=== design 1 ===
$ cat src/rtl/bcd_display_scanner.sv
`default_nettype none
// ============================================================================
// Module   : bcd_display_scanner
// Brief    : Time-multiplexed scan controller for a multi-digit seven-segment
//            display. Presents one BCD digit at a time with an anode select,
//            blanking and a sticky invalid-digit flag. New values are taken
//            through a ready/load handshake and committed on frame boundaries.
// Revision : 1.0 - initial release
// ============================================================================
module bcd_display_scanner #(
  parameter int DIGITS   = 4,
  parameter int PRESCALE = 1000,
  parameter int GUARD    = 2
) (
  input  logic                  clk,
  input  logic                  reset,
  input  logic                  load,
  input  logic [4*DIGITS-1:0]   value,
  input  logic                  lzb,
  input  logic                  err_clr,
  output logic                  ready,
  output logic [3:0]            bcd,
  output logic                  n_blank,
  output logic [DIGITS-1:0]     digit_sel,
  output logic                  err
);

  localparam int                c_pw        = (PRESCALE > 1) ? $clog2(PRESCALE) : 1;
  localparam int                c_iw        = (DIGITS > 1) ? $clog2(DIGITS) : 1;
  localparam logic [c_pw-1:0]   c_pcnt_max  = c_pw'(PRESCALE - 1);
  localparam logic [c_pw-1:0]   c_guard     = c_pw'(GUARD);
  localparam logic [c_iw-1:0]   c_idx_max   = c_iw'(DIGITS - 1);
  localparam logic [DIGITS-1:0] c_sel_one   = DIGITS'(1);

  logic [c_pw-1:0]     r_pcnt;
  logic [c_iw-1:0]     r_idx;
  logic [4*DIGITS-1:0] r_shadow;
  logic [4*DIGITS-1:0] r_disp;
  logic                r_pending;

  logic                w_slot_end;
  logic                w_frame_wrap;
  logic [4*DIGITS-1:0] w_shift;
  logic [3:0]          w_nib;
  logic [DIGITS-1:0]   w_nz;
  logic                w_upper_zero;
  logic                w_bad;
  logic                w_blank;

  assign w_slot_end   = (r_pcnt == c_pcnt_max);
  assign w_frame_wrap = w_slot_end && (r_idx == c_idx_max);
  assign ready        = ~r_pending;

  // Select the current digit and decide whether it must be blanked
  always_comb begin
    w_shift = r_disp >> {r_idx, 2'b00};
    w_nib   = w_shift[3:0];
    w_nz    = '0;
    for (int j = 0; j < DIGITS; j++) begin
      w_nz[j] = (r_disp[j*4 +: 4] != 4'd0);
    end
    // Digits from the current index up to the MSD are all zero
    w_upper_zero = ~|(w_nz >> r_idx);
    w_bad        = (w_nib > 4'd9);
    w_blank      = w_bad || (lzb && (r_idx != '0) && w_upper_zero);
  end

  // Slot counter and digit index; index wraps at the end of a frame
  always_ff @(posedge clk or posedge reset) begin
    if (reset) begin
      r_pcnt <= '0;
      r_idx  <= '0;
    end else if (w_slot_end) begin
      r_pcnt <= '0;
      r_idx  <= (r_idx == c_idx_max) ? '0 : r_idx + c_iw'(1);
    end else begin
      r_pcnt <= r_pcnt + c_pw'(1);
    end
  end

  // Load handshake into the shadow register, commit to display on frame wrap
  always_ff @(posedge clk or posedge reset) begin
    if (reset) begin
      r_shadow  <= '0;
      r_disp    <= '0;
      r_pending <= 1'b0;
    end else if (r_pending) begin
      // While pending, loads are refused; only the frame wrap can clear it
      if (w_frame_wrap) begin
        r_disp    <= r_shadow;
        r_pending <= 1'b0;
      end
    end else if (load) begin
      r_shadow  <= value;
      r_pending <= 1'b1;
    end
  end

  // Registered display outputs, one cycle behind the scan state
  always_ff @(posedge clk or posedge reset) begin
    if (reset) begin
      bcd       <= 4'd0;
      n_blank   <= 1'b1;
      digit_sel <= '0;
    end else begin
      bcd       <= w_nib;
      n_blank   <= w_blank;
      digit_sel <= (r_pcnt >= c_guard) ? (c_sel_one << r_idx) : '0;
    end
  end

  // Sticky invalid-digit flag; a new error wins over a simultaneous clear
  always_ff @(posedge clk or posedge reset) begin
    if (reset) begin
      err <= 1'b0;
    end else if (w_bad) begin
      err <= 1'b1;
    end else if (err_clr) begin
      err <= 1'b0;
    end
  end

endmodule
`default_nettype wire
$ cat config.mk
export PLATFORM = sky130hd
export DESIGN_NAME = bcd_display_scanner
export DESIGN_NICKNAME = d
export VERILOG_FILES = /design/src/rtl/bcd_display_scanner.sv
export SDC_FILE = /design/constraint.sdc
export NUM_CORES = 1
export LEC_CHECK = 0
export CAP_MARGIN = 15
export CORE_MARGIN = 5
export CORE_UTILIZATION = 55
export DETAILED_ROUTE_END_ITERATION = 8
export PLACE_DENSITY = 0.8
export SYNTH_ARGS = -nofsm -noshare
export SYNTH_HDL_FRONTEND = slang
export SYNTH_SLANG_ARGS = --single-unit
$ cat constraint.sdc
create_clock -name clk -period 4.6 [get_ports clk]
set_input_delay 0.92 -clock clk [delete_from_list [all_inputs] [get_ports clk]]
set_output_delay 0.92 -clock clk [all_outputs]
set_load 0.005 [all_outputs]
=== design 2 ===
--- src/rtl/parking_slot_store.sv ---
// rtl/parking_slot_store.sv - per-bay occupancy, entry-time and exit-cost store with lowest-free allocation
module parking_slot_store #(
    parameter int NUM_SLOTS = 8,
    parameter int SEL_W     = 3,
    parameter int TIME_W    = 10,
    parameter int COST_W    = 10,
    parameter int RATE      = 2
) (
    input  logic                clk,
    input  logic                reset,
    input  logic [TIME_W-1:0]   cur_time,
    input  logic                park_req,
    input  logic                exit_req,
    input  logic [SEL_W-1:0]    exit_slot,
    output logic                park_ack,
    output logic                park_fail,
    output logic [SEL_W-1:0]    park_slot,
    output logic                exit_ack,
    output logic                exit_err,
    output logic [COST_W-1:0]   exit_cost,
    output logic                busy,
    input  logic [SEL_W-1:0]    rd_sel,
    output logic [TIME_W-1:0]   rd_entry_time,
    output logic [COST_W-1:0]   rd_cost,
    output logic                rd_occupied,
    output logic [SEL_W:0]      occ_count,
    output logic                full,
    output logic                empty
);

    typedef enum logic [1:0] {IDLE, ALLOC, BILL} state_t;

    localparam int              PROD_W     = TIME_W + 32;
    localparam logic [SEL_W:0]  SLOT_LIMIT = (SEL_W+1)'(NUM_SLOTS);

    state_t                 state;
    logic [TIME_W-1:0]      entry_time [NUM_SLOTS];
    logic [COST_W-1:0]      cost       [NUM_SLOTS];
    logic [NUM_SLOTS-1:0]   occupied;
    logic [TIME_W-1:0]      lat_time;
    logic [SEL_W-1:0]       lat_slot;

    logic                   free_found;
    logic [SEL_W-1:0]       free_idx;
    logic                   bill_ok;
    logic [TIME_W-1:0]      duration;
    logic [PROD_W-1:0]      product;
    logic [COST_W-1:0]      bill_cost;
    logic                   rd_ok;

    // Descending scan so the last hit, the lowest free index, wins.
    always_comb begin
        free_found = 1'b0;
        free_idx   = '0;
        for (int i = NUM_SLOTS - 1; i >= 0; i--) begin
            if (!occupied[i]) begin
                free_found = 1'b1;
                free_idx   = SEL_W'(i);
            end
        end
    end

    // Modular subtraction makes a wrapped timer come out right.
    always_comb begin
        bill_ok  = 1'b0;
        duration = '0;
        if ({1'b0, lat_slot} < SLOT_LIMIT) begin
            bill_ok  = occupied[lat_slot];
            duration = lat_time - entry_time[lat_slot];
        end
        product   = PROD_W'(duration) * PROD_W'(RATE);
        bill_cost = (|product[PROD_W-1:COST_W]) ? {COST_W{1'b1}} : product[COST_W-1:0];
    end

    always_ff @(posedge clk or negedge reset) begin
        if (!reset) begin
            state     <= IDLE;
            occupied  <= '0;
            lat_time  <= '0;
            lat_slot  <= '0;
            occ_count <= '0;
            park_ack  <= 1'b0;
            park_fail <= 1'b0;
            park_slot <= '0;
            exit_ack  <= 1'b0;
            exit_err  <= 1'b0;
            exit_cost <= '0;
            for (int i = 0; i < NUM_SLOTS; i++) begin
                entry_time[i] <= '0;
                cost[i]       <= '0;
            end
        end else begin
            park_ack  <= 1'b0;
            park_fail <= 1'b0;
            exit_ack  <= 1'b0;
            exit_err  <= 1'b0;
            case (state)
                IDLE: begin
                    if (exit_req) begin
                        lat_slot <= exit_slot;
                        lat_time <= cur_time;
                        state    <= BILL;
                    end else if (park_req) begin
                        lat_time <= cur_time;
                        state    <= ALLOC;
                    end
                end
                ALLOC: begin
                    if (free_found) begin
                        entry_time[free_idx] <= lat_time;
                        cost[free_idx]       <= '0;
                        occupied[free_idx]   <= 1'b1;
                        occ_count            <= occ_count + 1'b1;
                        park_slot            <= free_idx;
                        park_ack             <= 1'b1;
                    end else begin
                        park_fail <= 1'b1;
                    end
                    state <= IDLE;
                end
                BILL: begin
                    if (bill_ok) begin
                        cost[lat_slot]     <= bill_cost;
                        occupied[lat_slot] <= 1'b0;
                        occ_count          <= occ_count - 1'b1;
                        exit_cost          <= bill_cost;
                        exit_ack           <= 1'b1;
                    end else begin
                        exit_err <= 1'b1;
                    end
                    state <= IDLE;
                end
                default: state <= IDLE;
            endcase
        end
    end

    assign busy  = (state != IDLE);
    assign full  = (occ_count == SLOT_LIMIT);
    assign empty = (occ_count == '0);

    assign rd_ok         = ({1'b0, rd_sel} < SLOT_LIMIT);
    assign rd_entry_time = rd_ok ? entry_time[rd_sel] : '0;
    assign rd_cost       = rd_ok ? cost[rd_sel] : '0;
    assign rd_occupied   = rd_ok ? occupied[rd_sel] : 1'b0;

endmodule

--- config.mk ---
export PLATFORM = sky130hd
export DESIGN_NAME = parking_slot_store
export DESIGN_NICKNAME = d
export VERILOG_FILES = /design/src/rtl/parking_slot_store.sv
export SDC_FILE = /design/constraint.sdc
export NUM_CORES = 1
export LEC_CHECK = 0
export CAP_MARGIN = 20
export CORE_ASPECT_RATIO = 1.75
export CORE_MARGIN = 4
export CORE_UTILIZATION = 40
export CTS_BUF_LIST = sky130_fd_sc_hd__clkbuf_4 sky130_fd_sc_hd__clkbuf_8 sky130_fd_sc_hd__clkbuf_16
export DETAILED_ROUTE_END_ITERATION = 10
export GPL_ROUTABILITY_DRIVEN = 0
export GPL_TIMING_DRIVEN = 0
export SYNTH_ARGS = -nofsm -noshare
export SYNTH_HDL_FRONTEND = slang
export SYNTH_SLANG_ARGS = --single-unit
--- constraint.sdc ---
create_clock -name clk -period 3.98 [get_ports clk]
set_input_delay 0.597 -clock clk [delete_from_list [all_inputs] [get_ports clk]]
set_output_delay 0.597 -clock clk [all_outputs]
set_load 0.02 [all_outputs]
=== design 3 ===
<file path="src/rtl/fetch_unit.sv">
// Instruction fetch stage: owns the PC, drives a 1-cycle-latency instruction
// memory, and buffers returned words with their PCs in a small FIFO for decode.
module fetch_unit #(
  parameter logic [31:0] RESET_PC  = 32'h0000_0000,
  parameter int          MEM_BYTES = 1024,
  parameter int          DEPTH     = 2
) (
  input  logic        clk,
  input  logic        rst_n,
  input  logic        fetch_en,
  output logic [31:0] imem_addr,
  output logic        imem_we,
  output logic [31:0] imem_wdata,
  input  logic [31:0] imem_rdata,
  input  logic        redirect_valid,
  input  logic [31:0] redirect_pc,
  output logic        instr_valid,
  input  logic        instr_ready,
  output logic [31:0] instr,
  output logic [31:0] instr_pc,
  output logic        fetch_fault,
  output logic [31:0] fault_pc
);

  localparam int PW = (DEPTH > 2) ? 2 : 1;
  localparam int CW = 3;
  localparam int OW = CW + 1;

  logic [31:0]   pc_q, pc_d;
  logic          inflight_q, inflight_d;
  logic [31:0]   inflight_pc_q, inflight_pc_d;
  logic [CW-1:0] count_q, count_d;
  logic [PW-1:0] wr_ptr_q, wr_ptr_d;
  logic [PW-1:0] rd_ptr_q, rd_ptr_d;
  logic          fault_q, fault_d;
  logic [31:0]   fault_pc_q, fault_pc_d;
  logic [31:0]   word_q [DEPTH];
  logic [31:0]   word_d [DEPTH];
  logic [31:0]   wpc_q  [DEPTH];
  logic [31:0]   wpc_d  [DEPTH];

  logic          ok;
  logic          not_empty;
  logic          pop;
  logic          push;
  logic          issue;
  logic          raise_fault;
  logic [OW-1:0] occupancy;

  function automatic logic [PW-1:0] ptr_inc(input logic [PW-1:0] p);
    return (p == PW'(DEPTH - 1)) ? '0 : p + 1'b1;
  endfunction

  // 33-bit compare so addresses near 2^32 cannot wrap into the legal range
  assign ok = (pc_q[1:0] == 2'b00) &&
              (({1'b0, pc_q} + 33'd3) < 33'(MEM_BYTES));

  assign not_empty   = (count_q != '0);
  assign instr_valid = not_empty && !redirect_valid;
  assign instr       = not_empty ? word_q[rd_ptr_q] : '0;
  assign instr_pc    = not_empty ? wpc_q[rd_ptr_q]  : '0;
  assign pop         = instr_valid && instr_ready;
  assign push        = inflight_q && !redirect_valid;

  // Credit covers both the FIFO contents and the word still in the memory
  assign occupancy   = OW'(count_q) + OW'(inflight_q) - OW'(pop);
  assign issue       = fetch_en && ok && !fault_q && !redirect_valid &&
                       (occupancy < OW'(DEPTH));
  assign raise_fault = fetch_en && !ok && !fault_q && !redirect_valid;

  assign imem_addr   = pc_q;
  assign imem_we     = 1'b0;
  assign imem_wdata  = 32'h0000_0000;
  assign fetch_fault = fault_q;
  assign fault_pc    = fault_pc_q;

  always_comb begin
    pc_d          = pc_q;
    inflight_d    = issue;
    inflight_pc_d = inflight_pc_q;
    count_d       = count_q;
    wr_ptr_d      = wr_ptr_q;
    rd_ptr_d      = rd_ptr_q;
    fault_d       = fault_q;
    fault_pc_d    = fault_pc_q;
    word_d        = word_q;
    wpc_d         = wpc_q;

    if (issue) begin
      pc_d          = pc_q + 32'd4;
      inflight_pc_d = pc_q;
    end

    if (push) begin
      word_d[wr_ptr_q] = imem_rdata;
      wpc_d[wr_ptr_q]  = inflight_pc_q;
      wr_ptr_d         = ptr_inc(wr_ptr_q);
    end
    if (pop) begin
      rd_ptr_d = ptr_inc(rd_ptr_q);
    end
    count_d = count_q + CW'(push) - CW'(pop);

    if (raise_fault) begin
      fault_d    = 1'b1;
      fault_pc_d = pc_q;
    end

    // Redirect flushes the stream, drops the returning word and clears faults
    if (redirect_valid) begin
      pc_d       = redirect_pc;
      count_d    = '0;
      wr_ptr_d   = '0;
      rd_ptr_d   = '0;
      fault_d    = 1'b0;
      fault_pc_d = '0;
    end
  end

  always_ff @(posedge clk or negedge rst_n) begin
    if (!rst_n) begin
      pc_q       <= RESET_PC;
      inflight_q <= 1'b0;
      count_q    <= '0;
      wr_ptr_q   <= '0;
      rd_ptr_q   <= '0;
      fault_q    <= 1'b0;
      fault_pc_q <= '0;
    end else begin
      pc_q       <= pc_d;
      inflight_q <= inflight_d;
      count_q    <= count_d;
      wr_ptr_q   <= wr_ptr_d;
      rd_ptr_q   <= rd_ptr_d;
      fault_q    <= fault_d;
      fault_pc_q <= fault_pc_d;
    end
  end

  // Payload storage is gated by count/inflight, so it needs no reset
  always_ff @(posedge clk) begin
    inflight_pc_q <= inflight_pc_d;
    word_q        <= word_d;
    wpc_q         <= wpc_d;
  end

endmodule
</file>
<file path="config.mk">
export PLATFORM = sky130hd
export DESIGN_NAME = fetch_unit
export DESIGN_NICKNAME = d
export VERILOG_FILES = /design/src/rtl/fetch_unit.sv
export SDC_FILE = /design/constraint.sdc
export NUM_CORES = 1
export LEC_CHECK = 0
export ABC_AREA = 1
export CAP_MARGIN = 20
export CORE_UTILIZATION = 46
export DETAILED_ROUTE_END_ITERATION = 12
export GPL_ROUTABILITY_DRIVEN = 0
export GPL_TIMING_DRIVEN = 0
export MAX_ROUTING_LAYER = met4
export PLACE_DENSITY = 0.78
export SETUP_SLACK_MARGIN = 0.5
export SLEW_MARGIN = 5
export SYNTH_ARGS = -nofsm -noshare
export SYNTH_HDL_FRONTEND = slang
export SYNTH_SLANG_ARGS = --single-unit
</file>
<file path="constraint.sdc">
create_clock -name clk -period 3.5 [get_ports clk]
set_input_delay 0.7 -clock clk [delete_from_list [all_inputs] [get_ports clk]]
set_output_delay 0.7 -clock clk [all_outputs]
set_load 0.01 [all_outputs]
</file>

==> layout pictures side by side <==
Placement density heat map.
Plate I
Drawn at 4 px/um. The die is cut into 7 by 7 equal tiles; black is low, pale yellow is high, 0 to 100% covered.
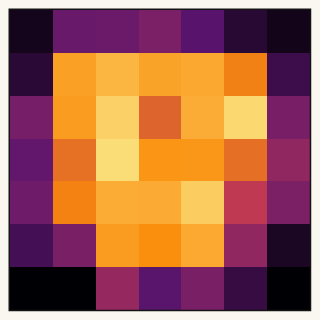
Plate II
Drawn at 2 px/um. The die is cut into 13 by 22 equal tiles; black is low, pale yellow is high, 0 to 100% covered.
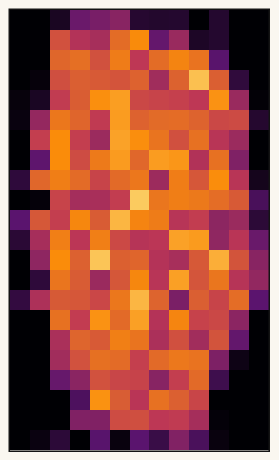
Plate III
Drawn at 2 px/um. The die is cut into 15 by 15 equal tiles; black is low, pale yellow is high, 0 to 100% covered.
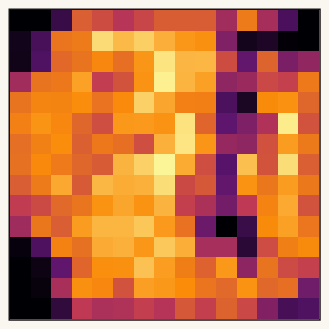
| from | picture |
|---|---|
| design 1 | Plate I |
| design 3 | Plate III |
| design 2 | Plate II |

**Design 3: ports around the boundary**

Drawn at 2 px/um. Pins as bars across the die edge, other pins in grey.
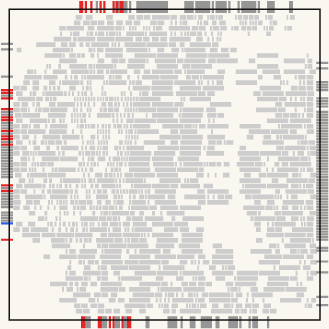
[fault_pc] red | pins: 32 | direction: output | edge: 13 left, 10 top, 9 bottom
[instr_ready] blue | pins: 1 | direction: input | edge: left
all pins by edge: 70 top, 64 right, 50 bottom, 48 left
horizontal extent of the die: 155 um
number of buffers added on ports: 198

==> Table 3: Implementation characteristics, design 3 <==
Implementation parameters

Parameter                              Value

Route
  Via-per-instance ratio    4.95

Critical path
  Critical path startpoint    rd_ptr_q$_DFFE_PN0P_
  Arr. time, crit path    2190 ps
  Endpoint of the lowest-slack register-to-register path    inflight_pc_q[4]$_DFFE_PP_
  Delay of the slowest cell on the worst path    520 ps

Power
  Combinational gate power    2340 uW
  Power after layout    7950 uW
  Pleak    0.00610 uW

Synth
  Most used standard cells in the synthesized netlist    sky130_fd_sc_hd__nand2_1 (273), sky130_fd_sc_hd__edfxtp_1 (160), sky130_fd_sc_hd__inv_1 (98), sky130_fd_sc_hd__dfrtp_1 (71), sky130_fd_sc_hd__mux2_2 (64)
  Area share of the leading cell type in the synthesized netlist    0.448

Finish
  Register fraction of the total cell area    0.456
  Number of multi-input logic gates    610

Floorplan
  Tap cells    313

Timing
  Post-layout worst setup margin    611 ps
  Sum of negative setup slack    0 ps

Clock network
  Sink count of the clock tree    231

Status
  Run status    finished, final reports clean
design 3: cell families after synthesis:
family / Yosys count / synth area share
muxes: 64 / 0.0672
other: 1 / 0.000350
xor gates and xnor gates: 8 / 0.00654
adders and majority gates: 9 / 0.0119
and+or+nand+nor: 465 / 0.208
AOI/OAI and AO/OA: 31 / 0.0152
buffers and inverters: 173 / 0.0774
DFF: 231 / 0.614
design 3: sequential cells by signal, summed over array words and instances (netlist names):
name / flops
word_q: 64
count_q: 3
inflight_pc_q: 32
inflight_q: 1
fetch_fault: 1
wr_ptr_q: 1
imem_addr: 32
wpc_q: 64
rd_ptr_q: 1
fault_pc: 32
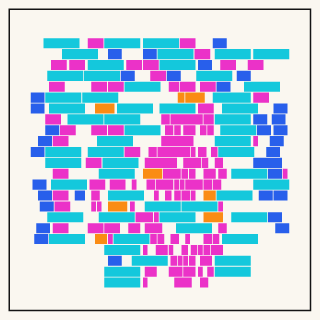
**Above:** design 1 (placement by cell class).
Drawn at 4 px/um.
[clock drivers and dummy loads] orange | cells: 8 | share of their area: 3.4%
[other buffers and delay cells] blue | cells: 33 | share of their area: 12%
[flops] cyan | cells: 55 | share of their area: 51%
[combinational and other logic] magenta | cells: 109 | share of their area: 33%

**Design 1: ports around the boundary**

Drawn at 4 px/um. Pins as bars across the die edge, other pins in grey.
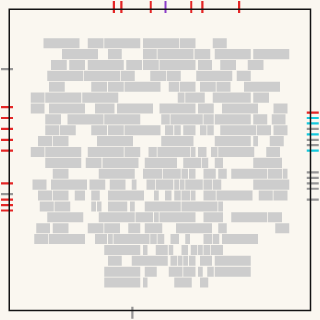
[bcd] cyan | pins: 4 | direction: output | edge: right
[lzb] purple | pins: 1 | direction: input | edge: top
[value] red | pins: 16 | direction: input | edge: 9 left, 6 top, 1 right
all pins by edge: 13 right, 11 left, 7 top, 1 bottom

==> Table 3: Implementation characteristics, design 1 <==
Implementation parameters

Parameter                              Value

Global routing
  Met3 capacity usage during global routing    0.0454
  Total congestion overflow    0

Synth
  Chip area in the Yosys report    2320 um^2
  Number of synthesized flops with an enable pin    0
  Most used standard cells in the synthesized netlist    sky130_fd_sc_hd__dfrtp_1 (54), sky130_fd_sc_hd__mux2_2 (23), sky130_fd_sc_hd__nor2_1 (10), sky130_fd_sc_hd__mux2_1 (9), sky130_fd_sc_hd__inv_1 (8)
  Count of distinct cell types in the synthesized netlist    33

Status
  Run status    finished, final reports clean

Power
  Reported clock group power    262 uW

Critical path
  Reg2Reg Launch Point    r_pcnt[5]$_DFF_PP0_
  Startpoint-to-endpoint class of the critical path    flip-flop to flip-flop

Route
  Uppermost routed layer    met4
  Antenna-violating nets left    0

Timing
  Min Tclk post-route    2840 ps
  Worst max-slew margin expressed relative to the limit    0.367

Job
  Max Cap Viol    0

Floorplan
  Core area    4060 um^2
## design 1: registers in the layout (all words and copies together), names as in the netlist
signal / cells
r_idx: 2
err: 1
bcd: 4
n_blank: 1
r_shadow: 16
r_disp: 16
r_pending: 1
digit_sel: 4
r_pcnt: 10
## design 1: logic make-up after synthesis
group,after synthesis,synth area share
AOI/OAI and AO/OA,17,0.0453
xor gates and xnor gates,5,0.0189
adders and majority gates,6,0.0324
buffers and inverters,15,0.0313
DFF,55,0.594
muxes,36,0.194
and+or+nand+nor,37,0.0841
**Design 2: clock nets**

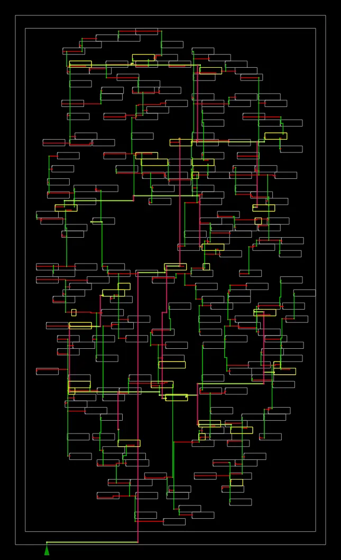
CTS Buf Count: 21
sink count of the clock tree: 204
skew final: 10.3 ps

**Design 2: placement by cell class**

Drawn at 1.5 px/um.
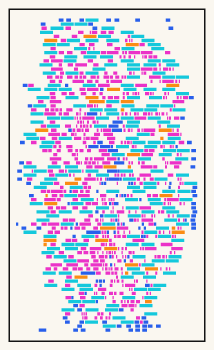
[other buffers and delay cells] blue | cells: 131 | share of their area: 9.7%
[clock drivers and dummy loads] orange | cells: 32 | share of their area: 5.6%
[flops] cyan | cells: 204 | share of their area: 43%
[combinational and other logic] magenta | cells: 589 | share of their area: 42%

==> Table 3: Implementation characteristics, design 2 <==
Implementation parameters

Parameter                              Value

Clock network
  TritonCTS clock tree    yes

Timing
  Sum of negative setup slack    0 ps

Power
  Switching power total    3160 uW
  Reported clock group power    1980 uW
  Combinational gate power    3720 uW

Route
  First-iteration detailed-routing DRC count    557
  Detailed route wirelength on metal3    1.23 mm

Synth
  Number of synthesized register bits    204

Finish
  Number of multi-input logic gates    579
  Area used by multi-input combinational logic    4930 um^2

Global routing
  Met3 capacity usage during global routing    0.0232

Status
  Run status    finished, final reports clean

Critical path
  Peak fanout along the critical path    10
  Nature of the critical path endpoint    flip-flop

Floorplan
  Full die area    28500 um^2
design 2: logic make-up (layout without fill, tap and decap cells):
kind of cell               count (synthesis)  in the layout  synth area share
buffers and inverters                     67            173            0.0277
xor gates and xnor gates                  11             11           0.00936
adders and majority gates                 13             13            0.0173
DFF                                      204            204             0.496
muxes                                    163            163             0.226
and+or+nand+nor                          201            201             0.103
AOI/OAI and AO/OA                        191            191             0.120

=== design 4 ===
**Design 4: metal layers overlaid**

Drawn at 2 px/um.
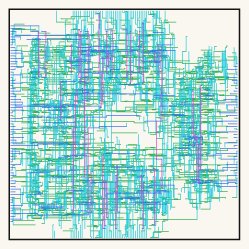

==> src/rtl/alu8_seq_sched_if.sv <==
// Bundle of request, response and ALU-side signals for alu8_seq_sched.
// master = sequencer side, slave = requesters / consumer / ALU side.
interface alu8_seq_sched_if #(
  parameter int NBYTES = 4
);
  localparam int W = 8 * NBYTES;

  logic         req0_valid;
  logic         req0_ready;
  logic [2:0]   req0_op;
  logic [W-1:0] req0_a;
  logic [W-1:0] req0_b;

  logic         req1_valid;
  logic         req1_ready;
  logic [2:0]   req1_op;
  logic [W-1:0] req1_a;
  logic [W-1:0] req1_b;

  logic         rsp_valid;
  logic         rsp_ready;
  logic         rsp_id;
  logic [W-1:0] rsp_data;
  logic         rsp_cout;
  logic         rsp_g;
  logic         rsp_e;

  logic [7:0]   alu_a;
  logic [7:0]   alu_b;
  logic         alu_cin;
  logic [2:0]   alu_s;
  logic [7:0]   alu_out;
  logic         alu_cout;
  logic         alu_g;
  logic         alu_e;

  logic         busy;

  modport master (
    input  req0_valid, req0_op, req0_a, req0_b,
    output req0_ready,
    input  req1_valid, req1_op, req1_a, req1_b,
    output req1_ready,
    output rsp_valid, rsp_id, rsp_data, rsp_cout, rsp_g, rsp_e,
    input  rsp_ready,
    output alu_a, alu_b, alu_cin, alu_s,
    input  alu_out, alu_cout, alu_g, alu_e,
    output busy
  );

  modport slave (
    output req0_valid, req0_op, req0_a, req0_b,
    input  req0_ready,
    output req1_valid, req1_op, req1_a, req1_b,
    input  req1_ready,
    input  rsp_valid, rsp_id, rsp_data, rsp_cout, rsp_g, rsp_e,
    output rsp_ready,
    input  alu_a, alu_b, alu_cin, alu_s,
    output alu_out, alu_cout, alu_g, alu_e,
    input  busy
  );
endinterface

==> src/rtl/alu8_seq_sched.sv <==
// Two-port arbiter and LSB-first byte sequencer for the shared 8-bit ALU.
// Define ALU_SCHED_FIXED_PRIO_EN for fixed req0-first priority (default: round-robin).
module alu8_seq_sched #(
  parameter int NBYTES = 4
) (
  input logic              clk,
  input logic              rst,
  alu8_seq_sched_if.master bus
);
  localparam int             IW     = (NBYTES > 1) ? $clog2(NBYTES) : 1;
  localparam logic [IW-1:0]  LAST   = IW'(NBYTES - 1);
  localparam logic [2:0]     OP_ADD = 3'b010;

  typedef enum logic [1:0] {IDLE, EXEC, RESP} state_t;

  state_t                  state, state_nx;
  logic [2:0]              op_r;
  logic [NBYTES-1:0][7:0]  a_r, b_r, res_r;
  logic                    id_r;
  logic [IW-1:0]           idx;
  logic                    carry, g_acc, e_acc;

  logic                    prefer0, grant0, grant1;
  logic                    accept, acc_id;
  logic                    ready0, ready1;
  logic [7:0]              alu_a_c, alu_b_c;
  logic                    alu_cin_c;
  logic [2:0]              alu_s_c;

  // Magnitude from LSB upward: a higher byte that differs overrides lower history.
  function automatic logic merge_g(input logic g_byte, input logic e_byte, input logic g_prev);
    return g_byte | (e_byte & g_prev);
  endfunction

`ifdef ALU_SCHED_FIXED_PRIO_EN
  assign prefer0 = 1'b1;
`else
  logic last_id;

  // last_id resets to 1 so that req0 wins the first contested grant.
  always_ff @(posedge clk or posedge rst) begin
    if (rst)         last_id <= 1'b1;
    else if (accept) last_id <= acc_id;
  end

  assign prefer0 = last_id;
`endif

  assign grant0 = bus.req0_valid & (~bus.req1_valid | prefer0);
  assign grant1 = bus.req1_valid & (~bus.req0_valid | ~prefer0);

  always_ff @(posedge clk or posedge rst) begin
    if (rst) state <= IDLE;
    else     state <= state_nx;
  end

  always_comb begin
    state_nx  = state;
    ready0    = 1'b0;
    ready1    = 1'b0;
    accept    = 1'b0;
    acc_id    = 1'b0;
    alu_a_c   = 8'h00;
    alu_b_c   = 8'h00;
    alu_cin_c = 1'b0;
    alu_s_c   = 3'b000;
    case (state)
      IDLE: begin
        ready0 = grant0 & ~rst;
        ready1 = grant1 & ~rst;
        accept = (grant0 | grant1) & ~rst;
        acc_id = grant1;
        if (accept) state_nx = EXEC;
      end
      EXEC: begin
        alu_a_c   = a_r[idx];
        alu_b_c   = b_r[idx];
        alu_s_c   = op_r;
        alu_cin_c = (op_r == OP_ADD) & carry;
        if (idx == LAST) state_nx = RESP;
      end
      RESP: begin
        if (bus.rsp_ready) state_nx = IDLE;
      end
      default: state_nx = IDLE;
    endcase
  end

  // Operand capture at accept, then one result byte and flag update per EXEC cycle.
  always_ff @(posedge clk or posedge rst) begin
    if (rst) begin
      op_r  <= 3'b000;
      a_r   <= '0;
      b_r   <= '0;
      res_r <= '0;
      id_r  <= 1'b0;
      idx   <= '0;
      carry <= 1'b0;
      g_acc <= 1'b0;
      e_acc <= 1'b0;
    end else if (accept) begin
      op_r  <= acc_id ? bus.req1_op : bus.req0_op;
      a_r   <= acc_id ? bus.req1_a  : bus.req0_a;
      b_r   <= acc_id ? bus.req1_b  : bus.req0_b;
      res_r <= '0;
      id_r  <= acc_id;
      idx   <= '0;
      carry <= 1'b0;
      g_acc <= 1'b0;
      e_acc <= 1'b1;
    end else if (state == EXEC) begin
      res_r[idx] <= bus.alu_out;
      carry      <= (op_r == OP_ADD) & bus.alu_cout;
      g_acc      <= merge_g(bus.alu_g, bus.alu_e, g_acc);
      e_acc      <= e_acc & bus.alu_e;
      idx        <= idx + 1'b1;
    end
  end

  assign bus.req0_ready = ready0;
  assign bus.req1_ready = ready1;
  assign bus.rsp_valid  = (state == RESP);
  assign bus.rsp_id     = id_r;
  assign bus.rsp_data   = res_r;
  assign bus.rsp_cout   = carry;
  assign bus.rsp_g      = g_acc;
  assign bus.rsp_e      = e_acc;
  assign bus.alu_a      = alu_a_c;
  assign bus.alu_b      = alu_b_c;
  assign bus.alu_cin    = alu_cin_c;
  assign bus.alu_s      = alu_s_c;
  assign bus.busy       = (state != IDLE);

endmodule

==> src/flat_wrapper.sv <==
// flat-port wrapper written by rule: the top's interface ports become plain ports
module alu8_seq_sched_flat 
#(
  parameter int NBYTES = 4
)
  (clk, rst, bus_req0_valid, bus_req0_op, bus_req0_a, bus_req0_b, bus_req0_ready, bus_req1_valid, bus_req1_op, bus_req1_a, bus_req1_b, bus_req1_ready, bus_rsp_valid, bus_rsp_id, bus_rsp_data, bus_rsp_cout, bus_rsp_g, bus_rsp_e, bus_rsp_ready, bus_alu_a, bus_alu_b, bus_alu_cin, bus_alu_s, bus_alu_out, bus_alu_cout, bus_alu_g, bus_alu_e, bus_busy);
  alu8_seq_sched_if #(.NBYTES(NBYTES)) bus_i ();
  input logic clk;
  input logic rst;
  input wire logic [$bits(bus_i.req0_valid)-1:0] bus_req0_valid;
  input wire logic [$bits(bus_i.req0_op)-1:0] bus_req0_op;
  input wire logic [$bits(bus_i.req0_a)-1:0] bus_req0_a;
  input wire logic [$bits(bus_i.req0_b)-1:0] bus_req0_b;
  output wire logic [$bits(bus_i.req0_ready)-1:0] bus_req0_ready;
  input wire logic [$bits(bus_i.req1_valid)-1:0] bus_req1_valid;
  input wire logic [$bits(bus_i.req1_op)-1:0] bus_req1_op;
  input wire logic [$bits(bus_i.req1_a)-1:0] bus_req1_a;
  input wire logic [$bits(bus_i.req1_b)-1:0] bus_req1_b;
  output wire logic [$bits(bus_i.req1_ready)-1:0] bus_req1_ready;
  output wire logic [$bits(bus_i.rsp_valid)-1:0] bus_rsp_valid;
  output wire logic [$bits(bus_i.rsp_id)-1:0] bus_rsp_id;
  output wire logic [$bits(bus_i.rsp_data)-1:0] bus_rsp_data;
  output wire logic [$bits(bus_i.rsp_cout)-1:0] bus_rsp_cout;
  output wire logic [$bits(bus_i.rsp_g)-1:0] bus_rsp_g;
  output wire logic [$bits(bus_i.rsp_e)-1:0] bus_rsp_e;
  input wire logic [$bits(bus_i.rsp_ready)-1:0] bus_rsp_ready;
  output wire logic [$bits(bus_i.alu_a)-1:0] bus_alu_a;
  output wire logic [$bits(bus_i.alu_b)-1:0] bus_alu_b;
  output wire logic [$bits(bus_i.alu_cin)-1:0] bus_alu_cin;
  output wire logic [$bits(bus_i.alu_s)-1:0] bus_alu_s;
  input wire logic [$bits(bus_i.alu_out)-1:0] bus_alu_out;
  input wire logic [$bits(bus_i.alu_cout)-1:0] bus_alu_cout;
  input wire logic [$bits(bus_i.alu_g)-1:0] bus_alu_g;
  input wire logic [$bits(bus_i.alu_e)-1:0] bus_alu_e;
  output wire logic [$bits(bus_i.busy)-1:0] bus_busy;
  assign bus_i.req0_valid = bus_req0_valid;
  assign bus_i.req0_op = bus_req0_op;
  assign bus_i.req0_a = bus_req0_a;
  assign bus_i.req0_b = bus_req0_b;
  assign bus_req0_ready = bus_i.req0_ready;
  assign bus_i.req1_valid = bus_req1_valid;
  assign bus_i.req1_op = bus_req1_op;
  assign bus_i.req1_a = bus_req1_a;
  assign bus_i.req1_b = bus_req1_b;
  assign bus_req1_ready = bus_i.req1_ready;
  assign bus_rsp_valid = bus_i.rsp_valid;
  assign bus_rsp_id = bus_i.rsp_id;
  assign bus_rsp_data = bus_i.rsp_data;
  assign bus_rsp_cout = bus_i.rsp_cout;
  assign bus_rsp_g = bus_i.rsp_g;
  assign bus_rsp_e = bus_i.rsp_e;
  assign bus_i.rsp_ready = bus_rsp_ready;
  assign bus_alu_a = bus_i.alu_a;
  assign bus_alu_b = bus_i.alu_b;
  assign bus_alu_cin = bus_i.alu_cin;
  assign bus_alu_s = bus_i.alu_s;
  assign bus_i.alu_out = bus_alu_out;
  assign bus_i.alu_cout = bus_alu_cout;
  assign bus_i.alu_g = bus_alu_g;
  assign bus_i.alu_e = bus_alu_e;
  assign bus_busy = bus_i.busy;
  alu8_seq_sched #(.NBYTES(NBYTES)) u_core (.clk(clk), .rst(rst), .bus(bus_i));
endmodule
==> config.mk <==
export PLATFORM = sky130hd
export DESIGN_NAME = alu8_seq_sched_flat
export DESIGN_NICKNAME = d
export VERILOG_FILES = /design/src/rtl/alu8_seq_sched_if.sv /design/src/rtl/alu8_seq_sched.sv /design/src/flat_wrapper.sv
export SDC_FILE = /design/constraint.sdc
export NUM_CORES = 1
export LEC_CHECK = 0
export CORE_MARGIN = 2
export CORE_UTILIZATION = 50
export DETAILED_ROUTE_END_ITERATION = 8
export MAX_ROUTING_LAYER = met4
export PLACE_DENSITY = 0.93
export SETUP_SLACK_MARGIN = 0.02
export SYNTH_ARGS = -nofsm -noshare
export SYNTH_HDL_FRONTEND = slang
export SYNTH_SLANG_ARGS = --single-unit
==> constraint.sdc <==
create_clock -name clk -period 9.1 [get_ports clk]
set_input_delay 0.91 -clock clk [delete_from_list [all_inputs] [get_ports clk]]
set_output_delay 0.91 -clock clk [all_outputs]
set_load 0.01 [all_outputs]
=== design 5 ===
[src/rtl/pwr_seq_pkg.sv]
`default_nettype none
// ============================================================================
// pwr_seq_pkg : shared state encoding and width helpers for the rail sequencer
// Rev 1.0
// ============================================================================
package pwr_seq_pkg;

  typedef enum logic [2:0] {
    ST_OFF       = 3'd0,
    ST_UP_WAIT   = 3'd1,
    ST_UP_SETTLE = 3'd2,
    ST_ON        = 3'd3,
    ST_DN_SETTLE = 3'd4,
    ST_FAULT     = 3'd5
  } pwr_seq_state_e;

  // Counter must hold both the timeout limit and the settle reload value.
  function automatic int cnt_width(input int timeout_cyc, input int settle_cyc);
    int max_cyc;
    max_cyc = (timeout_cyc > settle_cyc) ? timeout_cyc : settle_cyc;
    return $clog2(max_cyc + 1);
  endfunction

  function automatic int idx_width(input int n_rails);
    return (n_rails > 1) ? $clog2(n_rails) : 1;
  endfunction

endpackage
`default_nettype wire

[src/rtl/pwr_pgood_sync.sv]
`default_nettype none
// ============================================================================
// pwr_pgood_sync : N-bit multi-flop synchronizer for asynchronous power-good
// Rev 1.0
// ============================================================================
module pwr_pgood_sync #(
  parameter int WIDTH       = 8,
  parameter int SYNC_STAGES = 2
) (
  input  logic             clk,
  input  logic             rst,
  input  logic [WIDTH-1:0] async_i,
  output logic [WIDTH-1:0] sync_o
);

  logic [SYNC_STAGES-1:0][WIDTH-1:0] stage_q;

  always_ff @(posedge clk) begin
    if (rst) begin
      stage_q <= '0;
    end else begin
      stage_q <= {stage_q[SYNC_STAGES-2:0], async_i};
    end
  end

  assign sync_o = stage_q[SYNC_STAGES-1];

endmodule
`default_nettype wire

[src/rtl/pwr_rail_sequencer.sv]
`default_nettype none
// ============================================================================
// pwr_rail_sequencer : ordered rail power-up/power-down with pgood fault monitor
// Rev 1.0
// ============================================================================
module pwr_rail_sequencer
  import pwr_seq_pkg::*;
#(
  parameter int N_RAILS     = 8,
  parameter int SETTLE_CYC  = 4,
  parameter int TIMEOUT_CYC = 16,
  parameter int SYNC_STAGES = 2
) (
  input  logic                       clk,
  input  logic                       rst,
  input  logic                       pwr_up_req_i,
  input  logic                       pwr_dn_req_i,
  input  logic                       fault_clr_i,
  input  logic [N_RAILS-1:0]         pgood_i,
  output logic [N_RAILS-1:0]         rail_en_o,
  output logic                       busy_o,
  output logic                       all_on_o,
  output logic                       fault_o,
  output logic [$clog2(N_RAILS)-1:0] fault_rail_o,
  output logic                       fault_timeout_o,
  output logic                       seq_done_o
);

  localparam int c_cnt_w = cnt_width(TIMEOUT_CYC, SETTLE_CYC);
  localparam int c_idx_w = idx_width(N_RAILS);

  localparam logic [c_cnt_w-1:0] c_settle_load  = c_cnt_w'(SETTLE_CYC);
  localparam logic [c_cnt_w-1:0] c_timeout_last = c_cnt_w'(TIMEOUT_CYC - 1);
  localparam logic [c_cnt_w-1:0] c_cnt_one      = c_cnt_w'(1);
  localparam logic [c_idx_w-1:0] c_last_idx     = c_idx_w'(N_RAILS - 1);

  pwr_seq_state_e     state_q, state_d;
  logic [c_idx_w-1:0] idx_q, idx_d;
  logic [c_cnt_w-1:0] cnt_q, cnt_d;
  logic [N_RAILS-1:0] rail_en_q, rail_en_d;
  logic [c_idx_w-1:0] fault_rail_q, fault_rail_d;
  logic               fault_to_q, fault_to_d;
  logic               seq_done_q, seq_done_d;

  logic [N_RAILS-1:0] pg_s;
  logic [N_RAILS-1:0] w_checked;
  logic               w_monitor;
  logic               w_drop;
  logic [c_idx_w-1:0] w_drop_idx;
  logic               w_settled;

  pwr_pgood_sync #(
    .WIDTH       (N_RAILS),
    .SYNC_STAGES (SYNC_STAGES)
  ) u_pgood_sync (
    .clk     (clk),
    .rst     (rst),
    .async_i (pgood_i),
    .sync_o  (pg_s)
  );

  // Rails below idx are already up; rail idx counts only once its pgood has been seen.
  always_comb begin
    w_monitor  = (state_q == ST_UP_WAIT) || (state_q == ST_UP_SETTLE) || (state_q == ST_ON);
    w_checked  = '0;
    w_drop_idx = '0;
    for (int i = 0; i < N_RAILS; i++) begin
      w_checked[i] = w_monitor && ((i < int'(idx_q)) ||
                                   ((i == int'(idx_q)) && (state_q != ST_UP_WAIT)));
    end
    for (int i = N_RAILS - 1; i >= 0; i--) begin
      if (w_checked[i] && !pg_s[i]) w_drop_idx = c_idx_w'(i);
    end
    w_drop    = |(w_checked & ~pg_s);
    w_settled = (cnt_q <= c_cnt_one);
  end

  always_comb begin
    state_d      = state_q;
    idx_d        = idx_q;
    cnt_d        = cnt_q;
    rail_en_d    = rail_en_q;
    fault_rail_d = fault_rail_q;
    fault_to_d   = fault_to_q;
    seq_done_d   = 1'b0;

    if (w_drop) begin
      state_d      = ST_FAULT;
      rail_en_d    = '0;
      fault_rail_d = w_drop_idx;
      fault_to_d   = 1'b0;
    end else begin
      case (state_q)
        ST_OFF: begin
          if (pwr_up_req_i) begin
            state_d      = ST_UP_WAIT;
            idx_d        = '0;
            cnt_d        = '0;
            rail_en_d    = '0;
            rail_en_d[0] = 1'b1;
          end
        end
        ST_UP_WAIT: begin
          if (!pg_s[idx_q] && (cnt_q == c_timeout_last)) begin
            state_d      = ST_FAULT;
            rail_en_d    = '0;
            fault_rail_d = idx_q;
            fault_to_d   = 1'b1;
          end else if (pwr_dn_req_i) begin
            state_d          = ST_DN_SETTLE;
            rail_en_d[idx_q] = 1'b0;
            cnt_d            = c_settle_load;
          end else if (pg_s[idx_q]) begin
            state_d = ST_UP_SETTLE;
            cnt_d   = c_settle_load;
          end else begin
            cnt_d = cnt_q + 1'b1;
          end
        end
        ST_UP_SETTLE: begin
          if (pwr_dn_req_i) begin
            state_d          = ST_DN_SETTLE;
            rail_en_d[idx_q] = 1'b0;
            cnt_d            = c_settle_load;
          end else if (w_settled) begin
            cnt_d = '0;
            if (idx_q == c_last_idx) begin
              state_d    = ST_ON;
              seq_done_d = 1'b1;
            end else begin
              state_d                 = ST_UP_WAIT;
              idx_d                   = idx_q + 1'b1;
              rail_en_d[idx_q + 1'b1] = 1'b1;
            end
          end else begin
            cnt_d = cnt_q - 1'b1;
          end
        end
        ST_ON: begin
          if (pwr_dn_req_i) begin
            state_d               = ST_DN_SETTLE;
            idx_d                 = c_last_idx;
            rail_en_d[c_last_idx] = 1'b0;
            cnt_d                 = c_settle_load;
          end
        end
        ST_DN_SETTLE: begin
          if (w_settled) begin
            if (idx_q == '0) begin
              state_d    = ST_OFF;
              cnt_d      = '0;
              seq_done_d = 1'b1;
            end else begin
              idx_d                   = idx_q - 1'b1;
              rail_en_d[idx_q - 1'b1] = 1'b0;
              cnt_d                   = c_settle_load;
            end
          end else begin
            cnt_d = cnt_q - 1'b1;
          end
        end
        ST_FAULT: begin
          if (fault_clr_i) begin
            state_d      = ST_OFF;
            idx_d        = '0;
            cnt_d        = '0;
            fault_rail_d = '0;
            fault_to_d   = 1'b0;
          end
        end
        default: begin
          state_d   = ST_OFF;
          rail_en_d = '0;
        end
      endcase
    end
  end

  always_ff @(posedge clk) begin
    if (rst) begin
      state_q      <= ST_OFF;
      idx_q        <= '0;
      cnt_q        <= '0;
      rail_en_q    <= '0;
      fault_rail_q <= '0;
      fault_to_q   <= 1'b0;
      seq_done_q   <= 1'b0;
    end else begin
      state_q      <= state_d;
      idx_q        <= idx_d;
      cnt_q        <= cnt_d;
      rail_en_q    <= rail_en_d;
      fault_rail_q <= fault_rail_d;
      fault_to_q   <= fault_to_d;
      seq_done_q   <= seq_done_d;
    end
  end

  assign rail_en_o       = rail_en_q;
  assign busy_o          = (state_q == ST_UP_WAIT) || (state_q == ST_UP_SETTLE) ||
                           (state_q == ST_DN_SETTLE);
  assign all_on_o        = (state_q == ST_ON);
  assign fault_o         = (state_q == ST_FAULT);
  assign fault_rail_o    = fault_rail_q;
  assign fault_timeout_o = fault_to_q;
  assign seq_done_o      = seq_done_q;

endmodule
`default_nettype wire

[config.mk]
export PLATFORM = sky130hd
export DESIGN_NAME = pwr_rail_sequencer
export DESIGN_NICKNAME = d
export VERILOG_FILES = /design/src/rtl/pwr_seq_pkg.sv /design/src/rtl/pwr_pgood_sync.sv /design/src/rtl/pwr_rail_sequencer.sv
export SDC_FILE = /design/constraint.sdc
export NUM_CORES = 1
export LEC_CHECK = 0
export ABC_AREA = 1
export CAP_MARGIN = 20
export CORE_MARGIN = 2
export CORE_UTILIZATION = 30
export CTS_CLUSTER_SIZE = 8
export DETAILED_ROUTE_END_ITERATION = 10
export GPL_TIMING_DRIVEN = 1
export PLACE_DENSITY = 0.57
export SETUP_SLACK_MARGIN = 0.3
export SYNTH_ARGS = -nofsm -noshare
export SYNTH_HDL_FRONTEND = slang
export SYNTH_SLANG_ARGS = --single-unit
[constraint.sdc]
create_clock -name clk -period 3.06 [get_ports clk]
set_clock_uncertainty 0.05 [all_clocks]
set_input_delay 0.306 -clock clk [delete_from_list [all_inputs] [get_ports clk]]
set_output_delay 0.306 -clock clk [all_outputs]
set_load 0.02 [all_outputs]
=== design 6 ===
### config.mk
export PLATFORM = sky130hd
export DESIGN_NAME = multicore_system_sequencer
export DESIGN_NICKNAME = d
export VERILOG_FILES = /design/src/rtl/multicore_system_sequencer.sv
export SDC_FILE = /design/constraint.sdc
export NUM_CORES = 1
export LEC_CHECK = 0
export ABC_AREA = 1
export CAP_MARGIN = 15
export CORE_AREA = 4 4 120 122
export CTS_CLUSTER_DIAMETER = 30
export DETAILED_ROUTE_END_ITERATION = 16
export DIE_AREA = 0 0 124 126
export PLACE_DENSITY = 0.77
export SYNTH_ARGS = -nofsm -noshare
export SYNTH_HDL_FRONTEND = slang
export SYNTH_SLANG_ARGS = --single-unit
### constraint.sdc
create_clock -name clk -period 2.1 [get_ports clk]
set_input_delay 0.315 -clock clk [delete_from_list [all_inputs] [get_ports clk]]
set_output_delay 0.315 -clock clk [all_outputs]
set_load 0.05 [all_outputs]
### src/rtl/multicore_system_sequencer.sv
// Top-level sequencer: arbitrates instruction/data RAM ports between stream loader, processor execute and stream dumper.
// Loads write in the handshake cycle; dumps take 2 cycles/word; both stall on their handshake, EXEC ends on proc_done or watchdog.
module multicore_system_sequencer #(
  parameter int CORE_COUNT     = 2,
  parameter int REG_WIDTH      = 12,
  parameter int INS_WIDTH      = 8,
  parameter int INS_MEM_DEPTH  = 256,
  parameter int DATA_MEM_DEPTH = 4096,
  parameter int CYC_WIDTH      = 32,
  parameter int TIMEOUT_CYCLES = 0,
  localparam int DMW = CORE_COUNT * REG_WIDTH,
  localparam int IA  = $clog2(INS_MEM_DEPTH),
  localparam int DA  = $clog2(DATA_MEM_DEPTH),
  localparam int LW  = DA + 1
) (
  input  logic                 clk,
  input  logic                 rstN,
  input  logic                 startN,
  input  logic [1:0]           modeSel,
  input  logic [LW-1:0]        xferLen,
  input  logic                 ld_valid,
  output logic                 ld_ready,
  input  logic [DMW-1:0]       ld_data,
  output logic                 dump_valid,
  input  logic                 dump_ready,
  output logic [DMW-1:0]       dump_data,
  output logic                 proc_startN,
  input  logic                 proc_done,
  input  logic                 proc_ready,
  input  logic [IA-1:0]        proc_insMemAddr,
  input  logic [DA-1:0]        proc_dataMemAddr,
  input  logic [DMW-1:0]       proc_DataOut,
  input  logic                 proc_DataMemWrEn,
  output logic                 insMemWrEn,
  output logic [IA-1:0]        insMemAddr,
  output logic [INS_WIDTH-1:0] insMemIn,
  output logic                 dataMemWrEn,
  output logic [DA-1:0]        dataMemAddr,
  output logic [DMW-1:0]       dataMemIn,
  input  logic [DMW-1:0]       dataMemOut,
  output logic                 busy,
  output logic                 done,
  output logic                 timeout,
  output logic [CYC_WIDTH-1:0] cycleCount
);

  typedef enum logic [2:0] {
    S_IDLE, S_LOAD_INS, S_LOAD_DATA, S_EXEC, S_DUMP_RD, S_DUMP_OUT, S_FINISH
  } state_t;

  state_t               r_state, w_next;
  logic [LW-1:0]        r_ptr, r_len, w_len;
  logic [CYC_WIDTH-1:0] r_cyc;
  logic                 r_timeout;
  logic                 w_idle, w_accept, w_last, w_wd_hit, w_unused;

  assign w_idle   = (r_state == S_IDLE) || (r_state == S_FINISH);
  assign w_accept = rstN && w_idle && !startN;
  assign w_last   = (r_ptr == r_len - LW'(1));
  assign w_wd_hit = (TIMEOUT_CYCLES != 0) && (r_cyc == CYC_WIDTH'(TIMEOUT_CYCLES - 1));
  assign w_unused = proc_ready;

  // Transfer length is clamped to the depth of the memory the command targets.
  always_comb begin
    w_len = xferLen;
    if (modeSel == 2'd1) begin
      if (xferLen > LW'(INS_MEM_DEPTH)) w_len = LW'(INS_MEM_DEPTH);
    end else if (xferLen > LW'(DATA_MEM_DEPTH)) begin
      w_len = LW'(DATA_MEM_DEPTH);
    end
  end

  always_comb begin
    w_next = r_state;
    case (r_state)
      S_IDLE, S_FINISH: begin
        if (!startN) begin
          case (modeSel)
            2'd0:    w_next = S_EXEC;
            2'd1:    w_next = (w_len == '0) ? S_FINISH : S_LOAD_INS;
            2'd2:    w_next = (w_len == '0) ? S_FINISH : S_LOAD_DATA;
            default: w_next = (w_len == '0) ? S_FINISH : S_DUMP_RD;
          endcase
        end
      end
      S_LOAD_INS, S_LOAD_DATA: if (ld_valid && w_last) w_next = S_FINISH;
      S_EXEC:     if (proc_done || w_wd_hit) w_next = S_FINISH;
      S_DUMP_RD:  w_next = S_DUMP_OUT;
      S_DUMP_OUT: if (dump_ready) w_next = w_last ? S_FINISH : S_DUMP_RD;
      default:    w_next = S_IDLE;
    endcase
  end

  always_ff @(posedge clk) begin
    if (!rstN) begin
      r_state   <= S_IDLE;
      r_ptr     <= '0;
      r_len     <= '0;
      r_cyc     <= '0;
      r_timeout <= 1'b0;
    end else begin
      r_state <= w_next;
      if (w_accept) begin
        r_ptr     <= '0;
        r_len     <= w_len;
        r_timeout <= 1'b0;
        if (modeSel == 2'd0) r_cyc <= '0;
      end
      case (r_state)
        S_LOAD_INS, S_LOAD_DATA: if (ld_valid) r_ptr <= r_ptr + LW'(1);
        // The proc_done cycle is counted; a watchdog expiry leaves the count at the limit minus one.
        S_EXEC: begin
          if (proc_done)     r_cyc     <= r_cyc + CYC_WIDTH'(1);
          else if (w_wd_hit) r_timeout <= 1'b1;
          else               r_cyc     <= r_cyc + CYC_WIDTH'(1);
        end
        S_DUMP_OUT: if (dump_ready && !w_last) r_ptr <= r_ptr + LW'(1);
        default: ;
      endcase
    end
  end

  always_comb begin
    ld_ready    = 1'b0;
    insMemWrEn  = 1'b0;
    insMemAddr  = '0;
    insMemIn    = '0;
    dataMemWrEn = 1'b0;
    dataMemAddr = '0;
    dataMemIn   = '0;
    dump_valid  = 1'b0;
    dump_data   = '0;
    busy        = !w_idle;
    done        = (r_state == S_FINISH);
    proc_startN = !(w_accept && (modeSel == 2'd0));
    case (r_state)
      S_LOAD_INS: begin
        ld_ready   = 1'b1;
        insMemWrEn = ld_valid;
        insMemAddr = r_ptr[IA-1:0];
        insMemIn   = ld_data[INS_WIDTH-1:0];
      end
      S_LOAD_DATA: begin
        ld_ready    = 1'b1;
        dataMemWrEn = ld_valid;
        dataMemAddr = r_ptr[DA-1:0];
        dataMemIn   = ld_data;
      end
      S_EXEC: begin
        insMemAddr  = proc_insMemAddr;
        dataMemAddr = proc_dataMemAddr;
        dataMemIn   = proc_DataOut;
        dataMemWrEn = proc_DataMemWrEn;
      end
      S_DUMP_RD: dataMemAddr = r_ptr[DA-1:0];
      // Address is held so the RAM keeps presenting the same word while the consumer stalls.
      S_DUMP_OUT: begin
        dataMemAddr = r_ptr[DA-1:0];
        dump_valid  = 1'b1;
        dump_data   = dataMemOut;
      end
      default: ;
    endcase
  end

  assign timeout    = r_timeout;
  assign cycleCount = r_cyc;

endmodule

=== design 7 ===
$ cat config.mk
export PLATFORM = sky130hd
export DESIGN_NAME = uart_tx_fifo
export DESIGN_NICKNAME = d
export VERILOG_FILES = /design/src/rtl/uart_tx_fifo.sv
export SDC_FILE = /design/constraint.sdc
export NUM_CORES = 1
export LEC_CHECK = 0
export CORE_MARGIN = 1
export CORE_UTILIZATION = 60
export DETAILED_ROUTE_END_ITERATION = 16
export PLACE_DENSITY = 0.78
export REMOVE_ABC_BUFFERS = 1
export SLEW_MARGIN = 30
export SYNTH_ARGS = -nofsm -noshare
export SYNTH_HDL_FRONTEND = slang
export SYNTH_SLANG_ARGS = --single-unit
export TNS_END_PERCENT = 5
$ cat constraint.sdc
create_clock -name clk -period 3.5 [get_ports clk]
set_input_delay 0.35 -clock clk [delete_from_list [all_inputs] [get_ports clk]]
set_output_delay 0.35 -clock clk [all_outputs]
set_load 0.05 [all_outputs]
$ cat src/rtl/uart_tx_fifo.sv
// Buffered UART transmitter: FIFO front end feeding a framer with configurable
// data width, parity and stop bits; frames are sent back-to-back while data is queued.
module uart_tx_fifo #(
  parameter int unsigned CLK_FREQ   = 27000000,
  parameter int unsigned BAUD       = 115200,
  parameter int unsigned DATA_BITS  = 8,
  parameter int unsigned PARITY     = 0,
  parameter int unsigned STOP_BITS  = 1,
  parameter int unsigned FIFO_DEPTH = 16
) (
  input  logic                              clk,
  input  logic                              rst,
  input  logic [DATA_BITS-1:0]              din,
  input  logic                              wr_en,
  output logic                              full,
  output logic [$clog2(FIFO_DEPTH+1)-1:0]   level,
  output logic                              tx_busy,
  output logic                              tx_p,
  output logic [2:0]                        state_o
);

  localparam int unsigned BIT_CLKS = CLK_FREQ / BAUD;
  localparam int unsigned CNT_W    = $clog2(BIT_CLKS);
  localparam int unsigned LW       = $clog2(FIFO_DEPTH + 1);
  localparam int unsigned AW       = $clog2(FIFO_DEPTH);
  localparam int unsigned BW       = $clog2(DATA_BITS);
  localparam bit          HAS_PAR  = (PARITY == 1) || (PARITY == 2);
  localparam bit          TWO_STOP = (STOP_BITS == 2);

  typedef enum logic [2:0] {
    S_IDLE   = 3'd0,
    S_START  = 3'd1,
    S_DATA   = 3'd2,
    S_PARITY = 3'd3,
    S_STOP   = 3'd4
  } state_e;

  // Write handshake: a word is taken on any rising edge where wr_en=1 and
  // full=0; with full=1 the word is silently dropped. There is no read port.
  logic [DATA_BITS-1:0] mem_q [FIFO_DEPTH];
  logic [AW-1:0]        wr_ptr_q, rd_ptr_q;
  logic [LW-1:0]        level_q, level_d;
  logic                 push, pop, empty;
  logic [DATA_BITS-1:0] head;

  assign full  = (level_q == LW'(FIFO_DEPTH));
  assign empty = (level_q == '0);
  assign push  = wr_en && !full;
  assign head  = mem_q[rd_ptr_q];
  assign level = level_q;

  always_comb begin
    level_d = level_q;
    unique case ({push, pop})
      2'b10:   level_d = level_q + 1'b1;
      2'b01:   level_d = level_q - 1'b1;
      default: level_d = level_q;
    endcase
  end

  always_ff @(posedge clk) begin
    if (rst) begin
      wr_ptr_q <= '0;
      rd_ptr_q <= '0;
      level_q  <= '0;
    end else begin
      if (push) wr_ptr_q <= wr_ptr_q + 1'b1;
      if (pop)  rd_ptr_q <= rd_ptr_q + 1'b1;
      level_q <= level_d;
    end
  end

  // Storage needs no reset; emptiness is tracked by the pointers and level.
  always_ff @(posedge clk) begin
    if (push) mem_q[wr_ptr_q] <= din;
  end

  state_e               state_q, state_d;
  logic [CNT_W-1:0]     cnt_q, cnt_d;
  logic [BW-1:0]        bit_q, bit_d;
  logic                 stop_q, stop_d;
  logic [DATA_BITS-1:0] shift_q, shift_d;
  logic                 par_q, par_d;
  logic                 tx_q, tx_d;
  logic                 bit_end, stop_last;

  assign bit_end   = (cnt_q == CNT_W'(BIT_CLKS - 1));
  assign stop_last = !TWO_STOP || stop_q;

  always_comb begin
    state_d = state_q;
    cnt_d   = cnt_q;
    bit_d   = bit_q;
    stop_d  = stop_q;
    shift_d = shift_q;
    par_d   = par_q;
    tx_d    = tx_q;
    pop     = 1'b0;

    // The bit timer runs in every non-idle state and restarts at each boundary.
    if (state_q != S_IDLE) cnt_d = bit_end ? '0 : cnt_q + 1'b1;

    unique case (state_q)
      S_IDLE: begin
        tx_d = 1'b1;
        if (!empty) begin
          pop     = 1'b1;
          shift_d = head;
          par_d   = (PARITY == 1) ? ~(^head) : (^head);
          tx_d    = 1'b0;
          cnt_d   = '0;
          state_d = S_START;
        end
      end
      S_START: begin
        if (bit_end) begin
          tx_d    = shift_q[0];
          bit_d   = '0;
          state_d = S_DATA;
        end
      end
      S_DATA: begin
        if (bit_end) begin
          if (bit_q == BW'(DATA_BITS - 1)) begin
            if (HAS_PAR) begin
              tx_d    = par_q;
              state_d = S_PARITY;
            end else begin
              tx_d    = 1'b1;
              stop_d  = 1'b0;
              state_d = S_STOP;
            end
          end else begin
            bit_d   = bit_q + 1'b1;
            shift_d = shift_q >> 1;
            tx_d    = shift_q[1];
          end
        end
      end
      S_PARITY: begin
        if (bit_end) begin
          tx_d    = 1'b1;
          stop_d  = 1'b0;
          state_d = S_STOP;
        end
      end
      S_STOP: begin
        if (bit_end) begin
          if (!stop_last) begin
            stop_d = 1'b1;
          end else if (!empty) begin
            // Back-to-back: next start bit directly follows the last stop bit.
            pop     = 1'b1;
            shift_d = head;
            par_d   = (PARITY == 1) ? ~(^head) : (^head);
            tx_d    = 1'b0;
            state_d = S_START;
          end else begin
            tx_d    = 1'b1;
            state_d = S_IDLE;
          end
        end
      end
      default: begin
        tx_d    = 1'b1;
        state_d = S_IDLE;
      end
    endcase
  end

  always_ff @(posedge clk) begin
    if (rst) begin
      state_q <= S_IDLE;
      cnt_q   <= '0;
      bit_q   <= '0;
      stop_q  <= 1'b0;
      shift_q <= '0;
      par_q   <= 1'b0;
      tx_q    <= 1'b1;
    end else begin
      state_q <= state_d;
      cnt_q   <= cnt_d;
      bit_q   <= bit_d;
      stop_q  <= stop_d;
      shift_q <= shift_d;
      par_q   <= par_d;
      tx_q    <= tx_d;
    end
  end

  assign tx_p    = tx_q;
  assign tx_busy = (state_q != S_IDLE) || !empty;
  assign state_o = state_q;

endmodule

**Design 5: metal layers overlaid**

Drawn at 3 px/um.
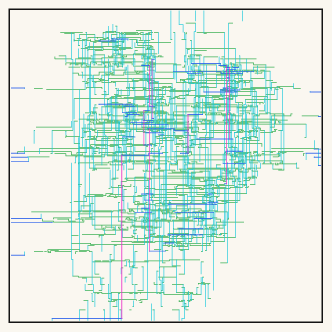
[metal 4] magenta | wire length: 216 um
[metal 1] green | wire length: 3830 um
[metal 2] cyan | wire length: 3700 um
[metal 3] blue | wire length: 382 um

==> Table 3: Implementation characteristics, design 5 <==
Implementation parameters

Parameter                              Value

Critical path
  Slowest stage cell on the critical path    sky130_fd_sc_hd__clkdlybuf4s50_1

Timing
  Worst max-slew margin expressed relative to the limit    0.635
  Final hold violation count    0
  Min Tclk post-route    2630 ps
  Period Utilization, post-route    0.860

Finish
  Fin area    3560 um^2
  Final core utilization    0.365
  Portion of the layout cell area used by non-clock buffers    0.0957
  Register fraction of the total cell area    0.225
  Number of clock-tree buffers in the layout    5
  Logic gate fraction of the total cell area    0.513

Floorplan
  Tap cells    133
  # IOs    29
  Horizontal extent of the die    104 um

Min path
  Source of the worst hold timing path    u_pgood_sync.stage_q[6]$_SDFF_PP0_
  Hold EP    u_pgood_sync.sync_o[6]$_SDFF_PP0_

Synth
  Chip area in the Yosys report    2990 um^2
  Count of distinct cell types in the synthesized netlist    37

Job
  Warning total across the stage logs    33

Clock network
  Clk buf depth    2
  TritonCTS clock tree    yes

Power
  Power drawn by the sequential cells    716 uW

Route
  Wirelength, routed    8.13 mm

Status
  Run status    finished, final reports clean
design 5: sequential cells by signal (all words and copies together), names as in the netlist:
name	cells
idx_q	3
fault_timeout_o	1
u_pgood_sync.sync_o	8
seq_done_o	1
fault_rail_o	3
rail_en_o	8
cnt_q	5
u_pgood_sync.stage_q	8
state_q	3
design 5: metal layers:
metal	global-route usage	vias up	share of wire
met5	0	-	0
met4	0.0618	0	0.027
met3	0.0201	20	0.047
met2	0.255	104	0.46
met1	0.201	1359	0.47
li1	-	1580	-
**Design 6: placement density heat map**

Drawn at 3 px/um. The die is cut into 12 by 13 equal tiles; black is low, pale yellow is high, 0 to 100% covered.
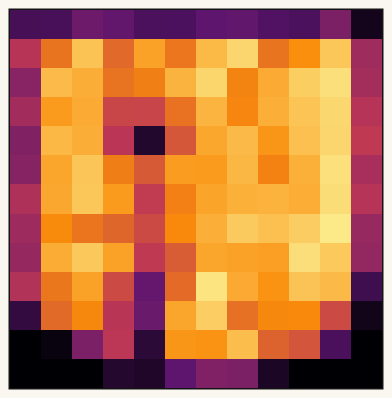
emptiest ninth of the die: lower left
mean over tiles: 59%
fullest tile: 95%
tiles over 75% full: 42%
nearly empty tiles: 5.1%
core area: 13200 um^2
Core Density at Floorplan: 0.378
final core utilization: 0.716

**Design 6: ports around the boundary**

Drawn at 3 px/um. Pins as bars across the die edge, other pins in grey.
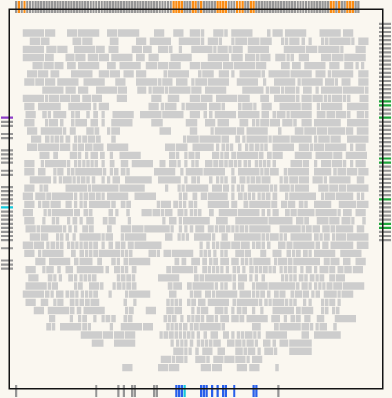
[xferLen] blue | pins: 13 | direction: input | edge: bottom
[modeSel] cyan | pins: 2 | direction: input | edge: 1 bottom, 1 left
[dump_data] orange | pins: 24 | direction: output | edge: top
[proc_insMemAddr] green | pins: 8 | direction: input | edge: right
[clk] purple | pins: 1 | direction: input | edge: left
all pins by edge: 125 top, 54 right, 29 left, 23 bottom
horizontal extent of the die: 124 um
Die Y-Extent: 126 um
number of buffers added on ports: 228

==> Table 3: Implementation characteristics, design 6 <==
Implementation parameters

Parameter                              Value

Finish
  Syn-to-layout area delta    89.5%
  Nets    1243

Global routing
  Tot GR Track Use    0.245
  Largest net degree at the start of global routing    39

Timing
  Post-layout worst setup margin    -26.5 ps
  Final hold violation count    0
  Sum of negative setup slack    -53.3 ps
  Post-route worst hold slack    484 ps
  Number of setup violations in the final report    5
  Worst max-slew margin expressed relative to the limit    0.650

Status
  Violated checks    negative setup slack
  Run status    finished, violations left

Clock network
  Clock network latency to the later pin of the worst-skew pair    330 ps

Job
  Max Cap Viol    0

Route
  Met2 wire length    10.6 mm

Floorplan
  Number of standard-cell rows in the floorplan    42

Placed design
  Post-Place Setup Slack    -74.8 ps
  Placed Area    8820 um^2

Critical path
  Nature of the critical path endpoint    flip-flop
  Ordered cell list for the critical path    inv_2, ha_4, inv_2, nand2_1, nand2_1, nor2_2, nand2_1, nor2_1, nand3_1, nor3_4, nand3_4, nand2_8, buf_12, nand2_8, nand3b_1, a21oi_1
  Data required time of the worst path    2300 ps
  Capturing element of the worst setup path    r_ptr[8]$_SDFF_PN0_

Power
  Combinational gate power    3650 uW
  Switching portion of total power    0.424
  Reported clock group power    1440 uW

Synth
  XORs/XNORs by Area    0.0271
  Yosys cell count    856
==> design 6: sequential cells by signal, indices dropped and copies added, names as in the netlist <==
register    flops
r_state         3
r_len          13
cycleCount     32
r_ptr          13
==> design 6: timing repair <==
| action | CTS | global route |
|---|---|---|
| buffers inserted | 1 | 1 |
| endpoints found under the setup margin | 19 | 48 |
| pin swaps | 1 | 10 |
| resized | 3 | 56 |
| gates cloned | 0 | 4 |
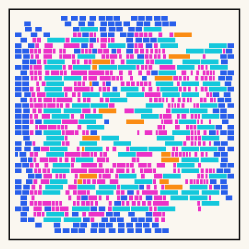
**Above:** design 4 (placement by cell class).
Drawn at 2 px/um.
[other buffers and delay cells] blue | cells: 217 | share of their area: 26%
[clock drivers and dummy loads] orange | cells: 16 | share of their area: 3.7%
[combinational and other logic] magenta | cells: 446 | share of their area: 37%
[flops] cyan | cells: 108 | share of their area: 33%
number of standard-cell rows in the floorplan: 40
register fraction of the total cell area: 0.324
fin area: 8340 um^2
final core utilization: 0.698

## Picture notes: 'metal layers overlaid' of design 4
[metal 3] blue | wire length: 1610 um
[metal 2] cyan | wire length: 9220 um
[metal 4] magenta | wire length: 969 um
[metal 1] green | wire length: 7260 um
wirelength, routed: 19.1 mm
count of vias placed by the detailed router: 6089
average wire length per cell after detail routing: 20.4 um
Tot GR Track Use: 0.302

==> Table 3: Implementation characteristics, design 4 <==
Implementation parameters

Parameter                              Value

Finish
  Most frequently placed logic cell in the final layout    sky130_fd_sc_hd__clkdlybuf4s50_1
  Syn-to-layout area delta    37.0%

Placed design
  Post-Place Setup Slack    5000 ps
  Total instance count after detailed placement    918

Critical path
  Ordered cell list for the critical path    buf_2, buf_4, inv_2, o211ai_1, inv_1, clkdlybuf4s50_1
  Critical path buffers and inverters    5
  R2R Setup Slk    5880 ps
  Reg2Reg Launch Point    u_core.state[0]$_DFFE_PP0P_
  Delay of the slowest cell on the worst path    590 ps

Clock network
  Clock root buffer    sky130_fd_sc_hd__clkbuf_16
  Number of instances resized during post-cts repair    0
  Clk buf depth    2

Route
  Uppermost routed layer    met4
  1st-pass router iterations    5

Floorplan
  Core area    12000 um^2
  Die Y-Extent    114 um

Synth
  Yosys cell count    632
  Ranking of synthesized cells by area    sky130_fd_sc_hd__dfrtp_1 (44%), sky130_fd_sc_hd__a21oi_1 (8.3%), sky130_fd_sc_hd__a31oi_2 (8.2%), sky130_fd_sc_hd__nand4_1 (6.9%), sky130_fd_sc_hd__mux4_2 (5.9%)

Global routing
  Wire length of the first global-routing pass    30.2 mm

Status
  Run status    finished, final reports clean

Min path
  Class of the tightest hold or removal check    flip-flop to flip-flop
-- design 4: logic make-up after synthesis --
logic type | Yosys count | share of synthesized area
simple gates | 172 | 0.156
buf+inv | 86 | 0.0713
mux | 17 | 0.0610
compound gates | 245 | 0.259
flops | 108 | 0.444
fa+ha+maj | 4 | 0.00822
-- design 4: state kept, by name (all words and copies together), names as in the netlist --
signal,flops
u_core.a_r,32
u_core.b_r,32
u_core.last_id,1
u_core.bus.rsp_cout,1
u_core.op_r,3
u_core.bus.rsp_id,1
u_core.bus.rsp_g,1
u_core.state,2
u_core.bus.rsp_e,1
u_core.idx,2
u_core.bus.rsp_data,32
**Design 7: ports around the boundary**

Drawn at 3 px/um. Pins as bars across the die edge, other pins in grey.
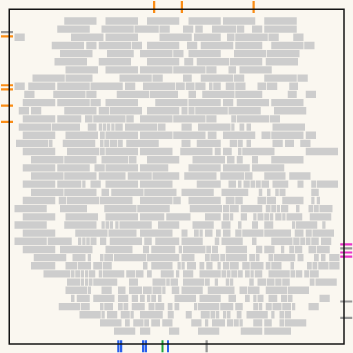
[din] orange | pins: 8 | direction: input | edge: 5 left, 3 top
[state_o] magenta | pins: 3 | direction: output | edge: right
[wr_en] green | pins: 1 | direction: input | edge: bottom
[level] blue | pins: 5 | direction: output | edge: bottom
all pins by edge: 7 bottom, 6 left, 6 right, 3 top
horizontal extent of the die: 111 um
number of buffers added on ports: 21
Die Y-Extent: 111 um

**Design 7: metal layers overlaid**

Drawn at 2 px/um.
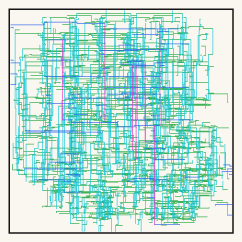
[metal 2] cyan | wire length: 7050 um
[metal 4] magenta | wire length: 369 um
[metal 1] green | wire length: 6110 um
[metal 3] blue | wire length: 831 um

==> Table 3: Implementation characteristics, design 7 <==
Implementation parameters

Parameter                              Value

Clock network
  Sink count of the clock tree    168

Power
  Clock share of power    0.302
  Worst supply voltage drop on vdd    0.590 mV

Critical path
  Capturing element of the worst setup path    level[4]$_SDFFE_PP0P_
  Startpoint-to-endpoint class of the critical path    flip-flop to flip-flop

Timing
  Final hold violation count    0
  Post-layout worst setup margin    423 ps

Status
  Run status    finished, violations left
  Violated checks    design-rule violations

Min path
  Hold path cells    2
  Source of the worst hold timing path    bit_q[1]$_SDFFE_PP0P_

Synth
  Post-Synthesis Cells    497
  Mean instance size in the synthesized netlist    14.4 um^2

Route
  DRC violations left    2
  M1 WL    6.11 mm
  Wirelength, routed    14.4 mm

Finish
  Syn-to-layout area delta    12.5%
  Final core utilization    0.698
  Top register by number of flip-flops    mem_q

Global routing
  Total congestion overflow    0

Floorplan
  Number of standard-cell rows in the floorplan    39
## design 7: cells by family after synthesis
group,count (synthesis),share of synthesized area
DFF,168,0.650
and+or+nand+nor,125,0.0925
buffers and inverters,41,0.0307
xor gates and xnor gates,9,0.0110
muxes,53,0.112
AOI/OAI and AO/OA,88,0.0809
adders and majority gates,13,0.0228
## design 7: area by class of cell
cell class	count	area, um^2	area share
inverter	15	56.3	0.00701
multi-input combinational	288	2280	0.284
clock buffer	17	425	0.0529
sequential	168	4650	0.578
timing repair buffer	34	308	0.0383
clock inverter	15	143	0.0178
tap	143	179	0.0223


==> screenshots <==
Placement density heat map.
shot_01.png
Drawn at 3 px/um. The die is cut into 11 by 11 equal tiles; black is low, pale yellow is high, 0 to 100% covered.
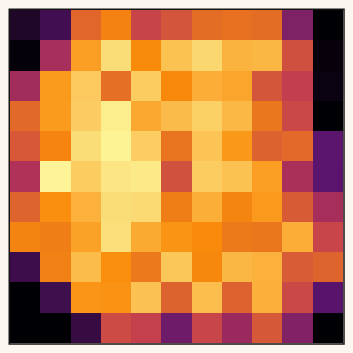
shot_02.png
Drawn at 3 px/um. The die is cut into 11 by 11 equal tiles; black is low, pale yellow is high, 0 to 100% covered.
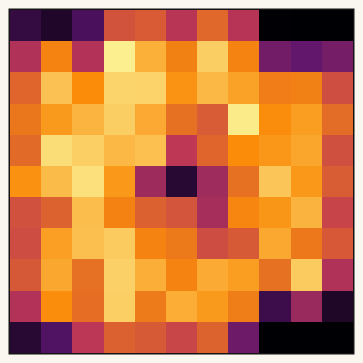
shot_03.png
Drawn at 4 px/um. The die is cut into 10 by 10 equal tiles; black is low, pale yellow is high, 0 to 100% covered.
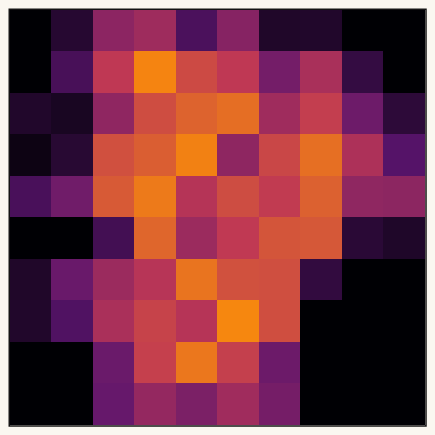
- design 5 = shot_03.png
- design 4 = shot_02.png
- design 7 = shot_01.png


==> layout pictures side by side <==
Clock nets.
picture 1
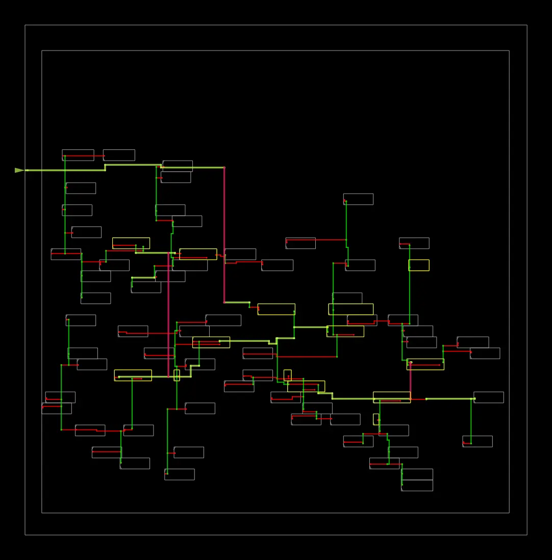
picture 2
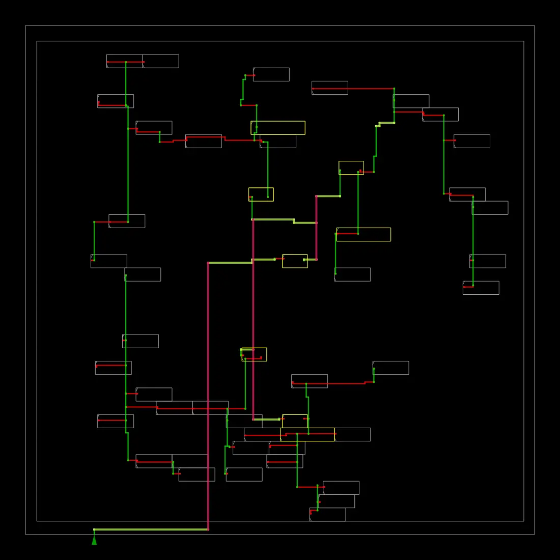
picture 3
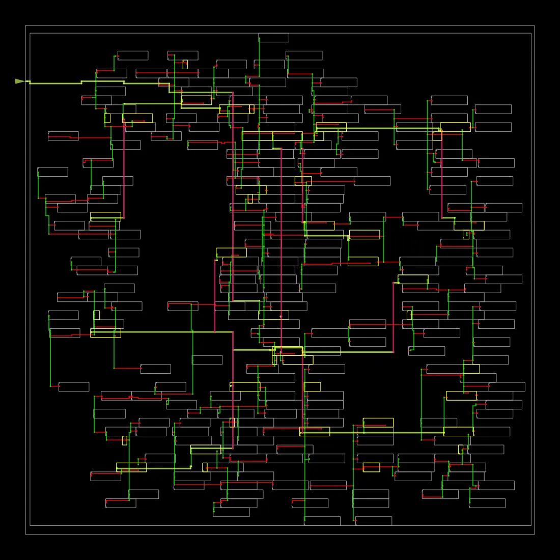
picture 4
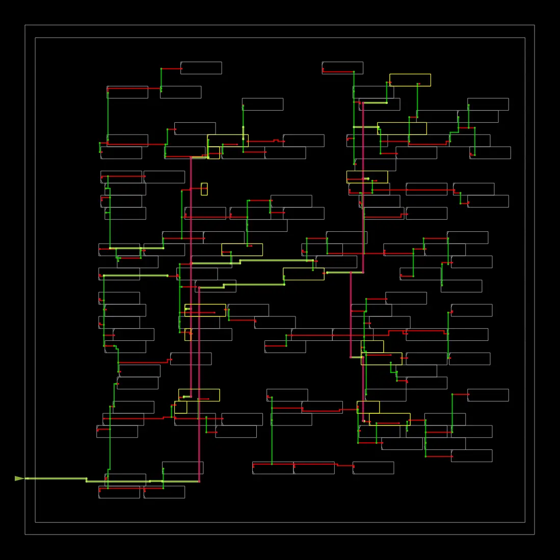
picture 5
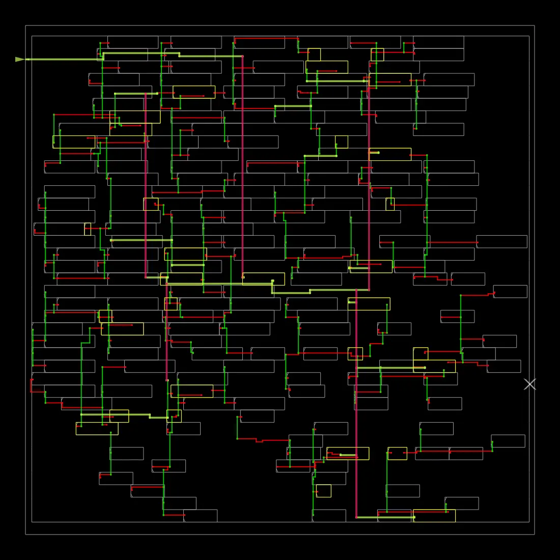
picture 6
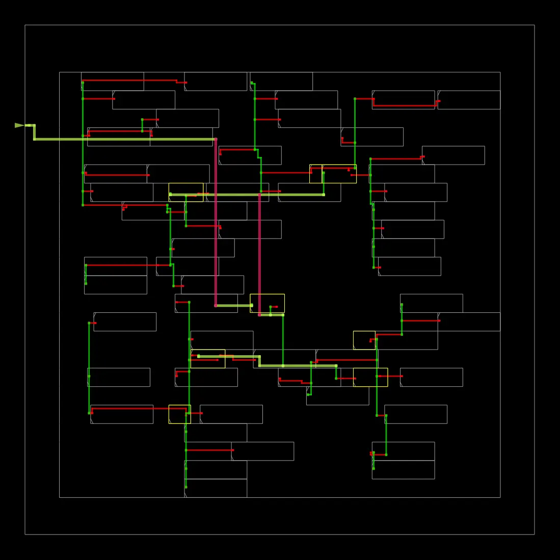
picture 3 -> design 3
picture 6 -> design 1
picture 4 -> design 4
picture 2 -> design 5
picture 1 -> design 6
picture 5 -> design 7
- most clock buffers: picture 3

Power is estimated from default activity; no workload was simulated.
